######## block 1 ########
### Clock network drawn from the DEF, block 1

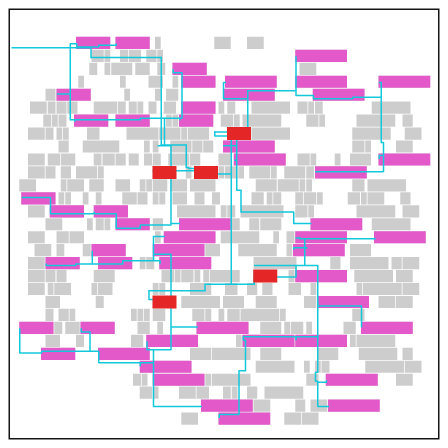

$ cat config.mk
export PLATFORM = sky130hd
export DESIGN_NAME = compare_sort_ctrl
export DESIGN_NICKNAME = d
export VERILOG_FILES = /design/src/rtl/compare_sort_ctrl_pkg.sv /design/src/rtl/compare_sort_ctrl_compare8_unit.sv /design/src/rtl/compare_sort_ctrl.sv
export SDC_FILE = /design/constraint.sdc
export NUM_CORES = 1
export LEC_CHECK = 0
export ABC_CLOCK_PERIOD_IN_PS = 11300
export CAP_MARGIN = 15
export CORE_MARGIN = 1.5
export CORE_UTILIZATION = 45
export DETAILED_ROUTE_END_ITERATION = 10
export PLACE_DENSITY = 0.65
export RECOVER_POWER = 25
export SYNTH_ARGS = -nofsm -noshare
export SYNTH_HDL_FRONTEND = slang
export SYNTH_SLANG_ARGS = --single-unit
$ cat constraint.sdc
create_clock -name iClk -period 11.3 [get_ports iClk]
set_input_delay 1.695 -clock iClk [delete_from_list [all_inputs] [get_ports iClk]]
set_output_delay 1.695 -clock iClk [all_outputs]
set_load 0.01 [all_outputs]
$ cat src/rtl/compare_sort_ctrl_pkg.sv
// Shared types and encodings for the byte-buffer sort sequencer and its comparator.
package cmp_sort_pkg;

    typedef enum logic [1:0] {
        IDLE = 2'd0,
        SORT = 2'd1,
        DONE = 2'd2
    } state_t;

    localparam logic [2:0] CMP_GT = 3'b100;
    localparam logic [2:0] CMP_EQ = 3'b010;
    localparam logic [2:0] CMP_LT = 3'b001;

    localparam logic DIR_ASC  = 1'b0;
    localparam logic DIR_DESC = 1'b1;

    // Equal operands never count as out of order, which keeps the sort stable.
    function automatic logic outOfOrder(input logic [2:0] code, input logic dir);
        return (dir == DIR_ASC) ? (code == CMP_GT) : (code == CMP_LT);
    endfunction

endpackage

$ cat src/rtl/compare_sort_ctrl_compare8_unit.sv
// Combinational 8-bit magnitude comparator producing a one-hot {gt,eq,lt} code.
module compare8_unit
    import cmp_sort_pkg::*;
(
    input  logic [7:0] iA,
    input  logic [7:0] iB,
    output logic [2:0] oCode
);

    always_comb begin
        oCode = CMP_EQ;
        if (iA > iB) begin
            oCode = CMP_GT;
        end else if (iA < iB) begin
            oCode = CMP_LT;
        end
    end

endmodule

$ cat src/rtl/compare_sort_ctrl.sv
// Serial-load byte buffer sorted in place by a bubble-sort FSM around one shared comparator.
module compare_sort_ctrl
    import cmp_sort_pkg::*;
#(
    parameter int unsigned N = 4,
    parameter int unsigned W = 8
) (
    input  logic         iClk,
    input  logic         iRst,
    input  logic         iClear,
    input  logic         iLoad_valid,
    input  logic [W-1:0] iLoad_data,
    output logic         oLoad_ready,
    input  logic         iStart,
    input  logic         iDir,
    output logic         oBusy,
    output logic         oDone,
    input  logic [2:0]   iRd_idx,
    output logic [W-1:0] oRd_data,
    output logic [5:0]   oSwap_cnt
);

    localparam int unsigned IW = $clog2(N);
    localparam int unsigned CW = $clog2(N + 1);

    logic [W-1:0]  bufMem [N];
    state_t        state;
    state_t        stateNext;
    logic [CW-1:0] count;
    logic [IW-1:0] j;
    logic [IW-1:0] jPlus;
    logic [IW-1:0] limit;
    logic          dir;
    logic          swapped;

    logic [W-1:0]  opA;
    logic [W-1:0]  opB;
    logic [2:0]    cmpCode;
    logic          loadReady;
    logic          loadFire;
    logic          startFire;
    logic          swapNow;
    logic          endPass;

    assign jPlus = j + IW'(1);
    assign opA   = bufMem[j];
    assign opB   = bufMem[jPlus];

    compare8_unit uCmp (
        .iA    (opA),
        .iB    (opB),
        .oCode (cmpCode)
    );

    assign oRd_data = (32'(iRd_idx) < N) ? bufMem[iRd_idx[IW-1:0]] : '0;

    always_comb begin
        stateNext = state;
        loadReady = (state == IDLE) && (count < CW'(N));
        // Clear outranks load, and either one suppresses a start in the same cycle.
        loadFire  = (state == IDLE) && !iClear && iLoad_valid && loadReady;
        startFire = (state == IDLE) && !iClear && !(iLoad_valid && loadReady) && iStart;
        swapNow   = (state == SORT) && outOfOrder(cmpCode, dir);
        endPass   = (j == limit - IW'(1));

        case (state)
            IDLE: begin
                if (startFire) begin
                    stateNext = (count < CW'(2)) ? DONE : SORT;
                end
            end
            SORT: begin
                if (endPass && (!(swapped || swapNow) || limit == IW'(1))) begin
                    stateNext = DONE;
                end
            end
            DONE:    stateNext = IDLE;
            default: stateNext = IDLE;
        endcase

        oLoad_ready = loadReady;
        oBusy       = (state == SORT);
        oDone       = (state == DONE);
    end

    always_ff @(posedge iClk) begin
        if (iRst) begin
            state <= IDLE;
        end else begin
            state <= stateNext;
        end
    end

    always_ff @(posedge iClk) begin
        if (iRst) begin
            count     <= '0;
            j         <= '0;
            limit     <= '0;
            dir       <= DIR_ASC;
            swapped   <= 1'b0;
            oSwap_cnt <= '0;
            for (int unsigned i = 0; i < N; i++) begin
                bufMem[i] <= '0;
            end
        end else begin
            if (state == IDLE && iClear) begin
                count <= '0;
            end else if (loadFire) begin
                bufMem[IW'(count)] <= iLoad_data;
                count              <= count + CW'(1);
            end else if (startFire) begin
                dir       <= iDir;
                j         <= '0;
                limit     <= IW'(count - CW'(1));
                swapped   <= 1'b0;
                oSwap_cnt <= '0;
            end

            if (state == SORT) begin
                if (swapNow) begin
                    bufMem[j]     <= opB;
                    bufMem[jPlus] <= opA;
                    oSwap_cnt     <= oSwap_cnt + 6'd1;
                end
                // At a pass end that finishes the sort these updates are harmless.
                if (endPass) begin
                    j       <= '0;
                    limit   <= limit - IW'(1);
                    swapped <= 1'b0;
                end else begin
                    j       <= jPlus;
                    swapped <= swapped | swapNow;
                end
            end
        end
    end

endmodule

######## block 2 ########
==> config.mk <==
export PLATFORM = sky130hd
export DESIGN_NAME = crc8_arbiter
export DESIGN_NICKNAME = d
export VERILOG_FILES = /design/src/rtl/crc8_arbiter.sv
export SDC_FILE = /design/constraint.sdc
export NUM_CORES = 1
export LEC_CHECK = 0
export CORE_UTILIZATION = 35
export DETAILED_ROUTE_END_ITERATION = 7
export PLACE_DENSITY = 0.6
export SYNTH_ARGS = -nofsm -noshare
export SYNTH_HDL_FRONTEND = slang
export SYNTH_SLANG_ARGS = --single-unit
export TNS_END_PERCENT = 50
==> constraint.sdc <==
create_clock -name clk -period 2.4 [get_ports clk]
set_clock_uncertainty 0.15 [all_clocks]
set_input_delay 0.6 -clock clk [delete_from_list [all_inputs] [get_ports clk]]
set_output_delay 0.6 -clock clk [all_outputs]
set_load 0.05 [all_outputs]
==> src/rtl/crc8_arbiter.sv <==
// crc8_arbiter: one bit-serial CRC8 engine shared round-robin among NREQ
// requesters. The grant stays with one requester for its whole message.
module crc8_arbiter #(
  parameter int         NREQ = 4,
  parameter logic [7:0] POLY = 8'h9B,
  parameter logic [7:0] INIT = 8'h00
) (
  input  logic              clk,
  input  logic              rst,
  input  logic [NREQ-1:0]   req,
  input  logic [8*NREQ-1:0] data,
  input  logic [NREQ-1:0]   last,
  output logic [NREQ-1:0]   grant,
  output logic [NREQ-1:0]   byte_ack,
  output logic [NREQ-1:0]   done,
  output logic [7:0]        crc_out,
  output logic              busy
);

  localparam int unsigned NR = NREQ;
  localparam int unsigned GW = (NREQ > 1) ? $clog2(NREQ) : 1;

  typedef enum logic [1:0] {
    IDLE  = 2'd0,
    FETCH = 2'd1,
    SHIFT = 2'd2
  } state_t;

  state_t          state_q, state_d;
  logic [NREQ-1:0] grant_q, grant_d;
  logic [NREQ-1:0] ack_q, ack_d;
  logic [NREQ-1:0] done_q, done_d;
  logic [7:0]      crc_out_q, crc_out_d;
  logic [7:0]      crc_q, crc_d;
  logic [7:0]      shreg_q, shreg_d;
  logic            lst_q, lst_d;
  logic [2:0]      bit_cnt_q, bit_cnt_d;
  logic [GW-1:0]   gidx_q, gidx_d;
  logic [GW-1:0]   rr_q, rr_d;

  logic [GW-1:0]   sel;
  logic            found;
  logic [GW-1:0]   next_ptr;
  logic            fb;
  logic [7:0]      crc_step;

  // Round-robin pick, one CRC bit step and the pointer past the current owner.
  always_comb begin
    sel   = '0;
    found = 1'b0;
    for (int unsigned k = 0; k < NR; k++) begin
      if (!found && req[(32'(rr_q) + k) % NR]) begin
        sel   = GW'((32'(rr_q) + k) % NR);
        found = 1'b1;
      end
    end
    next_ptr = (gidx_q == GW'(NR - 1)) ? '0 : gidx_q + GW'(1);
    fb       = crc_q[7] ^ shreg_q[7];
    crc_step = {crc_q[6:0], 1'b0} ^ (fb ? POLY : 8'h00);
  end

  // Next-state and registered-output logic of the arbitration/CRC FSM.
  always_comb begin
    state_d   = state_q;
    grant_d   = grant_q;
    ack_d     = '0;
    done_d    = '0;
    crc_out_d = crc_out_q;
    crc_d     = crc_q;
    shreg_d   = shreg_q;
    lst_d     = lst_q;
    bit_cnt_d = bit_cnt_q;
    gidx_d    = gidx_q;
    rr_d      = rr_q;
    unique case (state_q)
      IDLE: begin
        if (found) begin
          grant_d      = '0;
          grant_d[sel] = 1'b1;
          gidx_d       = sel;
          crc_d        = INIT;
          state_d      = FETCH;
        end
      end
      FETCH: begin
        if (req[gidx_q]) begin
          shreg_d         = data[8*gidx_q +: 8];
          lst_d           = last[gidx_q];
          bit_cnt_d       = '0;
          ack_d[gidx_q]   = 1'b1;
          state_d         = SHIFT;
        end else begin
          // Owner withdrew between bytes: drop the message silently.
          grant_d = '0;
          rr_d    = next_ptr;
          state_d = IDLE;
        end
      end
      SHIFT: begin
        crc_d     = crc_step;
        shreg_d   = {shreg_q[6:0], 1'b0};
        bit_cnt_d = bit_cnt_q + 3'd1;
        if (bit_cnt_q == 3'd7) begin
          if (lst_q) begin
            crc_out_d      = crc_step;
            done_d[gidx_q] = 1'b1;
            grant_d        = '0;
            rr_d           = next_ptr;
            state_d        = IDLE;
          end else begin
            state_d = FETCH;
          end
        end
      end
      default: begin
        grant_d = '0;
        state_d = IDLE;
      end
    endcase
  end

  // State register with synchronous reset.
  always_ff @(posedge clk) begin
    if (rst) begin
      state_q   <= IDLE;
      grant_q   <= '0;
      ack_q     <= '0;
      done_q    <= '0;
      crc_out_q <= '0;
      crc_q     <= '0;
      shreg_q   <= '0;
      lst_q     <= 1'b0;
      bit_cnt_q <= '0;
      gidx_q    <= '0;
      rr_q      <= '0;
    end else begin
      state_q   <= state_d;
      grant_q   <= grant_d;
      ack_q     <= ack_d;
      done_q    <= done_d;
      crc_out_q <= crc_out_d;
      crc_q     <= crc_d;
      shreg_q   <= shreg_d;
      lst_q     <= lst_d;
      bit_cnt_q <= bit_cnt_d;
      gidx_q    <= gidx_d;
      rr_q      <= rr_d;
    end
  end

  assign grant    = grant_q;
  assign byte_ack = ack_q;
  assign done     = done_q;
  assign crc_out  = crc_out_q;
  assign busy     = |grant_q;

endmodule

######## block 3 ########
$ cat src/rtl/packet_tx_scheduler.sv
// packet_tx_scheduler: frames packets from the packet buffer into a serial
// bit stream for the BPSK modulator: preamble, sync word, payload, gap.
// One extra packet can wait in a holding register while a frame is in
// flight. Any packet beyond that is dropped and flagged.
// Optional feature macro: PACKET_TX_CRC8_EN adds a CRC-8 field (poly 0x07)
// between the payload and the gap.
module packet_tx_scheduler #(
    parameter int          PACKET_BYTES  = 8,
    parameter int          PREAMBLE_BITS = 16,
    parameter logic [15:0] SYNC_WORD     = 16'hD391,
    parameter int          GAP_BITS      = 8
) (
    input  logic                      clk,
    input  logic                      reset,
    input  logic [PACKET_BYTES*8-1:0] packet_in,
    input  logic                      packet_valid,
    input  logic                      bit_tick,
    output logic                      tx_bit,
    output logic                      tx_valid,
    output logic                      tx_busy,
    output logic                      hold_full,
    output logic                      dropped
);

    localparam int PAYLOAD_BITS = PACKET_BYTES * 8;
    localparam int SYNC_BITS    = 16;
    localparam int SEG_A        = (PREAMBLE_BITS > SYNC_BITS) ? PREAMBLE_BITS : SYNC_BITS;
    localparam int SEG_B        = (PAYLOAD_BITS > GAP_BITS) ? PAYLOAD_BITS : GAP_BITS;
    localparam int MAX_SEG      = (SEG_A > SEG_B) ? SEG_A : SEG_B;
    localparam int CNT_W        = $clog2(MAX_SEG) + 1;

    typedef enum logic [2:0] {
        S_IDLE,
        S_PREAMBLE,
        S_SYNC,
        S_PAYLOAD,
`ifdef PACKET_TX_CRC8_EN
        S_CRC,
`endif
        S_GAP
    } state_t;

    state_t                  state_q, state_d;
    logic [CNT_W-1:0]        bit_cnt_q, bit_cnt_d;
    logic [PAYLOAD_BITS-1:0] shift_q, shift_d;
    logic [PAYLOAD_BITS-1:0] hold_q, hold_d;
    logic                    hold_full_q, hold_full_d;
    logic                    tx_bit_q, tx_bit_d;
    logic                    tx_valid_q, tx_valid_d;
    logic                    dropped_q, dropped_d;
    logic                    gap_exit;
`ifdef PACKET_TX_CRC8_EN
    logic [7:0]              crc_q, crc_d;

    // One CRC-8 step (x^8+x^2+x+1) for a single payload bit.
    function automatic logic [7:0] crc8_step(input logic [7:0] crc, input logic din);
        logic fb;
        fb = crc[7] ^ din;
        return {crc[6:0], 1'b0} ^ (fb ? 8'h07 : 8'h00);
    endfunction
`endif

    // Rearrange a packet so that transmit order (byte 0 first, MSB first
    // within each byte) runs from the top bit of the shift register down.
    function automatic logic [PAYLOAD_BITS-1:0] tx_order(input logic [PAYLOAD_BITS-1:0] pkt);
        logic [PAYLOAD_BITS-1:0] r;
        r = '0;
        for (int b = 0; b < PACKET_BYTES; b++) begin
            for (int i = 0; i < 8; i++) begin
                r[PAYLOAD_BITS-1-(b*8+i)] = pkt[b*8+7-i];
            end
        end
        return r;
    endfunction

    // Next-state, bit generation and holding-register arbitration.
    always_comb begin
        state_d     = state_q;
        bit_cnt_d   = bit_cnt_q;
        shift_d     = shift_q;
        hold_d      = hold_q;
        hold_full_d = hold_full_q;
        tx_bit_d    = tx_bit_q;
        tx_valid_d  = tx_valid_q;
        dropped_d   = 1'b0;
`ifdef PACKET_TX_CRC8_EN
        crc_d       = crc_q;
`endif
        gap_exit    = 1'b0;

        case (state_q)
            S_IDLE: begin
                // A tick arriving with the packet is not consumed here.
                if (packet_valid) begin
                    shift_d   = tx_order(packet_in);
                    bit_cnt_d = '0;
                    state_d   = S_PREAMBLE;
                end
            end
            S_PREAMBLE: begin
                if (bit_tick) begin
                    tx_bit_d   = ~bit_cnt_q[0];
                    tx_valid_d = 1'b1;
                    if (bit_cnt_q == CNT_W'(PREAMBLE_BITS - 1)) begin
                        bit_cnt_d = '0;
                        state_d   = S_SYNC;
                    end else begin
                        bit_cnt_d = bit_cnt_q + CNT_W'(1);
                    end
                end
            end
            S_SYNC: begin
                if (bit_tick) begin
                    tx_bit_d   = SYNC_WORD[4'd15 - bit_cnt_q[3:0]];
                    tx_valid_d = 1'b1;
                    if (bit_cnt_q == CNT_W'(SYNC_BITS - 1)) begin
                        bit_cnt_d = '0;
                        state_d   = S_PAYLOAD;
`ifdef PACKET_TX_CRC8_EN
                        crc_d     = 8'h00;
`endif
                    end else begin
                        bit_cnt_d = bit_cnt_q + CNT_W'(1);
                    end
                end
            end
            S_PAYLOAD: begin
                if (bit_tick) begin
                    tx_bit_d   = shift_q[PAYLOAD_BITS-1];
                    tx_valid_d = 1'b1;
                    shift_d    = shift_q << 1;
`ifdef PACKET_TX_CRC8_EN
                    crc_d      = crc8_step(crc_q, shift_q[PAYLOAD_BITS-1]);
`endif
                    if (bit_cnt_q == CNT_W'(PAYLOAD_BITS - 1)) begin
                        bit_cnt_d = '0;
`ifdef PACKET_TX_CRC8_EN
                        state_d   = S_CRC;
`else
                        state_d   = S_GAP;
`endif
                    end else begin
                        bit_cnt_d = bit_cnt_q + CNT_W'(1);
                    end
                end
            end
`ifdef PACKET_TX_CRC8_EN
            S_CRC: begin
                if (bit_tick) begin
                    tx_bit_d   = crc_q[3'd7 - bit_cnt_q[2:0]];
                    tx_valid_d = 1'b1;
                    if (bit_cnt_q == CNT_W'(7)) begin
                        bit_cnt_d = '0;
                        state_d   = S_GAP;
                    end else begin
                        bit_cnt_d = bit_cnt_q + CNT_W'(1);
                    end
                end
            end
`endif
            S_GAP: begin
                if (bit_tick) begin
                    tx_bit_d   = 1'b0;
                    tx_valid_d = 1'b0;
                    if (bit_cnt_q == CNT_W'(GAP_BITS - 1)) begin
                        gap_exit = 1'b1;
                    end else begin
                        bit_cnt_d = bit_cnt_q + CNT_W'(1);
                    end
                end
            end
            default: begin
                state_d = S_IDLE;
            end
        endcase

        // Gap exit chains straight into the next frame when one is waiting,
        // so back-to-back frames never pass through IDLE.
        if (gap_exit) begin
            bit_cnt_d = '0;
            if (hold_full_q) begin
                shift_d = tx_order(hold_q);
                state_d = S_PREAMBLE;
                if (packet_valid) begin
                    hold_d = packet_in;
                end else begin
                    hold_full_d = 1'b0;
                end
            end else if (packet_valid) begin
                shift_d = tx_order(packet_in);
                state_d = S_PREAMBLE;
            end else begin
                state_d = S_IDLE;
            end
        end else if (state_q != S_IDLE && packet_valid) begin
            if (!hold_full_q) begin
                hold_d      = packet_in;
                hold_full_d = 1'b1;
            end else begin
                dropped_d = 1'b1;
            end
        end
    end

    // State and datapath registers; reset aborts any frame in flight.
    always_ff @(posedge clk or posedge reset) begin
        if (reset) begin
            state_q     <= S_IDLE;
            bit_cnt_q   <= '0;
            shift_q     <= '0;
            hold_q      <= '0;
            hold_full_q <= 1'b0;
            tx_bit_q    <= 1'b0;
            tx_valid_q  <= 1'b0;
            dropped_q   <= 1'b0;
`ifdef PACKET_TX_CRC8_EN
            crc_q       <= 8'h00;
`endif
        end else begin
            state_q     <= state_d;
            bit_cnt_q   <= bit_cnt_d;
            shift_q     <= shift_d;
            hold_q      <= hold_d;
            hold_full_q <= hold_full_d;
            tx_bit_q    <= tx_bit_d;
            tx_valid_q  <= tx_valid_d;
            dropped_q   <= dropped_d;
`ifdef PACKET_TX_CRC8_EN
            crc_q       <= crc_d;
`endif
        end
    end

    assign tx_bit    = tx_bit_q;
    assign tx_valid  = tx_valid_q;
    assign tx_busy   = (state_q != S_IDLE);
    assign hold_full = hold_full_q;
    assign dropped   = dropped_q;

endmodule

$ cat config.mk
export PLATFORM = sky130hd
export DESIGN_NAME = packet_tx_scheduler
export DESIGN_NICKNAME = d
export VERILOG_FILES = /design/src/rtl/packet_tx_scheduler.sv
export SDC_FILE = /design/constraint.sdc
export NUM_CORES = 1
export LEC_CHECK = 0
export ABC_AREA = 0
export CORE_MARGIN = 1
export CORE_UTILIZATION = 61
export CTS_CLUSTER_SIZE = 25
export DETAILED_ROUTE_END_ITERATION = 10
export GPL_ROUTABILITY_DRIVEN = 0
export PLACE_DENSITY = 0.93
export SYNTH_ARGS = -nofsm -noshare
export SYNTH_HDL_FRONTEND = slang
export SYNTH_SLANG_ARGS = --single-unit
export TNS_END_PERCENT = 10
$ cat constraint.sdc
create_clock -name clk -period 8.8 [get_ports clk]
set_clock_uncertainty 0.1 [all_clocks]
set_input_delay 0.88 -clock clk [delete_from_list [all_inputs] [get_ports clk]]
set_output_delay 0.88 -clock clk [all_outputs]
set_load 0.05 [all_outputs]
### Routing congestion map, block 2

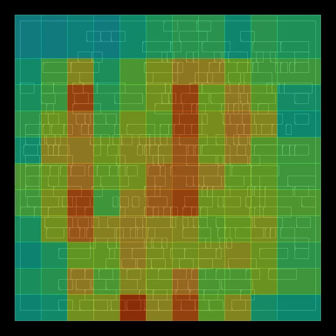
Layout Utilization: 51.1%
WL/cell: 13.2 um
GRT busiest layer: met2
All-Layer GR Usage: 17.7%
grt met3 use: 3.41%

==> results.json, block 2 <==
{
  "place.detailed.hpwl_mm": 3.86,
  "finalSetupTns_ps": 0,
  "drt-initial-drc-count": 118,
  "num-fill-cells": 587,
  "core_mm2": 0.00592,
  "layout_top_cell": "clkdlybuf4s50_1",
  "numClockSinks": 46,
  "cts_max_level": 2,
  "synth-edff-count": 0,
  "num_rows": 28,
  "ys_ff": 46,
  "hold_depth": 2,
  "gp_congestion": 0.759,
  "grt_overflow_total": 0,
  "crit_path_start": "grant[1]$_SDFFE_PP0P_",
  "critPathKind": "register to output port",
  "status": "finished, final reports clean",
  "drc": 0,
  "biggestCellCategory": "logic gates"
}
-- block 2: stage by stage --
stage          setup slack (ps)  power, mW  instance area, um^2
6_report                    168       1.77                 3020
5_1_grt                    95.2       1.86                 3020
4_1_cts                     155       1.79                 3020
3_5_place_dp               4.14       1.29                 2930
3_3_place_gp               55.0       1.29                 2930
2_1_floorplan               355       1.12                 2150
-- block 2: metal layers --
layer	up-vias	wire length [um]	track usage, %	part of all wire [%]
li1	981	-	-	-
met1	900	2480	23.3	49
met2	39	2370	28.8	46
met3	6	194	3.41	3.8
met4	0	66	5.89	1.3
met5	-	0	0	0
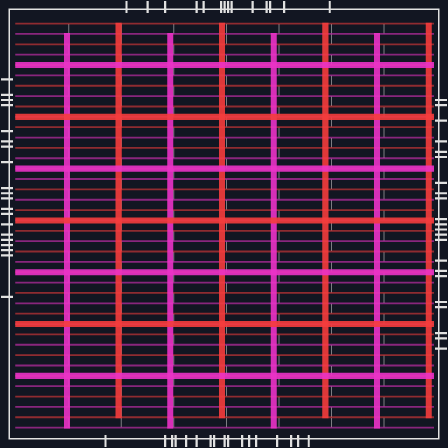
*Power grid, block 3*
Pins as bars on the die edge. Tap cells in gray.
| net | color |
|---|---|
| VDD | red |
| VSS | magenta |
tap cells: 143
met5 straps: 7

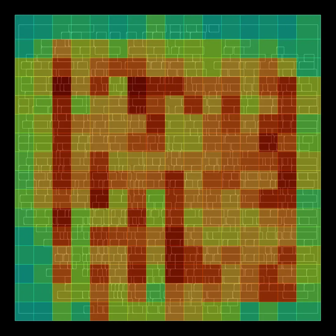
*Routing congestion map, block 3*
GR Layer Usage met2: 50.0%
GRT busiest layer: met2

==> results.json, block 3 <==
{
  "status": "finished, final reports clean",
  "top_cell_area_share_pct": 47.8,
  "regArea_mm2": 0.00355,
  "r2r_setup_slack_ps": 5770,
  "dp_cells": 794,
  "postCtsHoldBufs": 0,
  "cp-endpoint": "shift_q[24]$_DFF_PP0_",
  "portBuffers": 72,
  "synth-edff-count": 0,
  "nNonClkBuffers": 83,
  "die_area_mm2": 0.0126,
  "crit_chain": "clkdlybuf4s50_1 > or3b_2 > nor2_4 > buf_4 > a222oi_1 > o2bb2ai_1 > a211oi_1",
  "comb_cells": 420,
  "nWellTaps": 143,
  "flop_cell": "dfrtp_1",
  "end_kind": "register",
  "critPathLaunchType": "input port",
  "grt_pass1_wl_mm": 31.1,
  "num_rows": 39,
  "wl_met1_mm": 7.55,
  "layout_top_cell": "dfrtp_1",
  "grt_max_degree": 93,
  "final-comb-area_mm2": 0.00358,
  "dr.pass1.iters": 8,
  "area_growth_pct": 17.4,
  "synth_cells": 633,
  "die_x_um": 112,
  "drive_above_1_share_pct": 18.2,
  "grt_pass1_vias": 6186,
  "timing.rr.start": "state_q[0]$_DFFE_PP0P_",
  "worstSkewPairLatency_ps": 430,
  "vdd_drop_max_uv": 152,
  "n_clock_buffer": 19,
  "critPathKind": "input port to register",
  "synth_area_mm2": 0.00743
}
-- block 3: report_power, final --
| group | total (mW) | switching [mW] | internal [mW] |
|---|---|---|---|
| Combinational | 0.171 | 0.0654 | 0.105 |
| Clock | 0.716 | 0.291 | 0.425 |
| Sequential | 0.750 | 0.0414 | 0.708 |
-- block 3: cells by family after synthesis --
group | after synthesis | synth area share (%)
fa+ha+maj | 2 | 0.337
flops | 142 | 47.8
simple gates | 118 | 7.63
mux | 69 | 13.6
compound gates | 230 | 26.1
buf+inv | 71 | 4.38
xor+xnor | 1 | 0.118
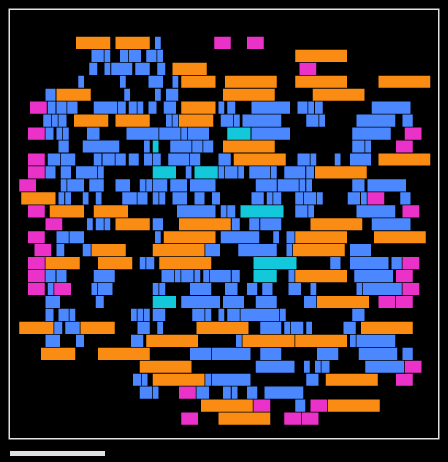
*Placed cells, one color a class, block 1*
Bar = 20 um.
| class | color | cells |
|---|---|---|
| clock drivers and dummy loads | cyan | 8 |
| combinational and other logic | blue | 243 |
| flops | orange | 51 |
| other buffers and delay cells | magenta | 33 |

About 'Clock network drawn from the DEF' of block 1:
[clock drivers] red | count: 5
[flip-flops] magenta | count: 51
[clock wires] cyan | length: 684 um
flops lie: all over the die
routed clock nets: 6

==> results.json, block 1 <==
{
  "finalSetupViolCount": 0,
  "gp_congestion": 0.842,
  "grt_pass1_vias": 2560,
  "maxCapViolCount": 0,
  "rsz0062_at_grt": "false",
  "cp-endpoint": "bufMem[0][5]$_DFFE_PP_",
  "tool_warnings": 29,
  "ys_area_mm2": 0.00340,
  "synth_seq_share_pct": 39.5,
  "hp-class": "register to register",
  "simple_gate_share_pct": 15.8,
  "cellInternalPower_uw": 301,
  "finalSetupTns_ps": 0,
  "grt.met2_usage_pct": 35.8,
  "die_area_mm2": 0.00808,
  "synth-edff-count": 32,
  "met3_length_um": 691,
  "aoi_share_pct": 16.6,
  "root_buffer": "clkbuf_8",
  "wl_met1_mm": 3.53,
  "top_cells_by_area": "edfxtp_1 28%, mux4_2 16%, dfxtp_1 11%",
  "synth_cells": 316,
  "grt_pass1_wl_mm": 13.5,
  "worstSkewPairLatency_ps": 310,
  "num_rows": 31,
  "dr.max_layer_used": "met4",
  "synthDistinctLibCells": 47,
  "final-hold-violation-count": 0,
  "status": "finished, final reports clean",
  "yosys_cells": 316,
  "numClockSinks": 51,
  "p_sw_uw": 96.3,
  "vdd_drop_max_uv": 48.2,
  "dp_cells": 426,
  "clock_path_buffers": 2,
  "drv_slew": 0,
  "switching_share_pct": 24.3,
  "grtUsageMet1_pct": 28.2,
  "top_logic_kind": "AND-OR/OR-AND gates",
  "pwr-share-clk_pct": 34.1,
  "hold_end": "swapped$_SDFFE_PP0P_",
  "synthTopCellsByCount": "39 x nand2_1, 32 x edfxtp_1, 27 x nor2_1",
  "clkCellAreaFrac_pct": 3.18,
  "grt_antenna_before_repair": 0
}
-- block 1: power groups by stage --
stage	Sequential (mW)	Combinational [mW]	Clock, mW
floorplan	0.212	0.0330	0
global placement	0.214	0.0512	0
detailed placement	0.215	0.0515	0
CTS	0.210	0.0519	0.137
global route	0.211	0.0551	0.145
finish	0.210	0.0512	0.135
-- block 1: critical path, stage by stage, from the launching register on --
cell and delay (ps):
dfxtp_1 770, inv_1 200, ha_1 720, mux4_2 610, inv_1 80, ha_1 250
a21oi_1 160, o21a_1 200, nand3_1 100, o2bb2ai_1 1070, and3_1 760, nor2_1 80
nand2_1 420

######## block 4 ########
### Placed cells, one color a class, block 4

Bar = 20 um.
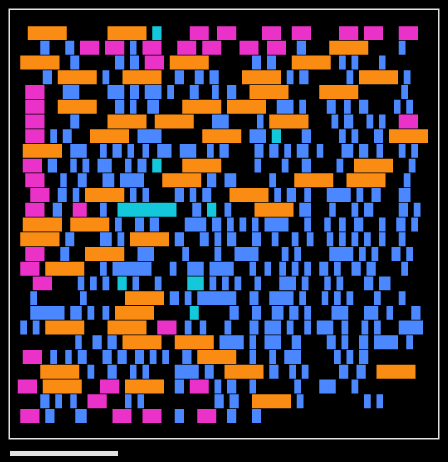

$ cat src/rtl/seq_booth_multiplier.sv
// Sequential radix-2 Booth multiplier, signed or unsigned operands, one Booth step per cycle.
// Latency WIDTH+2 cycles from start to done; no backpressure, start is ignored while busy.
module seq_booth_multiplier #(
  parameter int WIDTH = 8
) (
  input  logic                 clk,
  input  logic                 rst,
  input  logic                 start,
  input  logic                 is_signed,
  input  logic [WIDTH-1:0]     A,
  input  logic [WIDTH-1:0]     B,
  output logic                 busy,
  output logic                 done,
  output logic [2*WIDTH-1:0]   out
);

  localparam int CW = $clog2(WIDTH + 1);
  localparam logic [CW-1:0] LAST_STEP = CW'(WIDTH);

  typedef enum logic [1:0] {
    IDLE = 2'd0,
    RUN  = 2'd1,
    DONE = 2'd2
  } state_t;

  state_t               state, state_nxt;
  logic [WIDTH:0]       m_q, m_nxt;
  logic [WIDTH:0]       ac_q, ac_nxt;
  logic [WIDTH:0]       q_q, q_nxt;
  logic                 qres_q, qres_nxt;
  logic [CW-1:0]        cnt_q, cnt_nxt;
  logic [2*WIDTH-1:0]   out_q, out_nxt;
  logic [WIDTH:0]       sum;

  // Operands carry one extra bit so the most negative value and full-range
  // unsigned values both fit as signed WIDTH+1-bit quantities.
  always_comb begin
    case ({q_q[0], qres_q})
      2'b01:   sum = ac_q + m_q;
      2'b10:   sum = ac_q - m_q;
      default: sum = ac_q;
    endcase
  end

  always_comb begin
    state_nxt = state;
    m_nxt     = m_q;
    ac_nxt    = ac_q;
    q_nxt     = q_q;
    qres_nxt  = qres_q;
    cnt_nxt   = cnt_q;
    out_nxt   = out_q;
    busy      = (state != IDLE);
    done      = (state == DONE);

    case (state)
      IDLE: begin
        if (start) begin
          m_nxt     = is_signed ? {A[WIDTH-1], A} : {1'b0, A};
          q_nxt     = is_signed ? {B[WIDTH-1], B} : {1'b0, B};
          ac_nxt    = '0;
          qres_nxt  = 1'b0;
          cnt_nxt   = '0;
          state_nxt = RUN;
        end
      end
      RUN: begin
        // Arithmetic right shift of {AC,Q,Qres}, AC MSB replicated.
        ac_nxt   = {sum[WIDTH], sum[WIDTH:1]};
        q_nxt    = {sum[0], q_q[WIDTH:1]};
        qres_nxt = q_q[0];
        cnt_nxt  = cnt_q + 1'b1;
        if (cnt_q == LAST_STEP) begin
          // Low 2*WIDTH bits of the shifted {AC,Q} pair.
          out_nxt   = {sum[WIDTH-1:0], q_q[WIDTH:1]};
          state_nxt = DONE;
        end
      end
      DONE: begin
        state_nxt = IDLE;
      end
      default: begin
        state_nxt = IDLE;
      end
    endcase
  end

  always_ff @(posedge clk) begin
    if (rst) begin
      state  <= IDLE;
      m_q    <= '0;
      ac_q   <= '0;
      q_q    <= '0;
      qres_q <= 1'b0;
      cnt_q  <= '0;
      out_q  <= '0;
    end else begin
      state  <= state_nxt;
      m_q    <= m_nxt;
      ac_q   <= ac_nxt;
      q_q    <= q_nxt;
      qres_q <= qres_nxt;
      cnt_q  <= cnt_nxt;
      out_q  <= out_nxt;
    end
  end

  assign out = out_q;

endmodule

$ cat config.mk
export PLATFORM = sky130hd
export DESIGN_NAME = seq_booth_multiplier
export DESIGN_NICKNAME = d
export VERILOG_FILES = /design/src/rtl/seq_booth_multiplier.sv
export SDC_FILE = /design/constraint.sdc
export NUM_CORES = 1
export LEC_CHECK = 0
export ABC_AREA = 1
export CAP_MARGIN = 10
export CELL_PAD_IN_SITES_DETAIL_PLACEMENT = 1
export CELL_PAD_IN_SITES_GLOBAL_PLACEMENT = 1
export CORE_UTILIZATION = 43
export CTS_BUF_LIST = sky130_fd_sc_hd__clkbuf_2
export CTS_CLUSTER_DIAMETER = 150
export DETAILED_ROUTE_END_ITERATION = 7
export PLACE_DENSITY_LB_ADDON = 0.1
export SYNTH_ARGS = -nofsm -noshare
export SYNTH_HDL_FRONTEND = slang
export SYNTH_SLANG_ARGS = --single-unit
export TNS_END_PERCENT = 1
$ cat constraint.sdc
create_clock -name clk -period 5.3 [get_ports clk]
set_input_delay 0.53 -clock clk [delete_from_list [all_inputs] [get_ports clk]]
set_output_delay 0.53 -clock clk [all_outputs]
set_load 0.01 [all_outputs]
######## block 5 ########
==> src/rtl/vend_pkg.sv <==
// vend_pkg: definitions shared by the vending panel arbiter and its stock counters.
// Holds the product codes, their prices, the arbiter state encoding, the stock
// counter width, and a helper that tells whether a selected product can be sold.
package vend_pkg;

  localparam int STOCK_W = 4;

  localparam logic [1:0] P_NONE = 2'b00;
  localparam logic [1:0] P15    = 2'b01;
  localparam logic [1:0] P20    = 2'b10;
  localparam logic [1:0] P25    = 2'b11;

  localparam logic [4:0] PRICE_P15 = 5'd15;
  localparam logic [4:0] PRICE_P20 = 5'd20;
  localparam logic [4:0] PRICE_P25 = 5'd25;

  typedef enum logic [1:0] {
    ST_IDLE   = 2'd0,
    ST_SELECT = 2'd1,
    ST_ACTIVE = 2'd2,
    ST_DRAIN  = 2'd3
  } state_t;

  // A select code is a valid request only for a real product that still has stock.
  function automatic logic prod_avail(input logic [1:0] sel, input logic [2:0] sold_out);
    logic avail;
    case (sel)
      P15:     avail = ~sold_out[0];
      P20:     avail = ~sold_out[1];
      P25:     avail = ~sold_out[2];
      default: avail = 1'b0;
    endcase
    return avail;
  endfunction

endpackage

==> src/rtl/vend_stock_counter.sv <==
// vend_stock_counter: stock count for one product.
// Ports: clk/rst (sync, active-high), load reloads INIT, dec decrements with
// saturation at zero (load wins over dec), empty is high while the count is zero.
module vend_stock_counter
  import vend_pkg::*;
#(
  parameter logic [STOCK_W-1:0] INIT = 4'd8
) (
  input  logic clk,
  input  logic rst,
  input  logic load,
  input  logic dec,
  output logic empty
);

  logic [STOCK_W-1:0] count_r;

  // Stock register: reset/restock reload, otherwise saturating decrement.
  always_ff @(posedge clk) begin
    if (rst) begin
      count_r <= INIT;
    end else if (load) begin
      count_r <= INIT;
    end else if (dec && (count_r != {STOCK_W{1'b0}})) begin
      count_r <= count_r - STOCK_W'(1);
    end else begin
      count_r <= count_r;
    end
  end

  assign empty = (count_r == {STOCK_W{1'b0}});

endmodule

==> src/rtl/vend_panel_arbiter.sv <==
// vend_panel_arbiter: shares one vending_fsm between two customer panels.
// Ports: clk, rst (sync, active-high); p0_*/p1_* panel select, coin and cancel
// inputs; restock reloads all stock; fsm_dispense/fsm_refund/fsm_product_id are
// completion reports from the vending_fsm; fsm_select/fsm_coin_5/fsm_coin_10/
// fsm_cancel are registered requests to it; grant is the one-hot session owner;
// sold_out flags empty products; timeout_err is a sticky drain-watchdog flag.
module vend_panel_arbiter
  import vend_pkg::*;
#(
  parameter int TIMEOUT    = 64,
  parameter int STOCK_INIT = 8
) (
  input  logic       clk,
  input  logic       rst,
  input  logic [1:0] p0_select,
  input  logic [1:0] p1_select,
  input  logic       p0_coin_5,
  input  logic       p0_coin_10,
  input  logic       p0_cancel,
  input  logic       p1_coin_5,
  input  logic       p1_coin_10,
  input  logic       p1_cancel,
  input  logic       restock,
  input  logic       fsm_dispense,
  input  logic       fsm_refund,
  input  logic [1:0] fsm_product_id,
  output logic [1:0] fsm_select,
  output logic       fsm_coin_5,
  output logic       fsm_coin_10,
  output logic       fsm_cancel,
  output logic [1:0] grant,
  output logic [2:0] sold_out,
  output logic       timeout_err
);

  localparam int            CW         = $clog2(TIMEOUT + 1);
  localparam logic [CW-1:0] IDLE_LIMIT = CW'(TIMEOUT - 1);

  state_t        state_r;
  logic [1:0]    grant_r;
  logic [1:0]    sel_r;
  logic [1:0]    fsm_select_r;
  logic          fsm_coin_5_r;
  logic          fsm_coin_10_r;
  logic          fsm_cancel_r;
  logic          last_r;        // panel granted last: 1 gives panel 0 priority
  logic [CW-1:0] idle_cnt_r;    // idle counter in ACTIVE, watchdog in DRAIN
  logic          timeout_err_r;

  logic [2:0] empty_s;
  logic [2:0] dec_s;
  logic       p0_req_s;
  logic       p1_req_s;
  logic       win_p1_s;
  logic       own_c5_s;
  logic       own_c10_s;
  logic       own_cancel_s;
  logic       fwd_c5_s;
  logic       fwd_c10_s;
  logic       done_s;

  for (genvar k = 0; k < 3; k++) begin : g_stock
    assign dec_s[k] = fsm_dispense && (fsm_product_id == 2'(k + 1));
    vend_stock_counter #(
      .INIT (STOCK_W'(STOCK_INIT))
    ) u_cnt (
      .clk   (clk),
      .rst   (rst),
      .load  (restock),
      .dec   (dec_s[k]),
      .empty (empty_s[k])
    );
  end

  // Request qualification, round-robin winner and owner input selection.
  always_comb begin
    p0_req_s     = (p0_select != P_NONE) && prod_avail(p0_select, empty_s);
    p1_req_s     = (p1_select != P_NONE) && prod_avail(p1_select, empty_s);
    // Panel 1 wins when alone, or when both request and panel 0 was granted last.
    win_p1_s     = p1_req_s && (!p0_req_s || !last_r);
    own_c5_s     = grant_r[1] ? p1_coin_5  : p0_coin_5;
    own_c10_s    = grant_r[1] ? p1_coin_10 : p0_coin_10;
    own_cancel_s = grant_r[1] ? p1_cancel  : p0_cancel;
    // Conflicting coins cancel each other; cancel suppresses any coin.
    fwd_c5_s     = own_c5_s && !own_c10_s && !own_cancel_s;
    fwd_c10_s    = own_c10_s && !own_c5_s && !own_cancel_s;
    done_s       = fsm_dispense || fsm_refund;
  end

  // Session state machine, forwarded pulses and watchdog.
  always_ff @(posedge clk) begin
    if (rst) begin
      state_r       <= ST_IDLE;
      grant_r       <= 2'b00;
      sel_r         <= 2'b00;
      fsm_select_r  <= 2'b00;
      fsm_coin_5_r  <= 1'b0;
      fsm_coin_10_r <= 1'b0;
      fsm_cancel_r  <= 1'b0;
      last_r        <= 1'b1;
      idle_cnt_r    <= {CW{1'b0}};
      timeout_err_r <= 1'b0;
    end else begin
      fsm_select_r  <= 2'b00;
      fsm_coin_5_r  <= 1'b0;
      fsm_coin_10_r <= 1'b0;
      fsm_cancel_r  <= 1'b0;
      case (state_r)
        ST_IDLE: begin
          if (p0_req_s || p1_req_s) begin
            grant_r    <= win_p1_s ? 2'b10 : 2'b01;
            sel_r      <= win_p1_s ? p1_select : p0_select;
            idle_cnt_r <= {CW{1'b0}};
            state_r    <= ST_SELECT;
          end
        end
        ST_SELECT: begin
          fsm_select_r <= sel_r;
          state_r      <= ST_ACTIVE;
        end
        ST_ACTIVE: begin
          if (done_s) begin
            last_r  <= grant_r[1];
            grant_r <= 2'b00;
            state_r <= ST_IDLE;
          end else begin
            fsm_coin_5_r  <= fwd_c5_s;
            fsm_coin_10_r <= fwd_c10_s;
            if (fwd_c5_s || fwd_c10_s) begin
              fsm_cancel_r <= own_cancel_s;
              idle_cnt_r   <= {CW{1'b0}};
            end else if (idle_cnt_r == IDLE_LIMIT) begin
              // Abandoned session: cancel on the customer's behalf and wait.
              fsm_cancel_r <= 1'b1;
              idle_cnt_r   <= {CW{1'b0}};
              state_r      <= ST_DRAIN;
            end else begin
              fsm_cancel_r <= own_cancel_s;
              idle_cnt_r   <= idle_cnt_r + CW'(1);
            end
          end
        end
        ST_DRAIN: begin
          if (done_s) begin
            last_r  <= grant_r[1];
            grant_r <= 2'b00;
            state_r <= ST_IDLE;
          end else if (idle_cnt_r == IDLE_LIMIT) begin
            // vending_fsm never acknowledged the cancel: free the machine anyway.
            last_r        <= grant_r[1];
            grant_r       <= 2'b00;
            timeout_err_r <= 1'b1;
            state_r       <= ST_IDLE;
          end else begin
            idle_cnt_r <= idle_cnt_r + CW'(1);
          end
        end
        default: begin
          grant_r <= 2'b00;
          state_r <= ST_IDLE;
        end
      endcase
    end
  end

  assign fsm_select  = fsm_select_r;
  assign fsm_coin_5  = fsm_coin_5_r;
  assign fsm_coin_10 = fsm_coin_10_r;
  assign fsm_cancel  = fsm_cancel_r;
  assign grant       = grant_r;
  assign sold_out    = empty_s;
  assign timeout_err = timeout_err_r;

endmodule

==> config.mk <==
export PLATFORM = sky130hd
export DESIGN_NAME = vend_panel_arbiter
export DESIGN_NICKNAME = d
export VERILOG_FILES = /design/src/rtl/vend_pkg.sv /design/src/rtl/vend_stock_counter.sv /design/src/rtl/vend_panel_arbiter.sv
export SDC_FILE = /design/constraint.sdc
export NUM_CORES = 1
export LEC_CHECK = 0
export CORE_MARGIN = 8
export CORE_UTILIZATION = 50
export CTS_CLUSTER_DIAMETER = 150
export DETAILED_ROUTE_END_ITERATION = 8
export GPL_TIMING_DRIVEN = 1
export PLACE_DENSITY = 0.84
export REMOVE_ABC_BUFFERS = 1
export SYNTH_ARGS = -nofsm -noshare
export SYNTH_HDL_FRONTEND = slang
export SYNTH_HIERARCHICAL = 1
export SYNTH_SLANG_ARGS = --single-unit
==> constraint.sdc <==
create_clock -name clk -period 2.55 [get_ports clk]
set_input_delay 0.3825 -clock clk [delete_from_list [all_inputs] [get_ports clk]]
set_output_delay 0.3825 -clock clk [all_outputs]
set_load 0.005 [all_outputs]
######## block 6 ########
===== src/rtl/leddisp_scan.sv =====
// leddisp_scan: multiplexed common-anode 7-segment driver with per-slot ghost
// guard, 4-bit PWM brightness and optional per-digit blink (LEDDISP_BLINK_EN).
// Ports: CLK, RST (async, active high); DIG[4*DIGITS] hex nibbles, DP/EN/BLINK
// per-digit bits, BRIGHT[4] level; nSEG {dp,g..a} and nAN active low, FRAME
// one-cycle pulse at the end of each full scan.
module leddisp_scan #(
    parameter int DIGITS       = 8,
    parameter int SUB_CYC      = 6250,
    parameter int BLINK_FRAMES = 64
) (
    input  logic                  CLK,
    input  logic                  RST,
    input  logic [4*DIGITS-1:0]   DIG,
    input  logic [DIGITS-1:0]     DP,
    input  logic [DIGITS-1:0]     EN,
    input  logic [3:0]            BRIGHT,
    input  logic [DIGITS-1:0]     BLINK,
    output logic [7:0]            nSEG,
    output logic [DIGITS-1:0]     nAN,
    output logic                  FRAME
);

    localparam int SCW = (SUB_CYC > 1) ? $clog2(SUB_CYC) : 1;
    localparam int IW  = $clog2(DIGITS);
    localparam logic [SCW-1:0] SC_MAX  = SCW'(SUB_CYC - 1);
    localparam logic [IW-1:0]  IDX_MAX = IW'(DIGITS - 1);

    logic [SCW-1:0]    sc;
    logic [3:0]        ss;
    logic [IW-1:0]     idx;
    logic [3:0]        bright_l;
    logic [3:0]        dig_l;
    logic              dp_l;
    logic              en_l;
    logic              sc_wrap;
    logic              ss_wrap;
    logic              frame_end;
    logic              slot_start;
    logic              blinkoff;
    logic              lit;
    logic [6:0]        segdec;
    logic [DIGITS-1:0] an_d;
    logic [7:0]        seg_d;

    // Counter state (sc,ss) = (0,0) marks the first cycle of a slot; idx has
    // already advanced to the new digit, so the latches sample that digit.
    always_comb begin
        sc_wrap    = (sc == SC_MAX);
        ss_wrap    = sc_wrap && (ss == 4'hF);
        frame_end  = ss_wrap && (idx == IDX_MAX);
        slot_start = (sc == '0) && (ss == 4'd0);
    end

    always_ff @(posedge CLK or posedge RST) begin
        if (RST) begin
            sc  <= '0;
            ss  <= 4'd0;
            idx <= '0;
        end else begin
            sc <= sc_wrap ? '0 : sc + 1'b1;
            if (sc_wrap)
                ss <= ss + 1'b1;
            if (ss_wrap)
                idx <= (idx == IDX_MAX) ? '0 : idx + 1'b1;
        end
    end

    always_ff @(posedge CLK or posedge RST) begin
        if (RST) begin
            bright_l <= 4'd0;
            dig_l    <= 4'd0;
            dp_l     <= 1'b0;
            en_l     <= 1'b0;
        end else if (slot_start) begin
            bright_l <= BRIGHT;
            dig_l    <= DIG[{idx, 2'b00} +: 4];
            dp_l     <= DP[idx];
            en_l     <= EN[idx];
        end
    end

`ifdef LEDDISP_BLINK_EN
    localparam int FW = (BLINK_FRAMES > 1) ? $clog2(BLINK_FRAMES) : 1;
    localparam logic [FW-1:0] F_MAX = FW'(BLINK_FRAMES - 1);

    logic [FW-1:0] fcnt;
    logic          phase;
    logic          blink_l;

    always_ff @(posedge CLK or posedge RST) begin
        if (RST) begin
            fcnt    <= '0;
            phase   <= 1'b0;
            blink_l <= 1'b0;
        end else begin
            if (slot_start)
                blink_l <= BLINK[idx];
            if (frame_end) begin
                if (fcnt == F_MAX) begin
                    fcnt  <= '0;
                    phase <= ~phase;
                end else begin
                    fcnt <= fcnt + 1'b1;
                end
            end
        end
    end

    assign blinkoff = blink_l & phase;
`else
    logic unused_blink;
    assign unused_blink = ^BLINK;
    assign blinkoff     = 1'b0;
`endif

    always_comb begin
        segdec = 7'h7F;
        case (dig_l)
            4'h0: segdec = 7'b1000000;
            4'h1: segdec = 7'b1111001;
            4'h2: segdec = 7'b0100100;
            4'h3: segdec = 7'b0110000;
            4'h4: segdec = 7'b0011001;
            4'h5: segdec = 7'b0010010;
            4'h6: segdec = 7'b0000010;
            4'h7: segdec = 7'b1111000;
            4'h8: segdec = 7'b0000000;
            4'h9: segdec = 7'b0010000;
            4'hA: segdec = 7'b0001000;
            4'hB: segdec = 7'b0000011;
            4'hC: segdec = 7'b1000110;
            4'hD: segdec = 7'b0100001;
            4'hE: segdec = 7'b0000110;
            4'hF: segdec = 7'b0001110;
            default: segdec = 7'h7F;
        endcase
    end

    // Subslot 0 is always dark so the anode switch never overlaps old data.
    always_comb begin
        lit   = (ss != 4'd0) && (ss <= bright_l) && !blinkoff;
        an_d  = '1;
        seg_d = 8'hFF;
        if (lit) begin
            an_d  = ~(DIGITS'(1) << idx);
            seg_d = {~dp_l, en_l ? segdec : 7'h7F};
        end
    end

    always_ff @(posedge CLK or posedge RST) begin
        if (RST) begin
            nAN   <= '1;
            nSEG  <= 8'hFF;
            FRAME <= 1'b0;
        end else begin
            nAN   <= an_d;
            nSEG  <= seg_d;
            FRAME <= frame_end;
        end
    end

endmodule

===== config.mk =====
export PLATFORM = sky130hd
export DESIGN_NAME = leddisp_scan
export DESIGN_NICKNAME = d
export VERILOG_FILES = /design/src/rtl/leddisp_scan.sv
export SDC_FILE = /design/constraint.sdc
export NUM_CORES = 1
export LEC_CHECK = 0
export CELL_PAD_IN_SITES_DETAIL_PLACEMENT = 0
export CELL_PAD_IN_SITES_GLOBAL_PLACEMENT = 2
export CORE_MARGIN = 2
export CORE_UTILIZATION = 30
export DETAILED_ROUTE_END_ITERATION = 16
export PLACE_DENSITY = 0.9
export SLEW_MARGIN = 20
export SYNTH_ARGS = -nofsm -noshare
export SYNTH_HDL_FRONTEND = slang
export SYNTH_SLANG_ARGS = --single-unit

===== constraint.sdc =====
create_clock -name CLK -period 2.7 [get_ports CLK]
set_clock_uncertainty 0.1 [all_clocks]
set_input_delay 0.54 -clock CLK [delete_from_list [all_inputs] [get_ports CLK]]
set_output_delay 0.54 -clock CLK [all_outputs]
set_load 0.02 [all_outputs]

######## block 7 ########
[src/rtl/conv_pkg.sv]
// Shared types and constants for the convolution datapath stages.
package conv_pkg;

  localparam int CONV_WIDTH = 14;
  localparam int CONV_TAPS  = 9;
  localparam int CONV_SUM_W = CONV_WIDTH + 4;
  localparam int TAP_W      = 4;

  localparam logic [TAP_W-1:0] MUX_SEL_IDLE = 4'd9;
  localparam int               PIX_MAX      = 255;

  typedef enum logic [1:0] {
    IDLE = 2'd0,
    ACC  = 2'd1,
    DONE = 2'd2
  } acc_state_t;

endpackage

[src/rtl/conv_tap_counter.sv]
// Tap index counter for 3x3 window traversal; raises `last` on the final tap.
module conv_tap_counter
  import conv_pkg::*;
#(
  parameter int TAPS  = CONV_TAPS,
  parameter int CNT_W = TAP_W
) (
  input  logic             clk,
  input  logic             rst,
  input  logic             clr,
  input  logic             en,
  output logic [CNT_W-1:0] tap_cnt,
  output logic             last
);

  logic [CNT_W-1:0] tap_cnt_q;
  logic [CNT_W-1:0] tap_cnt_d;

  always_comb begin
    tap_cnt_d = tap_cnt_q;
    if (clr) begin
      tap_cnt_d = '0;
    end else if (en) begin
      tap_cnt_d = tap_cnt_q + 1'b1;
    end
  end

  always_ff @(posedge clk) begin
    if (rst) begin
      tap_cnt_q <= '0;
    end else begin
      tap_cnt_q <= tap_cnt_d;
    end
  end

  assign tap_cnt = tap_cnt_q;
  assign last    = (tap_cnt_q == CNT_W'(TAPS - 1));

endmodule

[src/rtl/conv_accumulator.sv]
// Sequential 9-tap accumulate stage with valid/ready result port.
// Build option: define CONV_ACC_CLAMP_EN to clamp the result to the 8-bit pixel range.
module conv_accumulator
  import conv_pkg::*;
#(
  parameter int WIDTH = CONV_WIDTH,
  parameter int TAPS  = CONV_TAPS,
  parameter int SUM_W = WIDTH + 4
) (
  input  logic                    clk,
  input  logic                    rst,
  input  logic                    prod_valid,
  output logic                    prod_ready,
  output logic [TAP_W-1:0]        mux_sel,
  input  logic signed [WIDTH-1:0] in_adder,
  input  logic                    in_adder_valid,
  output logic signed [SUM_W-1:0] res_data,
  output logic                    res_valid,
  input  logic                    res_ready,
  output logic                    tap_err
);

  acc_state_t              state_q, state_d;
  logic signed [SUM_W-1:0] acc_q, acc_d;
  logic signed [SUM_W-1:0] res_q, res_d;
  logic                    tap_err_q, tap_err_d;

  logic                    cnt_clr;
  logic                    cnt_en;
  logic [TAP_W-1:0]        tap_cnt;
  logic                    tap_last;
  logic signed [SUM_W-1:0] term_ext;
  logic signed [SUM_W-1:0] acc_sum;

  function automatic logic signed [SUM_W-1:0] fmt_result(input logic signed [SUM_W-1:0] v);
`ifdef CONV_ACC_CLAMP_EN
    if (v < 0) begin
      return '0;
    end else if (v > $signed(SUM_W'(PIX_MAX))) begin
      return $signed(SUM_W'(PIX_MAX));
    end else begin
      return v;
    end
`else
    return v;
`endif
  endfunction

  conv_tap_counter #(
    .TAPS  (TAPS),
    .CNT_W (TAP_W)
  ) u_tap_counter (
    .clk     (clk),
    .rst     (rst),
    .clr     (cnt_clr),
    .en      (cnt_en),
    .tap_cnt (tap_cnt),
    .last    (tap_last)
  );

  assign term_ext = {{(SUM_W - WIDTH){in_adder[WIDTH-1]}}, in_adder};
  assign acc_sum  = acc_q + term_ext;

  always_comb begin
    state_d    = state_q;
    acc_d      = acc_q;
    res_d      = res_q;
    tap_err_d  = tap_err_q;
    cnt_clr    = 1'b0;
    cnt_en     = 1'b0;
    prod_ready = 1'b0;
    res_valid  = 1'b0;
    mux_sel    = MUX_SEL_IDLE;
    unique case (state_q)
      IDLE: begin
        prod_ready = 1'b1;
        if (prod_valid) begin
          acc_d   = '0;
          cnt_clr = 1'b1;
          state_d = ACC;
        end
      end
      ACC: begin
        mux_sel = tap_cnt;
        cnt_en  = !tap_last;
        // A missing product is dropped from the sum and flagged, never stalled on.
        if (in_adder_valid) begin
          acc_d = acc_sum;
        end else begin
          tap_err_d = 1'b1;
        end
        if (tap_last) begin
          res_d   = fmt_result(acc_d);
          state_d = DONE;
        end
      end
      DONE: begin
        res_valid = 1'b1;
        if (res_ready) begin
          prod_ready = 1'b1;
          if (prod_valid) begin
            acc_d   = '0;
            cnt_clr = 1'b1;
            state_d = ACC;
          end else begin
            state_d = IDLE;
          end
        end
      end
      default: begin
        state_d = IDLE;
      end
    endcase
  end

  always_ff @(posedge clk) begin
    if (rst) begin
      state_q   <= IDLE;
      acc_q     <= '0;
      res_q     <= '0;
      tap_err_q <= 1'b0;
    end else begin
      state_q   <= state_d;
      acc_q     <= acc_d;
      res_q     <= res_d;
      tap_err_q <= tap_err_d;
    end
  end

  assign res_data = res_q;
  assign tap_err  = tap_err_q;

endmodule

[config.mk]
export PLATFORM = sky130hd
export DESIGN_NAME = conv_accumulator
export DESIGN_NICKNAME = d
export VERILOG_FILES = /design/src/rtl/conv_pkg.sv /design/src/rtl/conv_tap_counter.sv /design/src/rtl/conv_accumulator.sv
export SDC_FILE = /design/constraint.sdc
export NUM_CORES = 1
export LEC_CHECK = 0
export ABC_AREA = 1
export CAP_MARGIN = 5
export CORE_ASPECT_RATIO = 1.25
export CORE_MARGIN = 4
export CORE_UTILIZATION = 35
export CTS_CLUSTER_SIZE = 14
export DETAILED_ROUTE_END_ITERATION = 7
export PLACE_DENSITY = 0.57
export SLEW_MARGIN = 5
export SYNTH_ARGS = -nofsm -noshare
export SYNTH_HDL_FRONTEND = slang
export SYNTH_SLANG_ARGS = --single-unit
[constraint.sdc]
create_clock -name clk -period 2.55 [get_ports clk]
set_input_delay 0.255 -clock clk [delete_from_list [all_inputs] [get_ports clk]]
set_output_delay 0.255 -clock clk [all_outputs]
set_load 0.01 [all_outputs]
### Routing congestion map, block 7

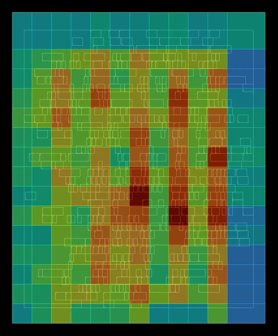
GR Layer Usage met2: 27.8%
GRT busiest layer: met2
met1 Use GR: 20.7%
WL/cell: 13.1 um
grt met3 use: 2.47%

==> results.json, block 7 <==
{
  "status": "finished, final reports clean",
  "slew_headroom_pct": 65.8,
  "grt_max_degree": 34,
  "wl_mm": 7.67,
  "met2_length_mm": 3.66,
  "fp-utilization_pct": 36.4,
  "gp_congestion": 0.849,
  "ff_count": 43,
  "layout_top_cells": "125 x nand2_1, 58 x inv_1, 44 x nor2_1",
  "ctsResizeCount": 0,
  "via_per_inst": 4.82,
  "grt_antenna_before_repair": 0,
  "p_clk_uw": 468,
  "end_kind": "register",
  "tritoncts": "built",
  "critPathArrivalTime_ps": 2360,
  "layout.nets": 530,
  "dr.max_layer_used": "met4",
  "rsz0062_at_grt": "false",
  "fmax_mhz": 474,
  "num_rows": 36,
  "final-hold-violation-count": 0,
  "path_buffers": 3,
  "drt-initial-drc-count": 152,
  "p_per_area_mw_per_mm2": 433,
  "ys_area_mm2": 0.00289,
  "flop_cell": "dfxtp_1",
  "postCtsHoldBufs": 0,
  "synth_area_mm2": 0.00289,
  "cp_max_fo": 3,
  "cp.required_ps": 2790,
  "top_cell_area_share_pct": 29.8,
  "p_sw_uw": 497
}
==> block 7: metrics by stage <==
stage / cell area, um^2 / total power [mW] / setup slack (ps)
floorplan: 2890 / 0.958 / 716
global placement: 3420 / 1.07 / 129
detailed placement: 3420 / 1.07 / 102
CTS: 3510 / 1.54 / 416
global route: 3510 / 1.62 / 260
finish: 3510 / 1.52 / 438
==> block 7: registers in the layout, summed over array words and instances, names as in the netlist <==
register               cells
acc_q                     18
u_tap_counter.tap_cnt      4
res_data                  18
tap_err                    1
state_q                    2
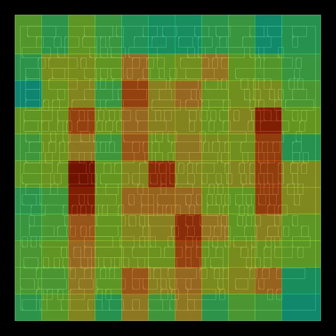
*Routing congestion map, block 4*
grt met3 use: 4.48%
GRT busiest layer: met2
All-Layer GR Usage: 23.4%
WL/cell: 14.5 um
GR Layer Usage met2: 41.9%

Notes on 'Placed cells, one color a class' of block 4 above:
| class | color | cells |
|---|---|---|
| other buffers and delay cells | magenta | 38 |
| clock drivers and dummy loads | cyan | 8 |
| flops | orange | 49 |
| combinational and other logic | blue | 293 |
flop share of the area: 32.5%
final non-filler cell area: 0.00302 mm^2
# rows: 27
Layout Utilization: 53.8%
Core ar.: 0.00561 mm^2

==> results.json, block 4 <==
{
  "hp-class": "register to register",
  "cp_max_fo": 7,
  "leakage_nw": 1.33,
  "tool_warnings": 27,
  "die_x_um": 79.1,
  "tritoncts": "built",
  "layout_top_cell": "nand2_1",
  "portBuffers": 37,
  "status": "finished, final reports clean",
  "dp_slack_ps": 2930,
  "slew_headroom_pct": 48.4,
  "grt_overflow_total": 0,
  "top_cells_by_area": "dfxtp_1 38%, nand2_1 11%, a21oi_1 7.1%",
  "nNonClkBuffers": 38,
  "rr_worst_depth": 16,
  "wl_mm": 6.68,
  "area_growth_pct": 18.1,
  "layout.nets": 420,
  "cts_setup_buffers": 0,
  "synthDistinctLibCells": 35,
  "yosysWarnings": 0,
  "route.antenna.remaining_nets": 0,
  "hp-start": "q_q[3]$_SDFFE_PP0P_",
  "maxCapViolCount": 0,
  "crit_cells": 16,
  "num-nonclk-inverters": 53,
  "cp.required_ps": 5680,
  "fp_nets": 388,
  "slowest_stage": "dfxtp_1",
  "ys_ff": 49,
  "gp_congestion": 0.802,
  "slowest_delay_ps": 410,
  "via_per_inst": 5.25,
  "comb_share_pct": 43.0,
  "ff_count": 49,
  "ys_sh_mux_pct": 0,
  "crit_family": "simple AND/OR/NAND/NOR gates",
  "grt_pass1_wl_mm": 11.4,
  "final-hold-violation-count": 0
}
==> block 4: report_power, final <==
group | leakage (nW) | internal, mW | switching (mW)
registers | 0.399 | 0.387 | 0.0148
logic | 0.884 | 0.0849 | 0.134
clock network | 0.0433 | 0.0808 | 0.132
==> block 4: registers in the layout, indices dropped and copies added, names as in the netlist <==
signal,flops
ac_q,8
qres_q,1
cnt_q,4
out,16
m_q,9
q_q,9
state,2
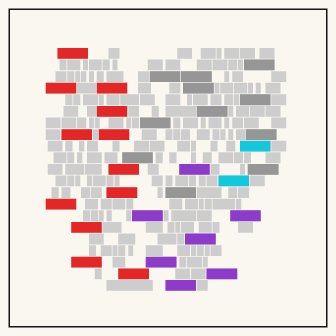
*Where the registers sit, block 5*
| signal | color | sequential cells |
|---|---|---|
| `g_stock.u_cnt/count_r` | red | 12 |
| `idle_cnt_r` | purple | 7 |
| `fsm_select` | cyan | 2 |

==> results.json, block 5 <==
{
  "num_vias": 1518,
  "ctsResizeCount": 0,
  "maxCapViolCount": 0,
  "globalRouteMet3Util_pct": 5.12,
  "synth_area_mm2": 0.00169,
  "critPathKind": "register to output port",
  "numClockSinks": 32,
  "ys_sh_mux_pct": 4.23,
  "grt.met2_usage_pct": 24.2,
  "p_per_area_mw_per_mm2": 528,
  "cp_max_fo": 5,
  "rsz0062_at_grt": "false",
  "die_area_mm2": 0.00549,
  "worst_pin_slew_ps": 494,
  "status": "finished, final reports clean",
  "area_growth_pct": 24.6,
  "grt_overflow_total": 0,
  "grt_antenna_before_repair": 0,
  "dp_cells": 262,
  "slowest_delay_ps": 530,
  "top_cells_by_area": "dfxtp_1 38%, a21oi_1 4.5%, mux2i_1 3.6%",
  "yosys_cells": 189,
  "critPathLaunchType": "register",
  "finalSetupViolCount": 0,
  "cp-endpoint": "sold_out[2]",
  "crit_path_start": "g_stock[2].u_cnt/count_r[0]$_SDFFE_PP0P_",
  "grt_max_degree": 13,
  "via_per_inst": 5.62,
  "aoi_share_pct": 22.0,
  "core_mm2": 0.00328,
  "clock_path_buffers": 2
}
block 5: power groups by stage:
stage / sequential [mW] / combinational, mW / clock (mW)
final: 0.540 / 0.176 / 0.394
after global routing: 0.544 / 0.196 / 0.422
after CTS: 0.540 / 0.177 / 0.405
after detailed placement: 0.552 / 0.176 / 0
after global placement: 0.551 / 0.173 / 0
after floorplan: 0.547 / 0.101 / 0
block 5: sequential cells by signal (all words and copies together), names as in the netlist:
name and flops:
fsm_coin_10 1, fsm_select 2, timeout_err 1, idle_cnt_r 7, sel_r 2, fsm_coin_5 1, g_stock.u_cnt/count_r 12, fsm_cancel 1
grant 2, last_r 1, state_r 2
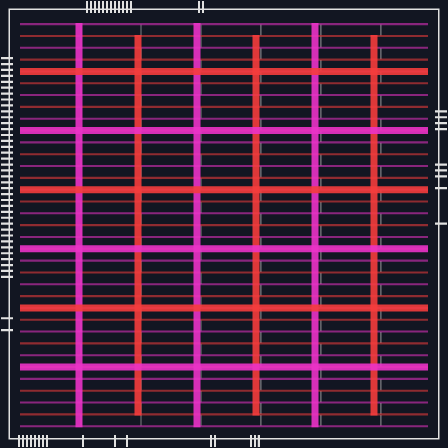
*Power grid, block 6*
Pins as bars on the die edge. Tap cells in gray.
| net | color |
|---|---|
| VSS | magenta |
| VDD | red |
met5 straps: 6
signal pins: 79
met4 straps: 6

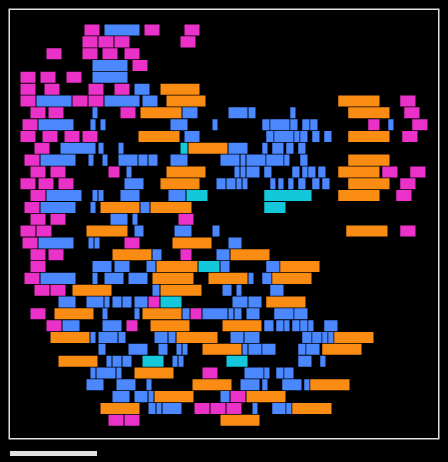
*Placed cells, one color a class, block 6*
Bar = 20 um.
| class | color | cells |
|---|---|---|
| combinational and other logic | blue | 183 |
| clock drivers and dummy loads | cyan | 8 |
| other buffers and delay cells | magenta | 76 |
| flops | orange | 47 |
flop share of the area: 33.0%
Layout Utilization: 41.8%
# rows: 34
final non-filler cell area: 0.00362 mm^2

==> results.json, block 6 <==
{
  "hp-start": "dp_l$_DFFE_PP0P_",
  "dp_cells": 414,
  "grt_max_degree": 48,
  "vdd_drop_max_uv": 249,
  "path_buffers": 2,
  "crit_family": "simple AND/OR/NAND/NOR gates",
  "routedWlPerCell_um": 13.0,
  "ys_ff": 47,
  "layout.nets": 396,
  "finalSetupViolCount": 0,
  "maxCapViolCount": 0,
  "yosysTopAreaCell": "dfrtp_1",
  "die_x_um": 98.5,
  "status": "finished, final reports clean",
  "dp_slack_ps": 516,
  "top_regs": "sc x13, nAN x8, nSEG x8",
  "synth-edff-count": 0,
  "ff_count": 47,
  "rsz0062_at_grt": "false",
  "rr_worst_depth": 7,
  "nNonClkBuffers": 76,
  "leakage_nw": 1.53,
  "synthDistinctLibCells": 36,
  "layout_top_cells": "70 x clkdlybuf4s50_1, 31 x dfrtp_1, 23 x nand2_1",
  "die_area_mm2": 0.00969,
  "grt_pass1_vias": 2007,
  "root_buffer": "clkbuf_8",
  "timing.rr.start": "sc[0]$_DFF_PP0_",
  "num-nonclk-inverters": 21,
  "num_vias": 1995,
  "grt_overflow_total": 0,
  "hp-class": "register to register",
  "largest_reg_flops": 13,
  "critPathArrivalTime_ps": 2280,
  "p_seq_uw": 722,
  "synthArstFlopShare_pct": 100,
  "r2r-end": "dig_l[3]$_DFFE_PP0P_",
  "ys_area_mm2": 0.00268,
  "p_sw_uw": 290,
  "grt_pass1_wl_mm": 9.52
}
==> block 6: cell families (layout without fill, tap and decap cells) <==
group | count (synthesis) | count (layout)
AND/OR/NAND/NOR | 80 | 80
flip-flops | 47 | 47
buffers and inverters | 31 | 105
multiplexers | 28 | 28
adder cells (fa/ha/maj) | 21 | 21
AND-OR/OR-AND | 21 | 21
XOR/XNOR | 12 | 12
==> block 6: metal layers <==
metal	global-route usage [%]	vias up	share of wire [%]
li1	-	992	-
met1	16.5	935	46
met2	19.0	62	46
met3	3.40	6	6.7
met4	3.48	0	1.3
met5	0	-	0

==> screenshots <==
Clock network drawn from the DEF.
picture 1
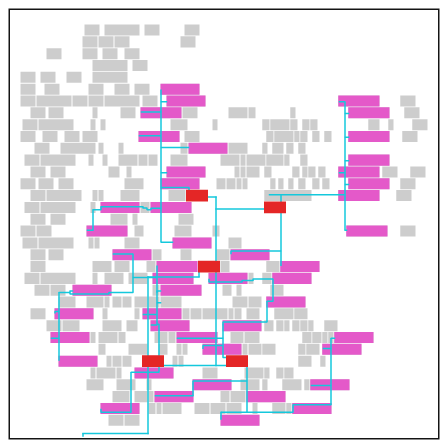
picture 2
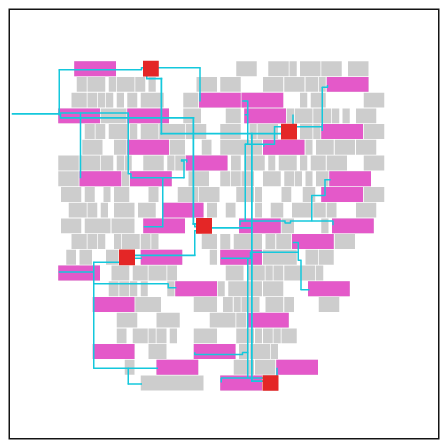
picture 3
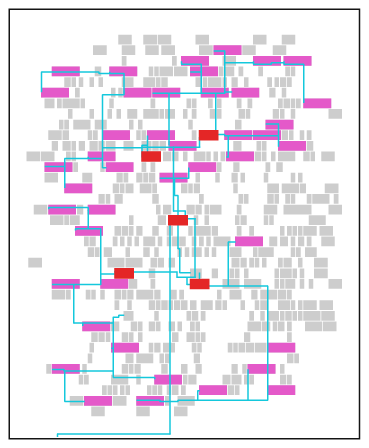
picture 4
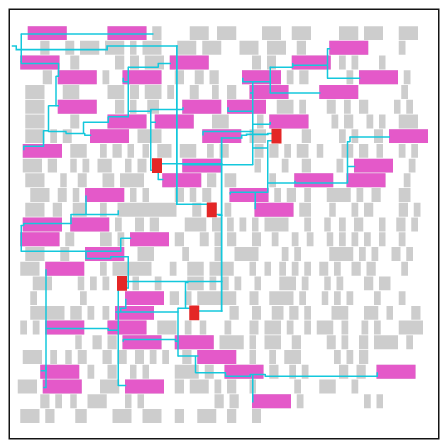
- block 5 = picture 2
- block 6 = picture 1
- block 4 = picture 4
- block 7 = picture 3

Key to picture 2:
[flip-flops] magenta | count: 32
[clock wires] cyan | length: 467 um
[clock drivers] red | count: 5
routed clock nets: 6


######## block 8 ########
### Routing congestion map, block 8

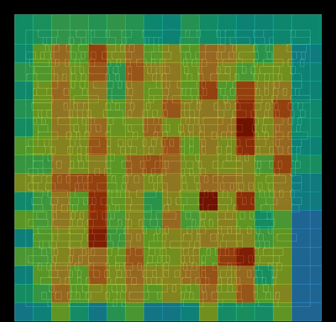

===== config.mk =====
export PLATFORM = sky130hd
export DESIGN_NAME = seven_seg_scan_ctrl
export DESIGN_NICKNAME = d
export VERILOG_FILES = /design/src/rtl/seven_seg_scan_ctrl.sv
export SDC_FILE = /design/constraint.sdc
export NUM_CORES = 1
export LEC_CHECK = 0
export ABC_AREA = 1
export CELL_PAD_IN_SITES_DETAIL_PLACEMENT = 2
export CELL_PAD_IN_SITES_GLOBAL_PLACEMENT = 2
export CORE_MARGIN = 4
export CORE_UTILIZATION = 34
export CTS_CLUSTER_DIAMETER = 30
export DETAILED_ROUTE_END_ITERATION = 6
export MAX_ROUTING_LAYER = met4
export PLACE_DENSITY_LB_ADDON = 0.05
export SETUP_SLACK_MARGIN = 0.05
export SLEW_MARGIN = 10
export SYNTH_ARGS = -nofsm -noshare
export SYNTH_HDL_FRONTEND = slang
export SYNTH_SLANG_ARGS = --single-unit

===== constraint.sdc =====
create_clock -name clk -period 3.75 [get_ports clk]
set_clock_uncertainty 0.15 [all_clocks]
set_input_delay 0.5625 -clock clk [delete_from_list [all_inputs] [get_ports clk]]
set_output_delay 0.5625 -clock clk [all_outputs]
set_load 0.01 [all_outputs]

===== src/rtl/seven_seg_scan_ctrl.sv =====
// seven_seg_scan_ctrl: time-multiplexed scan of NUM_DIGITS common-anode digits
// through one shared hex decoder. Double-buffered value, committed only at
// frame boundaries (or while idle), with an all-dark guard slot before each
// digit and live leading-zero suppression. Every output is registered.
module seven_seg_scan_ctrl #(
  parameter int NUM_DIGITS   = 4,
  parameter int DIGIT_CYCLES = 100000,
  parameter int GAP_CYCLES   = 1000
) (
  input  logic                      clk,
  input  logic                      reset,
  input  logic                      en,
  input  logic [4*NUM_DIGITS-1:0]   value,
  input  logic [NUM_DIGITS-1:0]     dp,
  input  logic                      load,
  input  logic                      lz_blank,
  output logic [3:0]                nibble,
  output logic                      dp_out,
  output logic [NUM_DIGITS-1:0]     anode_n,
  output logic                      frame_done,
  output logic                      pending
);

  localparam int MAX_CYC = (DIGIT_CYCLES > GAP_CYCLES) ? DIGIT_CYCLES : GAP_CYCLES;
  localparam int CW      = $clog2(MAX_CYC + 1);
  localparam int IW      = $clog2(NUM_DIGITS);

  localparam logic [CW-1:0] DIGIT_LAST = CW'(DIGIT_CYCLES - 1);
  localparam logic [CW-1:0] GAP_LAST   = (GAP_CYCLES > 0) ? CW'(GAP_CYCLES - 1) : '0;
  localparam logic [IW-1:0] LAST_IDX   = IW'(NUM_DIGITS - 1);

  typedef enum logic [1:0] {S_OFF, S_GAP, S_SHOW} state_t;

  // With no guard interval a new digit is entered straight into SHOW.
  localparam state_t DIGIT_ENTRY = (GAP_CYCLES > 0) ? S_GAP : S_SHOW;

  state_t                  state, state_nxt;
  logic [IW-1:0]           idx, idx_nxt;
  logic [CW-1:0]           cnt, cnt_nxt;
  logic [4*NUM_DIGITS-1:0] shadow_val, shadow_val_nxt;
  logic [NUM_DIGITS-1:0]   shadow_dp, shadow_dp_nxt;
  logic [4*NUM_DIGITS-1:0] active_val, active_val_nxt;
  logic [NUM_DIGITS-1:0]   active_dp, active_dp_nxt;
  logic                    pending_nxt;
  logic [NUM_DIGITS-1:0]   anode_nxt;
  logic [3:0]              nibble_nxt;
  logic                    dp_nxt;
  logic                    frame_done_nxt;
  logic                    frame_end;
  logic                    commit_point;
  logic                    enter_digit;

  // Digit i (i >= 1) is blanked when it and every more significant nibble are zero.
  function automatic logic is_suppressed(input logic [4*NUM_DIGITS-1:0] v,
                                         input logic [IW-1:0]           i,
                                         input logic                    lz);
    logic all_zero;
    all_zero = 1'b1;
    for (int k = 1; k < NUM_DIGITS; k++) begin
      if (k >= int'(i)) all_zero &= (v[4*k +: 4] == 4'h0);
    end
    return lz && (i != '0) && all_zero;
  endfunction

  // Last cycle of the last digit: the only in-scan point where a value may commit.
  assign frame_end    = en && (state == S_SHOW) && (cnt == DIGIT_LAST) && (idx == LAST_IDX);
  assign commit_point = (state == S_OFF) || frame_end;

  // Shadow/active double buffer: loads land directly in active at a commit point.
  always_comb begin
    // NOTE: every combinational output gets a default first so no path can infer a latch.
    shadow_val_nxt = shadow_val;
    shadow_dp_nxt  = shadow_dp;
    active_val_nxt = active_val;
    active_dp_nxt  = active_dp;
    pending_nxt    = pending;
    if (load) begin
      shadow_val_nxt = value;
      shadow_dp_nxt  = dp;
      if (commit_point) begin
        active_val_nxt = value;
        active_dp_nxt  = dp;
        pending_nxt    = 1'b0;
      end else begin
        pending_nxt    = 1'b1;
      end
    end else if (commit_point && pending) begin
      active_val_nxt = shadow_val;
      active_dp_nxt  = shadow_dp;
      pending_nxt    = 1'b0;
    end
  end

  // Scan FSM: next state, digit index, slot counter and next registered outputs.
  always_comb begin
    state_nxt      = state;
    idx_nxt        = idx;
    cnt_nxt        = cnt;
    frame_done_nxt = 1'b0;
    enter_digit    = 1'b0;
    nibble_nxt     = nibble;
    dp_nxt         = dp_out;
    anode_nxt      = '1;

    if (!en) begin
      state_nxt = S_OFF;
      idx_nxt   = '0;
      cnt_nxt   = '0;
    end else begin
      unique case (state)
        S_OFF: begin
          state_nxt   = DIGIT_ENTRY;
          idx_nxt     = '0;
          cnt_nxt     = '0;
          enter_digit = 1'b1;
        end
        S_GAP: begin
          if (cnt == GAP_LAST) begin
            state_nxt = S_SHOW;
            cnt_nxt   = '0;
          end else begin
            cnt_nxt   = cnt + CW'(1);
          end
        end
        S_SHOW: begin
          if (cnt == DIGIT_LAST) begin
            state_nxt   = DIGIT_ENTRY;
            cnt_nxt     = '0;
            enter_digit = 1'b1;
            if (idx == LAST_IDX) begin
              idx_nxt        = '0;
              frame_done_nxt = 1'b1;
            end else begin
              idx_nxt        = idx + IW'(1);
            end
          end else begin
            cnt_nxt = cnt + CW'(1);
          end
        end
        default: state_nxt = S_OFF;
      endcase
    end

    // The decoder input moves only when a new digit slot starts, while dark.
    if (enter_digit) begin
      nibble_nxt = active_val_nxt[{idx_nxt, 2'b00} +: 4];
      dp_nxt     = active_dp_nxt[idx_nxt];
    end

    if (state_nxt == S_SHOW && !is_suppressed(active_val_nxt, idx_nxt, lz_blank)) begin
      anode_nxt[idx_nxt] = 1'b0;
    end
  end

  // State, buffers and registered outputs; synchronous reset discards any pending load.
  always_ff @(posedge clk) begin
    // NOTE: sequential state uses non-blocking assignments so every register samples pre-edge values.
    if (reset) begin
      state      <= S_OFF;
      idx        <= '0;
      cnt        <= '0;
      shadow_val <= '0;
      shadow_dp  <= '0;
      active_val <= '0;
      active_dp  <= '0;
      pending    <= 1'b0;
      anode_n    <= '1;
      nibble     <= 4'h0;
      dp_out     <= 1'b0;
      frame_done <= 1'b0;
    end else begin
      state      <= state_nxt;
      idx        <= idx_nxt;
      cnt        <= cnt_nxt;
      shadow_val <= shadow_val_nxt;
      shadow_dp  <= shadow_dp_nxt;
      active_val <= active_val_nxt;
      active_dp  <= active_dp_nxt;
      pending    <= pending_nxt;
      anode_n    <= anode_nxt;
      nibble     <= nibble_nxt;
      dp_out     <= dp_nxt;
      frame_done <= frame_done_nxt;
    end
  end

endmodule

######## block 9 ########
File: src/rtl/thresholding_axilite_loader.sv
// Streams N_WORDS threshold words from AXI-Stream into consecutive AXI-Lite
// word addresses starting at BASE_ADDR, one outstanding write at a time.
`timescale 1ns/1ps
module thresholding_axilite_loader #(
  parameter int unsigned ADDR_BITS = 12,
  parameter int unsigned N_WORDS   = 32,
  parameter logic [31:0] BASE_ADDR = 32'h0
) (
  input  logic                 ap_clk,
  input  logic                 ap_rst_n,
  input  logic                 start,
  output logic                 busy,
  output logic                 done,
  output logic                 err,
  output logic                 s_axis_tready,
  input  logic                 s_axis_tvalid,
  input  logic [31:0]          s_axis_tdata,
  output logic                 m_axilite_AWVALID,
  input  logic                 m_axilite_AWREADY,
  output logic [ADDR_BITS-1:0] m_axilite_AWADDR,
  output logic                 m_axilite_WVALID,
  input  logic                 m_axilite_WREADY,
  output logic [31:0]          m_axilite_WDATA,
  output logic [3:0]           m_axilite_WSTRB,
  input  logic                 m_axilite_BVALID,
  output logic                 m_axilite_BREADY,
  input  logic [1:0]           m_axilite_BRESP
);

  localparam int unsigned IDX_W = (N_WORDS > 1) ? $clog2(N_WORDS) : 1;
  localparam logic [IDX_W-1:0] LAST_IDX = IDX_W'(N_WORDS - 1);
  localparam logic [ADDR_BITS-1:0] BASE_TRUNC = BASE_ADDR[ADDR_BITS-1:0];

  typedef enum logic [1:0] {IDLE, FETCH, ISSUE, RESP} state_t;

  state_t               state_q, state_d;
  logic [IDX_W-1:0]     idx_q, idx_d;
  logic                 err_q, err_d;
  logic                 done_q, done_d;
  logic                 busy_q, busy_d;
  logic                 tready_q, tready_d;
  logic                 awvalid_q, awvalid_d;
  logic                 wvalid_q, wvalid_d;
  logic                 bready_q, bready_d;
  logic [ADDR_BITS-1:0] awaddr_q, awaddr_d;
  logic [31:0]          wdata_q, wdata_d;
  logic [ADDR_BITS-1:0] word_addr;
  logic                 aw_pend, w_pend;

  // Modulo-2^ADDR_BITS addition gives the required truncation for free.
  assign word_addr = BASE_TRUNC + ADDR_BITS'({idx_q, 2'b00});

  always_ff @(posedge ap_clk or negedge ap_rst_n) begin
    if (!ap_rst_n) begin
      state_q   <= IDLE;
      idx_q     <= '0;
      err_q     <= 1'b0;
      done_q    <= 1'b0;
      busy_q    <= 1'b0;
      tready_q  <= 1'b0;
      awvalid_q <= 1'b0;
      wvalid_q  <= 1'b0;
      bready_q  <= 1'b0;
      awaddr_q  <= '0;
      wdata_q   <= '0;
    end else begin
      state_q   <= state_d;
      idx_q     <= idx_d;
      err_q     <= err_d;
      done_q    <= done_d;
      busy_q    <= busy_d;
      tready_q  <= tready_d;
      awvalid_q <= awvalid_d;
      wvalid_q  <= wvalid_d;
      bready_q  <= bready_d;
      awaddr_q  <= awaddr_d;
      wdata_q   <= wdata_d;
    end
  end

  always_comb begin
    state_d   = state_q;
    idx_d     = idx_q;
    err_d     = err_q;
    done_d    = 1'b0;
    awvalid_d = awvalid_q;
    wvalid_d  = wvalid_q;
    bready_d  = bready_q;
    awaddr_d  = awaddr_q;
    wdata_d   = wdata_q;
    aw_pend   = 1'b0;
    w_pend    = 1'b0;

    case (state_q)
      IDLE: begin
        if (start) begin
          state_d = FETCH;
          idx_d   = '0;
          err_d   = 1'b0;
        end
      end
      FETCH: begin
        if (s_axis_tvalid && tready_q) begin
          wdata_d   = s_axis_tdata;
          awaddr_d  = word_addr;
          awvalid_d = 1'b1;
          wvalid_d  = 1'b1;
          state_d   = ISSUE;
        end
      end
      ISSUE: begin
        // Each channel retires on its own ready; BREADY waits for both.
        aw_pend   = awvalid_q && !m_axilite_AWREADY;
        w_pend    = wvalid_q && !m_axilite_WREADY;
        awvalid_d = aw_pend;
        wvalid_d  = w_pend;
        if (!aw_pend && !w_pend) begin
          state_d  = RESP;
          bready_d = 1'b1;
        end
      end
      RESP: begin
        if (m_axilite_BVALID && bready_q) begin
          bready_d = 1'b0;
          if (m_axilite_BRESP != 2'b00) err_d = 1'b1;
          if (idx_q == LAST_IDX) begin
            state_d = IDLE;
            done_d  = 1'b1;
          end else begin
            idx_d   = idx_q + 1'b1;
            state_d = FETCH;
          end
        end
      end
      default: state_d = IDLE;
    endcase

    // Registered copies of state decodes keep busy/tready glitch-free.
    tready_d = (state_d == FETCH);
    busy_d   = (state_d != IDLE);
  end

  assign busy              = busy_q;
  assign done              = done_q;
  assign err               = err_q;
  assign s_axis_tready     = tready_q;
  assign m_axilite_AWVALID = awvalid_q;
  assign m_axilite_AWADDR  = awaddr_q;
  assign m_axilite_WVALID  = wvalid_q;
  assign m_axilite_WDATA   = wdata_q;
  assign m_axilite_WSTRB   = 4'hF;
  assign m_axilite_BREADY  = bready_q;

endmodule

File: config.mk
export PLATFORM = sky130hd
export DESIGN_NAME = thresholding_axilite_loader
export DESIGN_NICKNAME = d
export VERILOG_FILES = /design/src/rtl/thresholding_axilite_loader.sv
export SDC_FILE = /design/constraint.sdc
export NUM_CORES = 1
export LEC_CHECK = 0
export ABC_CLOCK_PERIOD_IN_PS = 4280
export CAP_MARGIN = 10
export CELL_PAD_IN_SITES_DETAIL_PLACEMENT = 0
export CELL_PAD_IN_SITES_GLOBAL_PLACEMENT = 1
export CORE_MARGIN = 3
export CORE_UTILIZATION = 35
export DETAILED_ROUTE_END_ITERATION = 16
export GPL_TIMING_DRIVEN = 0
export HOLD_SLACK_MARGIN = 0.03
export PLACE_DENSITY_LB_ADDON = 0.1
export SLEW_MARGIN = 15
export SYNTH_ARGS = -nofsm -noshare
export SYNTH_HDL_FRONTEND = slang
export SYNTH_SLANG_ARGS = --single-unit
File: constraint.sdc
create_clock -name ap_clk -period 4.28 [get_ports ap_clk]
set_input_delay 0.642 -clock ap_clk [delete_from_list [all_inputs] [get_ports ap_clk]]
set_output_delay 0.642 -clock ap_clk [all_outputs]
set_load 0.1 [all_outputs]
######## block 10 ########
`src/rtl/intr_pkg.sv`:
```
// Shared definitions for the interrupt controller: FSM state encoding,
// PC width and the default handler entry address.
package intr_pkg;

    localparam int PC_W = 32;

    localparam logic [PC_W-1:0] HANDLER_PC_DEF = 32'h0000_0008;

    typedef enum logic [2:0] {
        ST_IDLE   = 3'd0,
        ST_ARM    = 3'd1,
        ST_ENTER  = 3'd2,
        ST_ISR    = 3'd3,
        ST_RETURN = 3'd4
    } state_e;

endpackage

```
`src/rtl/intr_sync.sv`:
```
// Interrupt request conditioning: sampling flop(s) followed by edge or level
// detection. Define INTR_SYNC_EN to insert a two-flop synchronizer (+2 cycles).
module intr_sync #(
    parameter int EDGE_MODE = 1
) (
    input  logic clk_i,
    input  logic rst_i,
    input  logic irq_i,
    output logic event_o
);

`ifdef INTR_SYNC_EN
    localparam int DEPTH = 2;
`else
    localparam int DEPTH = 1;
`endif

    // prev_q only holds a genuine sample once the conditioning chain has filled,
    // so a request held high across reset release is not mistaken for an edge.
    localparam logic [1:0] WARM_MAX = 2'(DEPTH + 1);

    logic       cond_q;
    logic       prev_q;
    logic [1:0] warm_q;
    logic       raw_evt;

    assign raw_evt = (EDGE_MODE != 0) ? (cond_q & ~prev_q & (warm_q == WARM_MAX))
                                      : cond_q;

`ifdef INTR_SYNC_EN
    logic meta_q;
    logic evt_q;

    always_ff @(posedge clk_i) begin
        if (rst_i) begin
            meta_q <= 1'b0;
            cond_q <= 1'b0;
            evt_q  <= 1'b0;
        end else begin
            meta_q <= irq_i;
            cond_q <= meta_q;
            evt_q  <= raw_evt;
        end
    end

    assign event_o = evt_q;
`else
    always_ff @(posedge clk_i) begin
        if (rst_i) begin
            cond_q <= 1'b0;
        end else begin
            cond_q <= irq_i;
        end
    end

    assign event_o = raw_evt;
`endif

    always_ff @(posedge clk_i) begin
        if (rst_i) begin
            prev_q <= 1'b0;
            warm_q <= 2'd0;
        end else begin
            prev_q <= cond_q;
            if (warm_q != WARM_MAX) begin
                warm_q <= warm_q + 2'd1;
            end
        end
    end

endmodule

```
`src/rtl/intr_ctrl.sv`:
```
// Single-source interrupt controller: latches requests, waits for a clean EXE
// slot, redirects to the handler and back on ERET. Optional macro: INTR_SYNC_EN.
module intr_ctrl
    import intr_pkg::*;
#(
    parameter logic [PC_W-1:0] HANDLER_PC = HANDLER_PC_DEF,
    parameter int              EDGE_MODE  = 1
) (
    input  logic            clk,
    input  logic            rst,
    input  logic            interrupter,
    input  logic            exe_valid,
    input  logic [PC_W-1:0] pc_exe,
    input  logic            stall,
    input  logic            eret,
    output logic            flush,
    output logic            redirect,
    output logic [PC_W-1:0] redirect_pc,
    output logic [PC_W-1:0] epc,
    output logic            in_isr,
    output logic            pending
);

    state_e          state_q;
    logic            pending_q;
    logic            pending_d;
    logic            flush_q;
    logic            redirect_q;
    logic [PC_W-1:0] redirect_pc_q;
    logic [PC_W-1:0] epc_q;
    logic            in_isr_q;
    logic            req_evt;
    logic            take;
    logic            ret;

    intr_sync #(
        .EDGE_MODE(EDGE_MODE)
    ) u_sync (
        .clk_i  (clk),
        .rst_i  (rst),
        .irq_i  (interrupter),
        .event_o(req_evt)
    );

    assign take = (state_q == ST_ARM) & exe_valid & ~stall & ~eret;
    assign ret  = (state_q == ST_ISR) & eret & ~stall;

    // A new request arriving in the very cycle the interrupt is taken is kept,
    // so it is serviced after the handler returns rather than lost.
    assign pending_d = (pending_q & ~take) | req_evt;

    always_ff @(posedge clk) begin
        if (rst) begin
            state_q       <= ST_IDLE;
            pending_q     <= 1'b0;
            flush_q       <= 1'b0;
            redirect_q    <= 1'b0;
            redirect_pc_q <= '0;
            epc_q         <= '0;
            in_isr_q      <= 1'b0;
        end else begin
            pending_q     <= pending_d;
            flush_q       <= 1'b0;
            redirect_q    <= 1'b0;
            redirect_pc_q <= '0;
            case (state_q)
                ST_IDLE: begin
                    if (pending_q) begin
                        state_q <= ST_ARM;
                    end
                end
                ST_ARM: begin
                    if (take) begin
                        state_q       <= ST_ENTER;
                        epc_q         <= pc_exe;
                        flush_q       <= 1'b1;
                        redirect_q    <= 1'b1;
                        redirect_pc_q <= HANDLER_PC;
                        in_isr_q      <= 1'b1;
                    end
                end
                ST_ENTER: begin
                    state_q <= ST_ISR;
                end
                ST_ISR: begin
                    if (ret) begin
                        state_q       <= ST_RETURN;
                        flush_q       <= 1'b1;
                        redirect_q    <= 1'b1;
                        redirect_pc_q <= epc_q;
                        in_isr_q      <= 1'b0;
                    end
                end
                ST_RETURN: begin
                    state_q <= pending_q ? ST_ARM : ST_IDLE;
                end
                default: begin
                    state_q <= ST_IDLE;
                end
            endcase
        end
    end

    assign flush       = flush_q;
    assign redirect    = redirect_q;
    assign redirect_pc = redirect_pc_q;
    assign epc         = epc_q;
    assign in_isr      = in_isr_q;
    assign pending     = pending_q;

endmodule

```
`config.mk`:
```
export PLATFORM = sky130hd
export DESIGN_NAME = intr_ctrl
export DESIGN_NICKNAME = d
export VERILOG_FILES = /design/src/rtl/intr_pkg.sv /design/src/rtl/intr_sync.sv /design/src/rtl/intr_ctrl.sv
export SDC_FILE = /design/constraint.sdc
export NUM_CORES = 1
export LEC_CHECK = 0
export ABC_AREA = 1
export CAP_MARGIN = 15
export CORE_UTILIZATION = 42
export CTS_CLUSTER_DIAMETER = 120
export CTS_CLUSTER_SIZE = 24
export DETAILED_ROUTE_END_ITERATION = 16
export GPL_TIMING_DRIVEN = 0
export PLACE_DENSITY = 0.9
export SLEW_MARGIN = 20
export SYNTH_ARGS = -nofsm -noshare
export SYNTH_HDL_FRONTEND = slang
export SYNTH_SLANG_ARGS = --single-unit
export TNS_END_PERCENT = 30
```
`constraint.sdc`:
```
create_clock -name clk -period 1.7 [get_ports clk]
set_clock_uncertainty 0.2 [all_clocks]
set_input_delay 0.255 -clock clk [delete_from_list [all_inputs] [get_ports clk]]
set_output_delay 0.255 -clock clk [all_outputs]
set_load 0.03 [all_outputs]
```
######## block 11 ########
### src/rtl/adc_capture_if.sv
// ADC capture bus: serial ADC pins, sample-RAM write port and buffer status.
// Carries trig_level only when OSC_TRIGGER_EN is defined.
interface adc_capture_if #(
    parameter int DATA_W = 8,
    parameter int ADDR_W = 15
);
    logic              arm;
    logic              adc_data;
    logic              adc_clk;
    logic              adc_conv;
    logic              write_en;
    logic [ADDR_W-1:0] write_addr;
    logic [DATA_W-1:0] write_data;
    logic              buf_full;
    logic              busy;
`ifdef OSC_TRIGGER_EN
    logic [DATA_W-1:0] trig_level;

    modport slave (
        input  arm, adc_data, trig_level,
        output adc_clk, adc_conv, write_en, write_addr, write_data, buf_full, busy
    );
    modport master (
        output arm, adc_data, trig_level,
        input  adc_clk, adc_conv, write_en, write_addr, write_data, buf_full, busy
    );
`else
    modport slave (
        input  arm, adc_data,
        output adc_clk, adc_conv, write_en, write_addr, write_data, buf_full, busy
    );
    modport master (
        output arm, adc_data,
        input  adc_clk, adc_conv, write_en, write_addr, write_data, buf_full, busy
    );
`endif
endinterface

### src/rtl/adc_capture_ctrl.sv
// Serial ADC reader: generates adc_clk/adc_conv, deserialises frames and streams a
// DATA_W field into sample RAM. Optional level trigger under OSC_TRIGGER_EN.
module adc_capture_ctrl #(
    parameter int CLK_DIV    = 64,
    parameter int FRAME_BITS = 16,
    parameter int MSB_POS    = 13,
    parameter int DATA_W     = 8,
    parameter int DEPTH      = 25000,
    parameter int ADDR_W     = 15
) (
    input  logic          osc_clk,
    input  logic          reset,
    adc_capture_if.slave  bus
);
    localparam int DW  = $clog2(CLK_DIV);
    localparam int BCW = $clog2(FRAME_BITS + 1);

    typedef enum logic [2:0] {
        S_IDLE, S_CONV, S_SHIFT, S_STORE, S_FULL
`ifdef OSC_TRIGGER_EN
        , S_ARMED
`endif
    } state_t;

    state_t            r_state;
    logic [DW-1:0]     r_div;
    logic              r_adc_clk;
    logic              r_conv;
    logic [BCW-1:0]    r_bit;
    // Bits above MSB_POS never reach the output, so only the low MSB_POS bits are kept.
    logic [MSB_POS-1:0] r_shreg;
    logic [ADDR_W-1:0] r_ptr;
    logic              r_wen;
    logic [ADDR_W-1:0] r_waddr;
    logic [DATA_W-1:0] r_wdata;
    logic              r_full;
    logic              r_busy;

    logic              w_rise, w_fall, w_store_ok;
    logic [DW-1:0]     w_div_nxt;
    logic [MSB_POS:0]  w_shreg_nxt;
    logic [DATA_W-1:0] w_sample;

    assign w_rise      = (r_div == DW'(CLK_DIV/2 - 1));
    assign w_fall      = (r_div == DW'(CLK_DIV - 1));
    assign w_div_nxt   = w_fall ? '0 : r_div + 1'b1;
    assign w_shreg_nxt = {r_shreg, bus.adc_data};
    assign w_sample    = w_shreg_nxt[MSB_POS -: DATA_W];

`ifdef OSC_TRIGGER_EN
    logic              r_trig_wait;
    logic              r_have_prev;
    logic [DATA_W-1:0] r_prev;
    // Rising crossing of trig_level; the first frame after arm has no history.
    assign w_store_ok = !r_trig_wait ||
                        (r_have_prev && (r_prev < bus.trig_level) && (w_sample >= bus.trig_level));
`else
    assign w_store_ok = 1'b1;
`endif

    always_ff @(posedge osc_clk or posedge reset) begin
        if (reset) begin
            r_div     <= '0;
            r_adc_clk <= 1'b0;
        end else begin
            r_div     <= w_div_nxt;
            r_adc_clk <= (w_div_nxt >= DW'(CLK_DIV/2));
        end
    end

    always_ff @(posedge osc_clk or posedge reset) begin
        if (reset) begin
            r_state <= S_IDLE;
            r_conv  <= 1'b0;
            r_bit   <= '0;
            r_shreg <= '0;
            r_ptr   <= '0;
            r_wen   <= 1'b0;
            r_waddr <= '0;
            r_wdata <= '0;
            r_full  <= 1'b0;
            r_busy  <= 1'b0;
`ifdef OSC_TRIGGER_EN
            r_trig_wait <= 1'b0;
            r_have_prev <= 1'b0;
            r_prev      <= '0;
`endif
        end else begin
            r_wen <= 1'b0;
            case (r_state)
                S_IDLE, S_FULL: begin
                    if (bus.arm) begin
                        r_ptr   <= '0;
                        r_waddr <= '0;
                        r_full  <= 1'b0;
                        r_busy  <= 1'b1;
`ifdef OSC_TRIGGER_EN
                        r_trig_wait <= 1'b1;
                        r_have_prev <= 1'b0;
                        r_state     <= S_ARMED;
`else
                        r_state <= S_CONV;
`endif
                    end
                end
                S_CONV
`ifdef OSC_TRIGGER_EN
                , S_ARMED
`endif
                : begin
                    if (w_fall) begin
                        if (!r_conv) begin
                            r_conv <= 1'b1;
                        end else begin
                            r_conv  <= 1'b0;
                            r_bit   <= '0;
                            r_state <= S_SHIFT;
                        end
                    end
                end
                S_SHIFT: begin
                    if (w_rise) begin
                        r_shreg <= w_shreg_nxt[MSB_POS-1:0];
                        r_bit   <= r_bit + 1'b1;
                        if (r_bit == BCW'(FRAME_BITS - 1)) begin
`ifdef OSC_TRIGGER_EN
                            if (r_trig_wait) begin
                                r_prev      <= w_sample;
                                r_have_prev <= 1'b1;
                            end
`endif
                            if (w_store_ok) begin
                                r_wen   <= 1'b1;
                                r_wdata <= w_sample;
                                r_waddr <= r_ptr;
                                r_state <= S_STORE;
`ifdef OSC_TRIGGER_EN
                                r_trig_wait <= 1'b0;
`endif
                            end
`ifdef OSC_TRIGGER_EN
                            else r_state <= S_ARMED;
`endif
                        end
                    end
                end
                S_STORE: begin
                    if (r_ptr == ADDR_W'(DEPTH - 1)) begin
                        r_full  <= 1'b1;
                        r_busy  <= 1'b0;
                        r_state <= S_FULL;
                    end else begin
                        r_ptr   <= r_ptr + 1'b1;
                        // With CLK_DIV=2 this cycle is itself a fall; don't lose the frame start.
                        r_conv  <= w_fall;
                        r_state <= S_CONV;
                    end
                end
                default: r_state <= S_IDLE;
            endcase
        end
    end

    assign bus.adc_clk    = r_adc_clk;
    assign bus.adc_conv   = r_conv;
    assign bus.write_en   = r_wen;
    assign bus.write_addr = r_waddr;
    assign bus.write_data = r_wdata;
    assign bus.buf_full   = r_full;
    assign bus.busy       = r_busy;
endmodule

### src/flat_wrapper.sv
// flat-port wrapper written by rule: the top's interface ports become plain ports
module adc_capture_ctrl_flat 
#(
    parameter int CLK_DIV    = 64,
    parameter int FRAME_BITS = 16,
    parameter int MSB_POS    = 13,
    parameter int DATA_W     = 8,
    parameter int DEPTH      = 25000,
    parameter int ADDR_W     = 15
)
  (osc_clk, reset, bus_arm, bus_adc_data, bus_adc_clk, bus_adc_conv, bus_write_en, bus_write_addr, bus_write_data, bus_buf_full, bus_busy);
  adc_capture_if #(.DATA_W(DATA_W), .ADDR_W(ADDR_W)) bus_i ();
  input  logic osc_clk;
  input  logic reset;
  input wire logic [$bits(bus_i.arm)-1:0] bus_arm;
  input wire logic [$bits(bus_i.adc_data)-1:0] bus_adc_data;
  output wire logic [$bits(bus_i.adc_clk)-1:0] bus_adc_clk;
  output wire logic [$bits(bus_i.adc_conv)-1:0] bus_adc_conv;
  output wire logic [$bits(bus_i.write_en)-1:0] bus_write_en;
  output wire logic [$bits(bus_i.write_addr)-1:0] bus_write_addr;
  output wire logic [$bits(bus_i.write_data)-1:0] bus_write_data;
  output wire logic [$bits(bus_i.buf_full)-1:0] bus_buf_full;
  output wire logic [$bits(bus_i.busy)-1:0] bus_busy;
  assign bus_i.arm = bus_arm;
  assign bus_i.adc_data = bus_adc_data;
  assign bus_adc_clk = bus_i.adc_clk;
  assign bus_adc_conv = bus_i.adc_conv;
  assign bus_write_en = bus_i.write_en;
  assign bus_write_addr = bus_i.write_addr;
  assign bus_write_data = bus_i.write_data;
  assign bus_buf_full = bus_i.buf_full;
  assign bus_busy = bus_i.busy;
  adc_capture_ctrl #(.CLK_DIV(CLK_DIV), .FRAME_BITS(FRAME_BITS), .MSB_POS(MSB_POS), .DATA_W(DATA_W), .DEPTH(DEPTH), .ADDR_W(ADDR_W)) u_core (.osc_clk(osc_clk), .reset(reset), .bus(bus_i));
endmodule
### config.mk
export PLATFORM = sky130hd
export DESIGN_NAME = adc_capture_ctrl_flat
export DESIGN_NICKNAME = d
export VERILOG_FILES = /design/src/rtl/adc_capture_if.sv /design/src/rtl/adc_capture_ctrl.sv /design/src/flat_wrapper.sv
export SDC_FILE = /design/constraint.sdc
export NUM_CORES = 1
export LEC_CHECK = 0
export CORE_MARGIN = 2
export CORE_UTILIZATION = 46
export CTS_CLUSTER_DIAMETER = 80
export DETAILED_ROUTE_END_ITERATION = 8
export PLACE_DENSITY = 0.67
export SLEW_MARGIN = 20
export SYNTH_ARGS = -nofsm -noshare
export SYNTH_HDL_FRONTEND = slang
export SYNTH_SLANG_ARGS = --single-unit
### constraint.sdc
create_clock -name osc_clk -period 3.3 [get_ports osc_clk]
set_input_delay 0.33 -clock osc_clk [delete_from_list [all_inputs] [get_ports osc_clk]]
set_output_delay 0.33 -clock osc_clk [all_outputs]
set_load 0.1 [all_outputs]

==> gallery <==
Routing congestion map.
Plate I
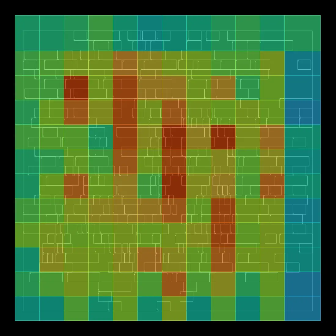
Plate II
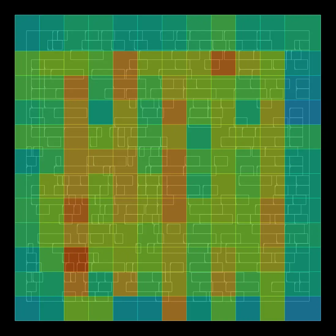
Plate III
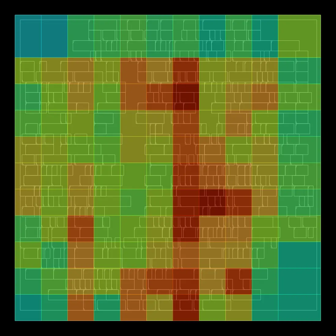
| from | picture |
|---|---|
| block 11 | Plate I |
| block 9 | Plate II |
| block 10 | Plate III |

### Where the registers sit, block 11

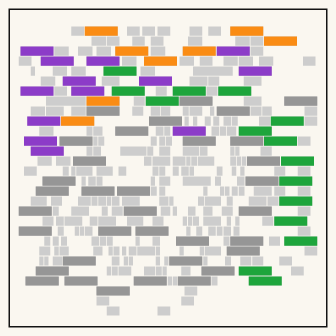
| signal | color | sequential cells |
|---|---|---|
| `u_core.bus.write_addr` | green | 15 |
| `u_core.bus.write_data` | orange | 8 |
| `u_core.r_shreg` | purple | 13 |
Layout Utilization: 57.3%
flop share of the area: 47.6%

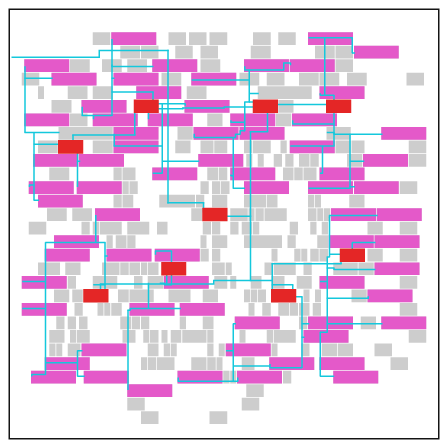
*Clock network drawn from the DEF, block 11*
[flip-flops] magenta | count: 70
[clock drivers] red | count: 9
[clock wires] cyan | length: 849 um
routed clock nets: 10
worst-skew pair later-pin latency: 340 ps

==> results.json, block 11 <==
{
  "slew_headroom_pct": 34.5,
  "ys_sh_mux_pct": 7.97,
  "cp_max_fo": 4,
  "drv_slew": 0,
  "place.detailed.hpwl_mm": 3.87,
  "area_growth_pct": 19.0,
  "critPathLaunchType": "register",
  "clock_path_buffers": 2,
  "wl_met1_mm": 2.58,
  "status": "finished, final reports clean",
  "rsz0062_at_grt": "false",
  "grt_antenna_before_repair": 0,
  "yosysWarnings": 0,
  "dr.pass1.iters": 4,
  "ys_ff": 70,
  "slowest_stage": "clkdlybuf4s50_1",
  "globalRouteMet3Util_pct": 6.26,
  "grt_overflow_total": 0
}
block 11: registers in the layout, summed over array words and instances (netlist names), 3 cells and up:
name and count:
u_core.bus.write_addr 15, u_core.bus.write_data 8, u_core.r_bit 5, u_core.r_div 6
u_core.r_ptr 15, u_core.r_shreg 13, u_core.r_state 3
block 11: layout make-up:
type,count,area (um^2)
Tap cell,77,96.3
Timing Repair Buffer,33,338
Sequential cell,70,1750
Clock buffer,12,165
Multi-Input combinational cell,176,1220
Clock inverter,4,76.3
Inverter,9,33.8
Fill cell,559,2740
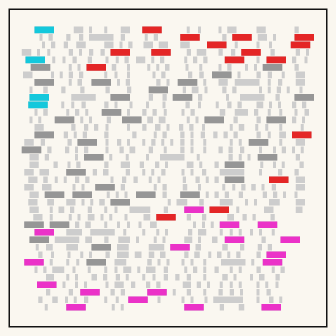
*Where the registers sit, block 8*
| signal | color | sequential cells |
|---|---|---|
| `cnt` | magenta | 17 |
| `shadow_val` | red | 16 |
| `shadow_dp` | cyan | 4 |
not colored: 35
Layout Utilization: 41.8%
Storage cell area: 0.00144 mm^2
flop share of the area: 31.4%

## Picture notes: 'Routing congestion map' of block 8
WL/cell: 18.0 um
grt met3 use: 3.33%
All-Layer GR Usage: 22.6%
GRT busiest layer: met2

==> results.json, block 8 <==
{
  "status": "finished, final reports clean",
  "grtUsageMet1_pct": 29.7,
  "core_mm2": 0.0110,
  "synthArstFlopShare_pct": 0,
  "hold_end": "shadow_val[8]$_SDFFE_PP0P_",
  "grt_overflow_total": 0,
  "area_growth_pct": 18.9,
  "finalSetupTns_ps": 0,
  "dp_slack_ps": 585,
  "synth_seq_share_pct": 37.3,
  "num-nonclk-inverters": 55,
  "met3_length_um": 420,
  "ys_sh_mux_pct": 0,
  "cts_setup_buffers": 0,
  "aoi_share_pct": 13.1,
  "dr.max_layer_used": "met4",
  "ff_count": 72,
  "clock_path_buffers": 2,
  "cp_max_fo": 26,
  "r2r-end": "anode_n[1]$_SDFF_PP1_",
  "final_area_mm2": 0.00460,
  "biggestCellCategory": "logic gates",
  "fa_ha_area_share_pct": 1.94,
  "ys_ff": 72,
  "die_h_um": 115,
  "synthDistinctLibCells": 36
}
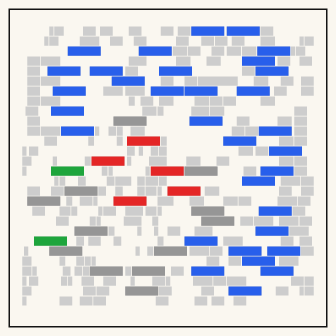
*Where the registers sit, block 9*
| signal | color | sequential cells |
|---|---|---|
| `idx_q` | red | 5 |
| `m_axilite_WDATA` | blue | 32 |
| `state_q` | green | 2 |

==> results.json, block 9 <==
{
  "clock_skew_ps": 12.6,
  "drv_slew": 0,
  "area_growth_pct": 48.4,
  "finalSetupViolCount": 0,
  "top_cell_area_share_pct": 57.0,
  "gp_congestion": 0.731,
  "min_period_ps": 2590,
  "die_x_um": 86.0,
  "grt_overflow_total": 0,
  "status": "finished, final reports clean",
  "final-hold-violation-count": 0,
  "fp-utilization_pct": 37.0,
  "yosysWarnings": 0,
  "grt_pass1_wl_mm": 7.94,
  "ios": 96,
  "flop_cell": "dfrtp_1"
}
## block 9: sequential cells by signal, summed over array words and instances (netlist names), 2 cells and up
register          cells
state_q               2
m_axilite_WDATA      32
idx_q                 5
m_axilite_AWADDR      5
## block 9: final cells by class
cell class,count,area [um^2]
Fill cell,532,2740
Buffer,19,136
Sequential cell,51,1280
Timing Repair Buffer,84,838
Tap cell,75,93.8
Clock buffer,6,82.6
Multi-Input combinational cell,102,843
Clock inverter,2,35.0
Inverter,5,18.8
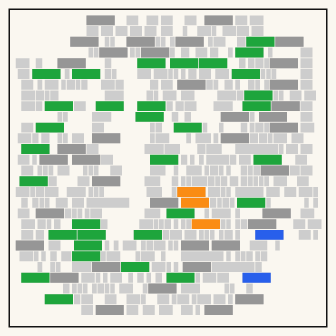
*Where the registers sit, block 10*
| signal | color | sequential cells |
|---|---|---|
| `u_sync.warm_q` | blue | 2 |
| `state_q` | orange | 3 |
| `epc` | green | 32 |
not colored: 37
Layout Utilization: 65.7%

==> results.json, block 10 <==
{
  "hp-class": "register to register",
  "comb_share_pct": 23.5,
  "hold_depth": 2,
  "globalRouteMet3Util_pct": 6.59,
  "critPathArrivalTime_ps": 1150,
  "num-fill-cells": 509,
  "fp_nets": 341,
  "syn_avg_cell_area_um2": 8.49,
  "cp_max_fo": 3,
  "timing.rr.start": "state_q[2]$_SDFFE_PP0P_",
  "status": "finished, final reports clean",
  "yosysWarnings": 0,
  "slew_headroom_pct": 64.8,
  "hold_end": "redirect_pc[9]$_SDFF_PP0_",
  "nNonClkBuffers": 121,
  "wl_met1_mm": 2.81,
  "via_per_inst": 4.80,
  "ff_count": 74
}
==> block 10: cells in the mapped netlist <==
cell       n  share of area (%)
clkinv_1   1               0.15
inv_1      7                1.0
nor2_8     1               0.78
clkbuf_1   6               0.88
buf_6      9                4.0
o21ai_2    1               0.34
nand2_1   44                6.4
nand3_1    1               0.19
dfxtp_1   74                 58
nor3_1     1               0.19
o21ai_1   11                2.1
or2_2      1               0.24
a21oi_1    5               0.98
nor3_4     1               0.63
ha_1       1               0.49
inv_4      1               0.24
nor2_1    89                 13
nor2_2    21                5.1
nand2_2    1               0.24
buf_4      1               0.29
o21ai_0   25                4.9


## Gallery

Power grid.
Pins as bars on the die edge. Tap cells in gray.
panel A
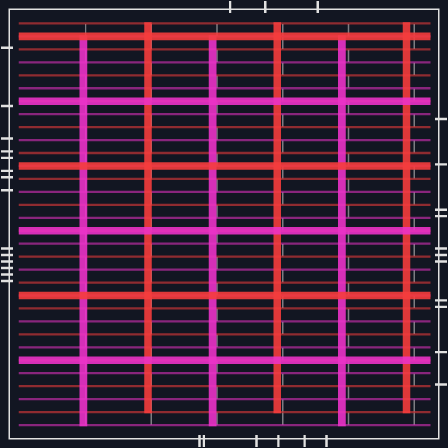
panel B
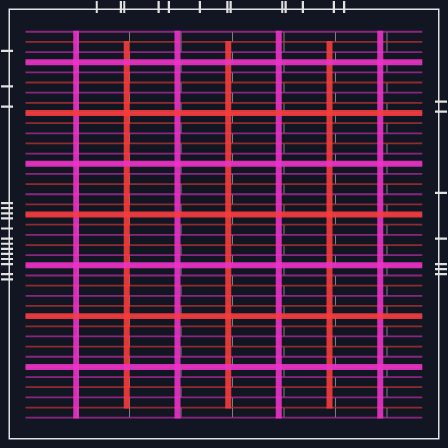
panel C
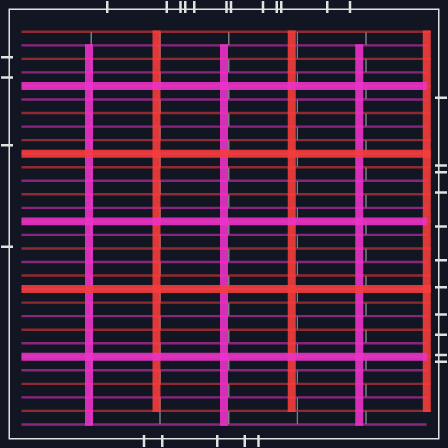
panel D
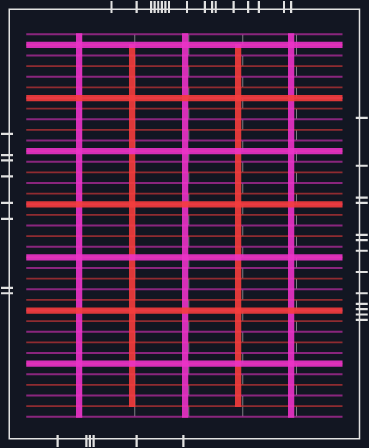
panel E
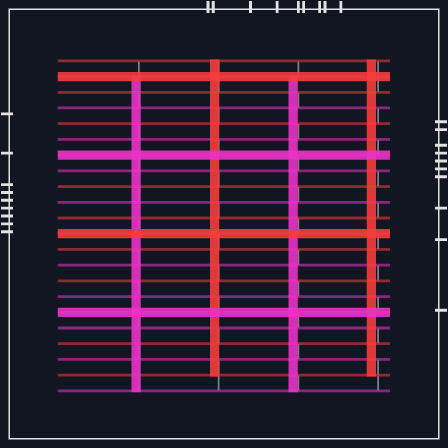
panel F
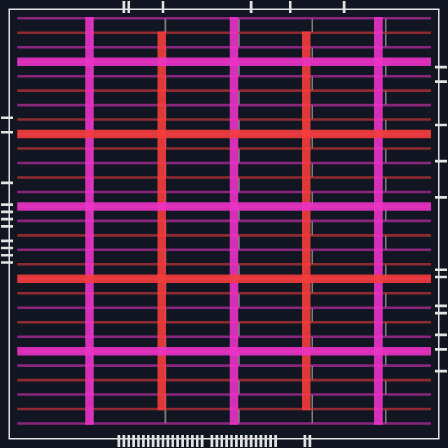
Panel D is block 7.
Panel B is block 8.
Panel F is block 2.
Panel E is block 5.
Panel C is block 11.
Panel A is block 1.
- smallest die: panel E
- most pins: panel F

Key to panel E:
| net | color |
|---|---|
| VDD | red |
| VSS | magenta |
met1 rails: 22
met5 straps: 4


==> notes/layouts.md <==
Pictures saved along the way, in no particular order.

Placed cells, one color a class.
Bar = 20 um.
image #1
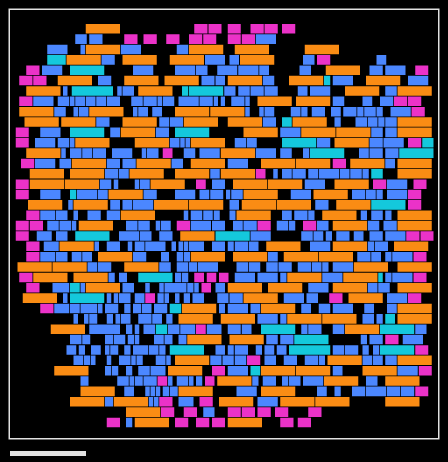
image #2
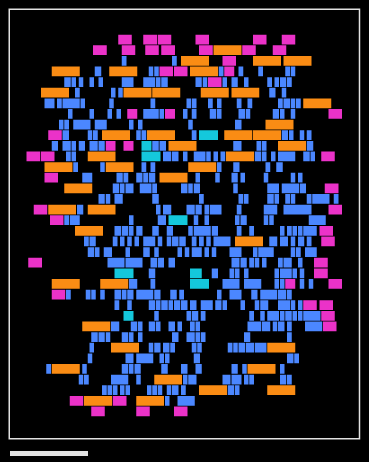
image #3
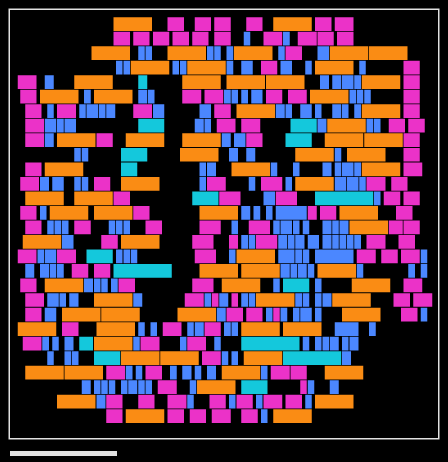
image #4
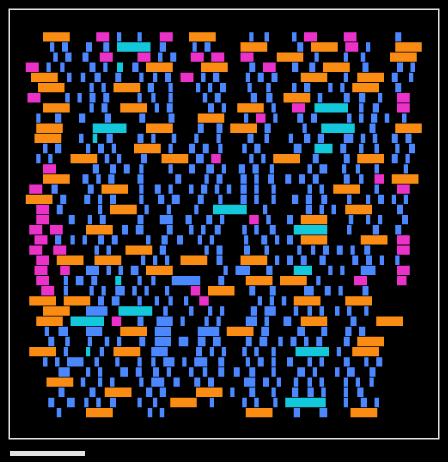
image #5
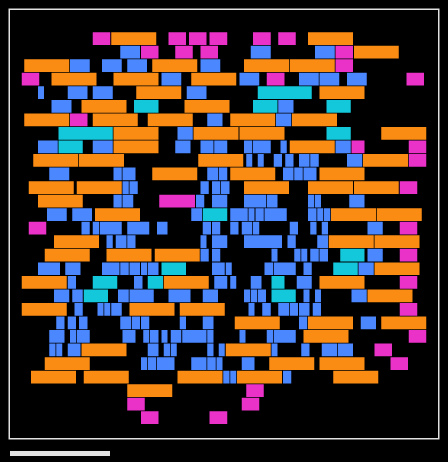
image #6
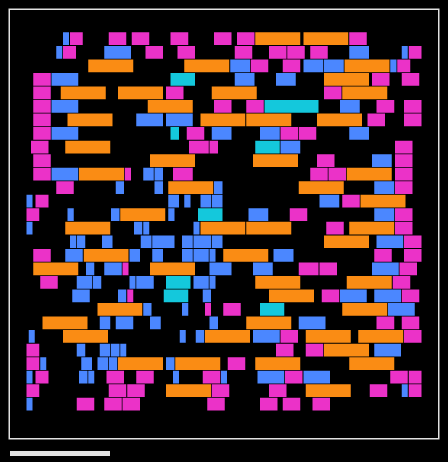
block 9: image #6
block 8: image #4
block 7: image #2
block 11: image #5
block 3: image #1
block 10: image #3

Key to image #1:
| class | color | cells |
|---|---|---|
| clock drivers and dummy loads | cyan | 32 |
| flops | orange | 142 |
| other buffers and delay cells | magenta | 83 |
| combinational and other logic | blue | 426 |

Power and IR drop assume default switching activity.
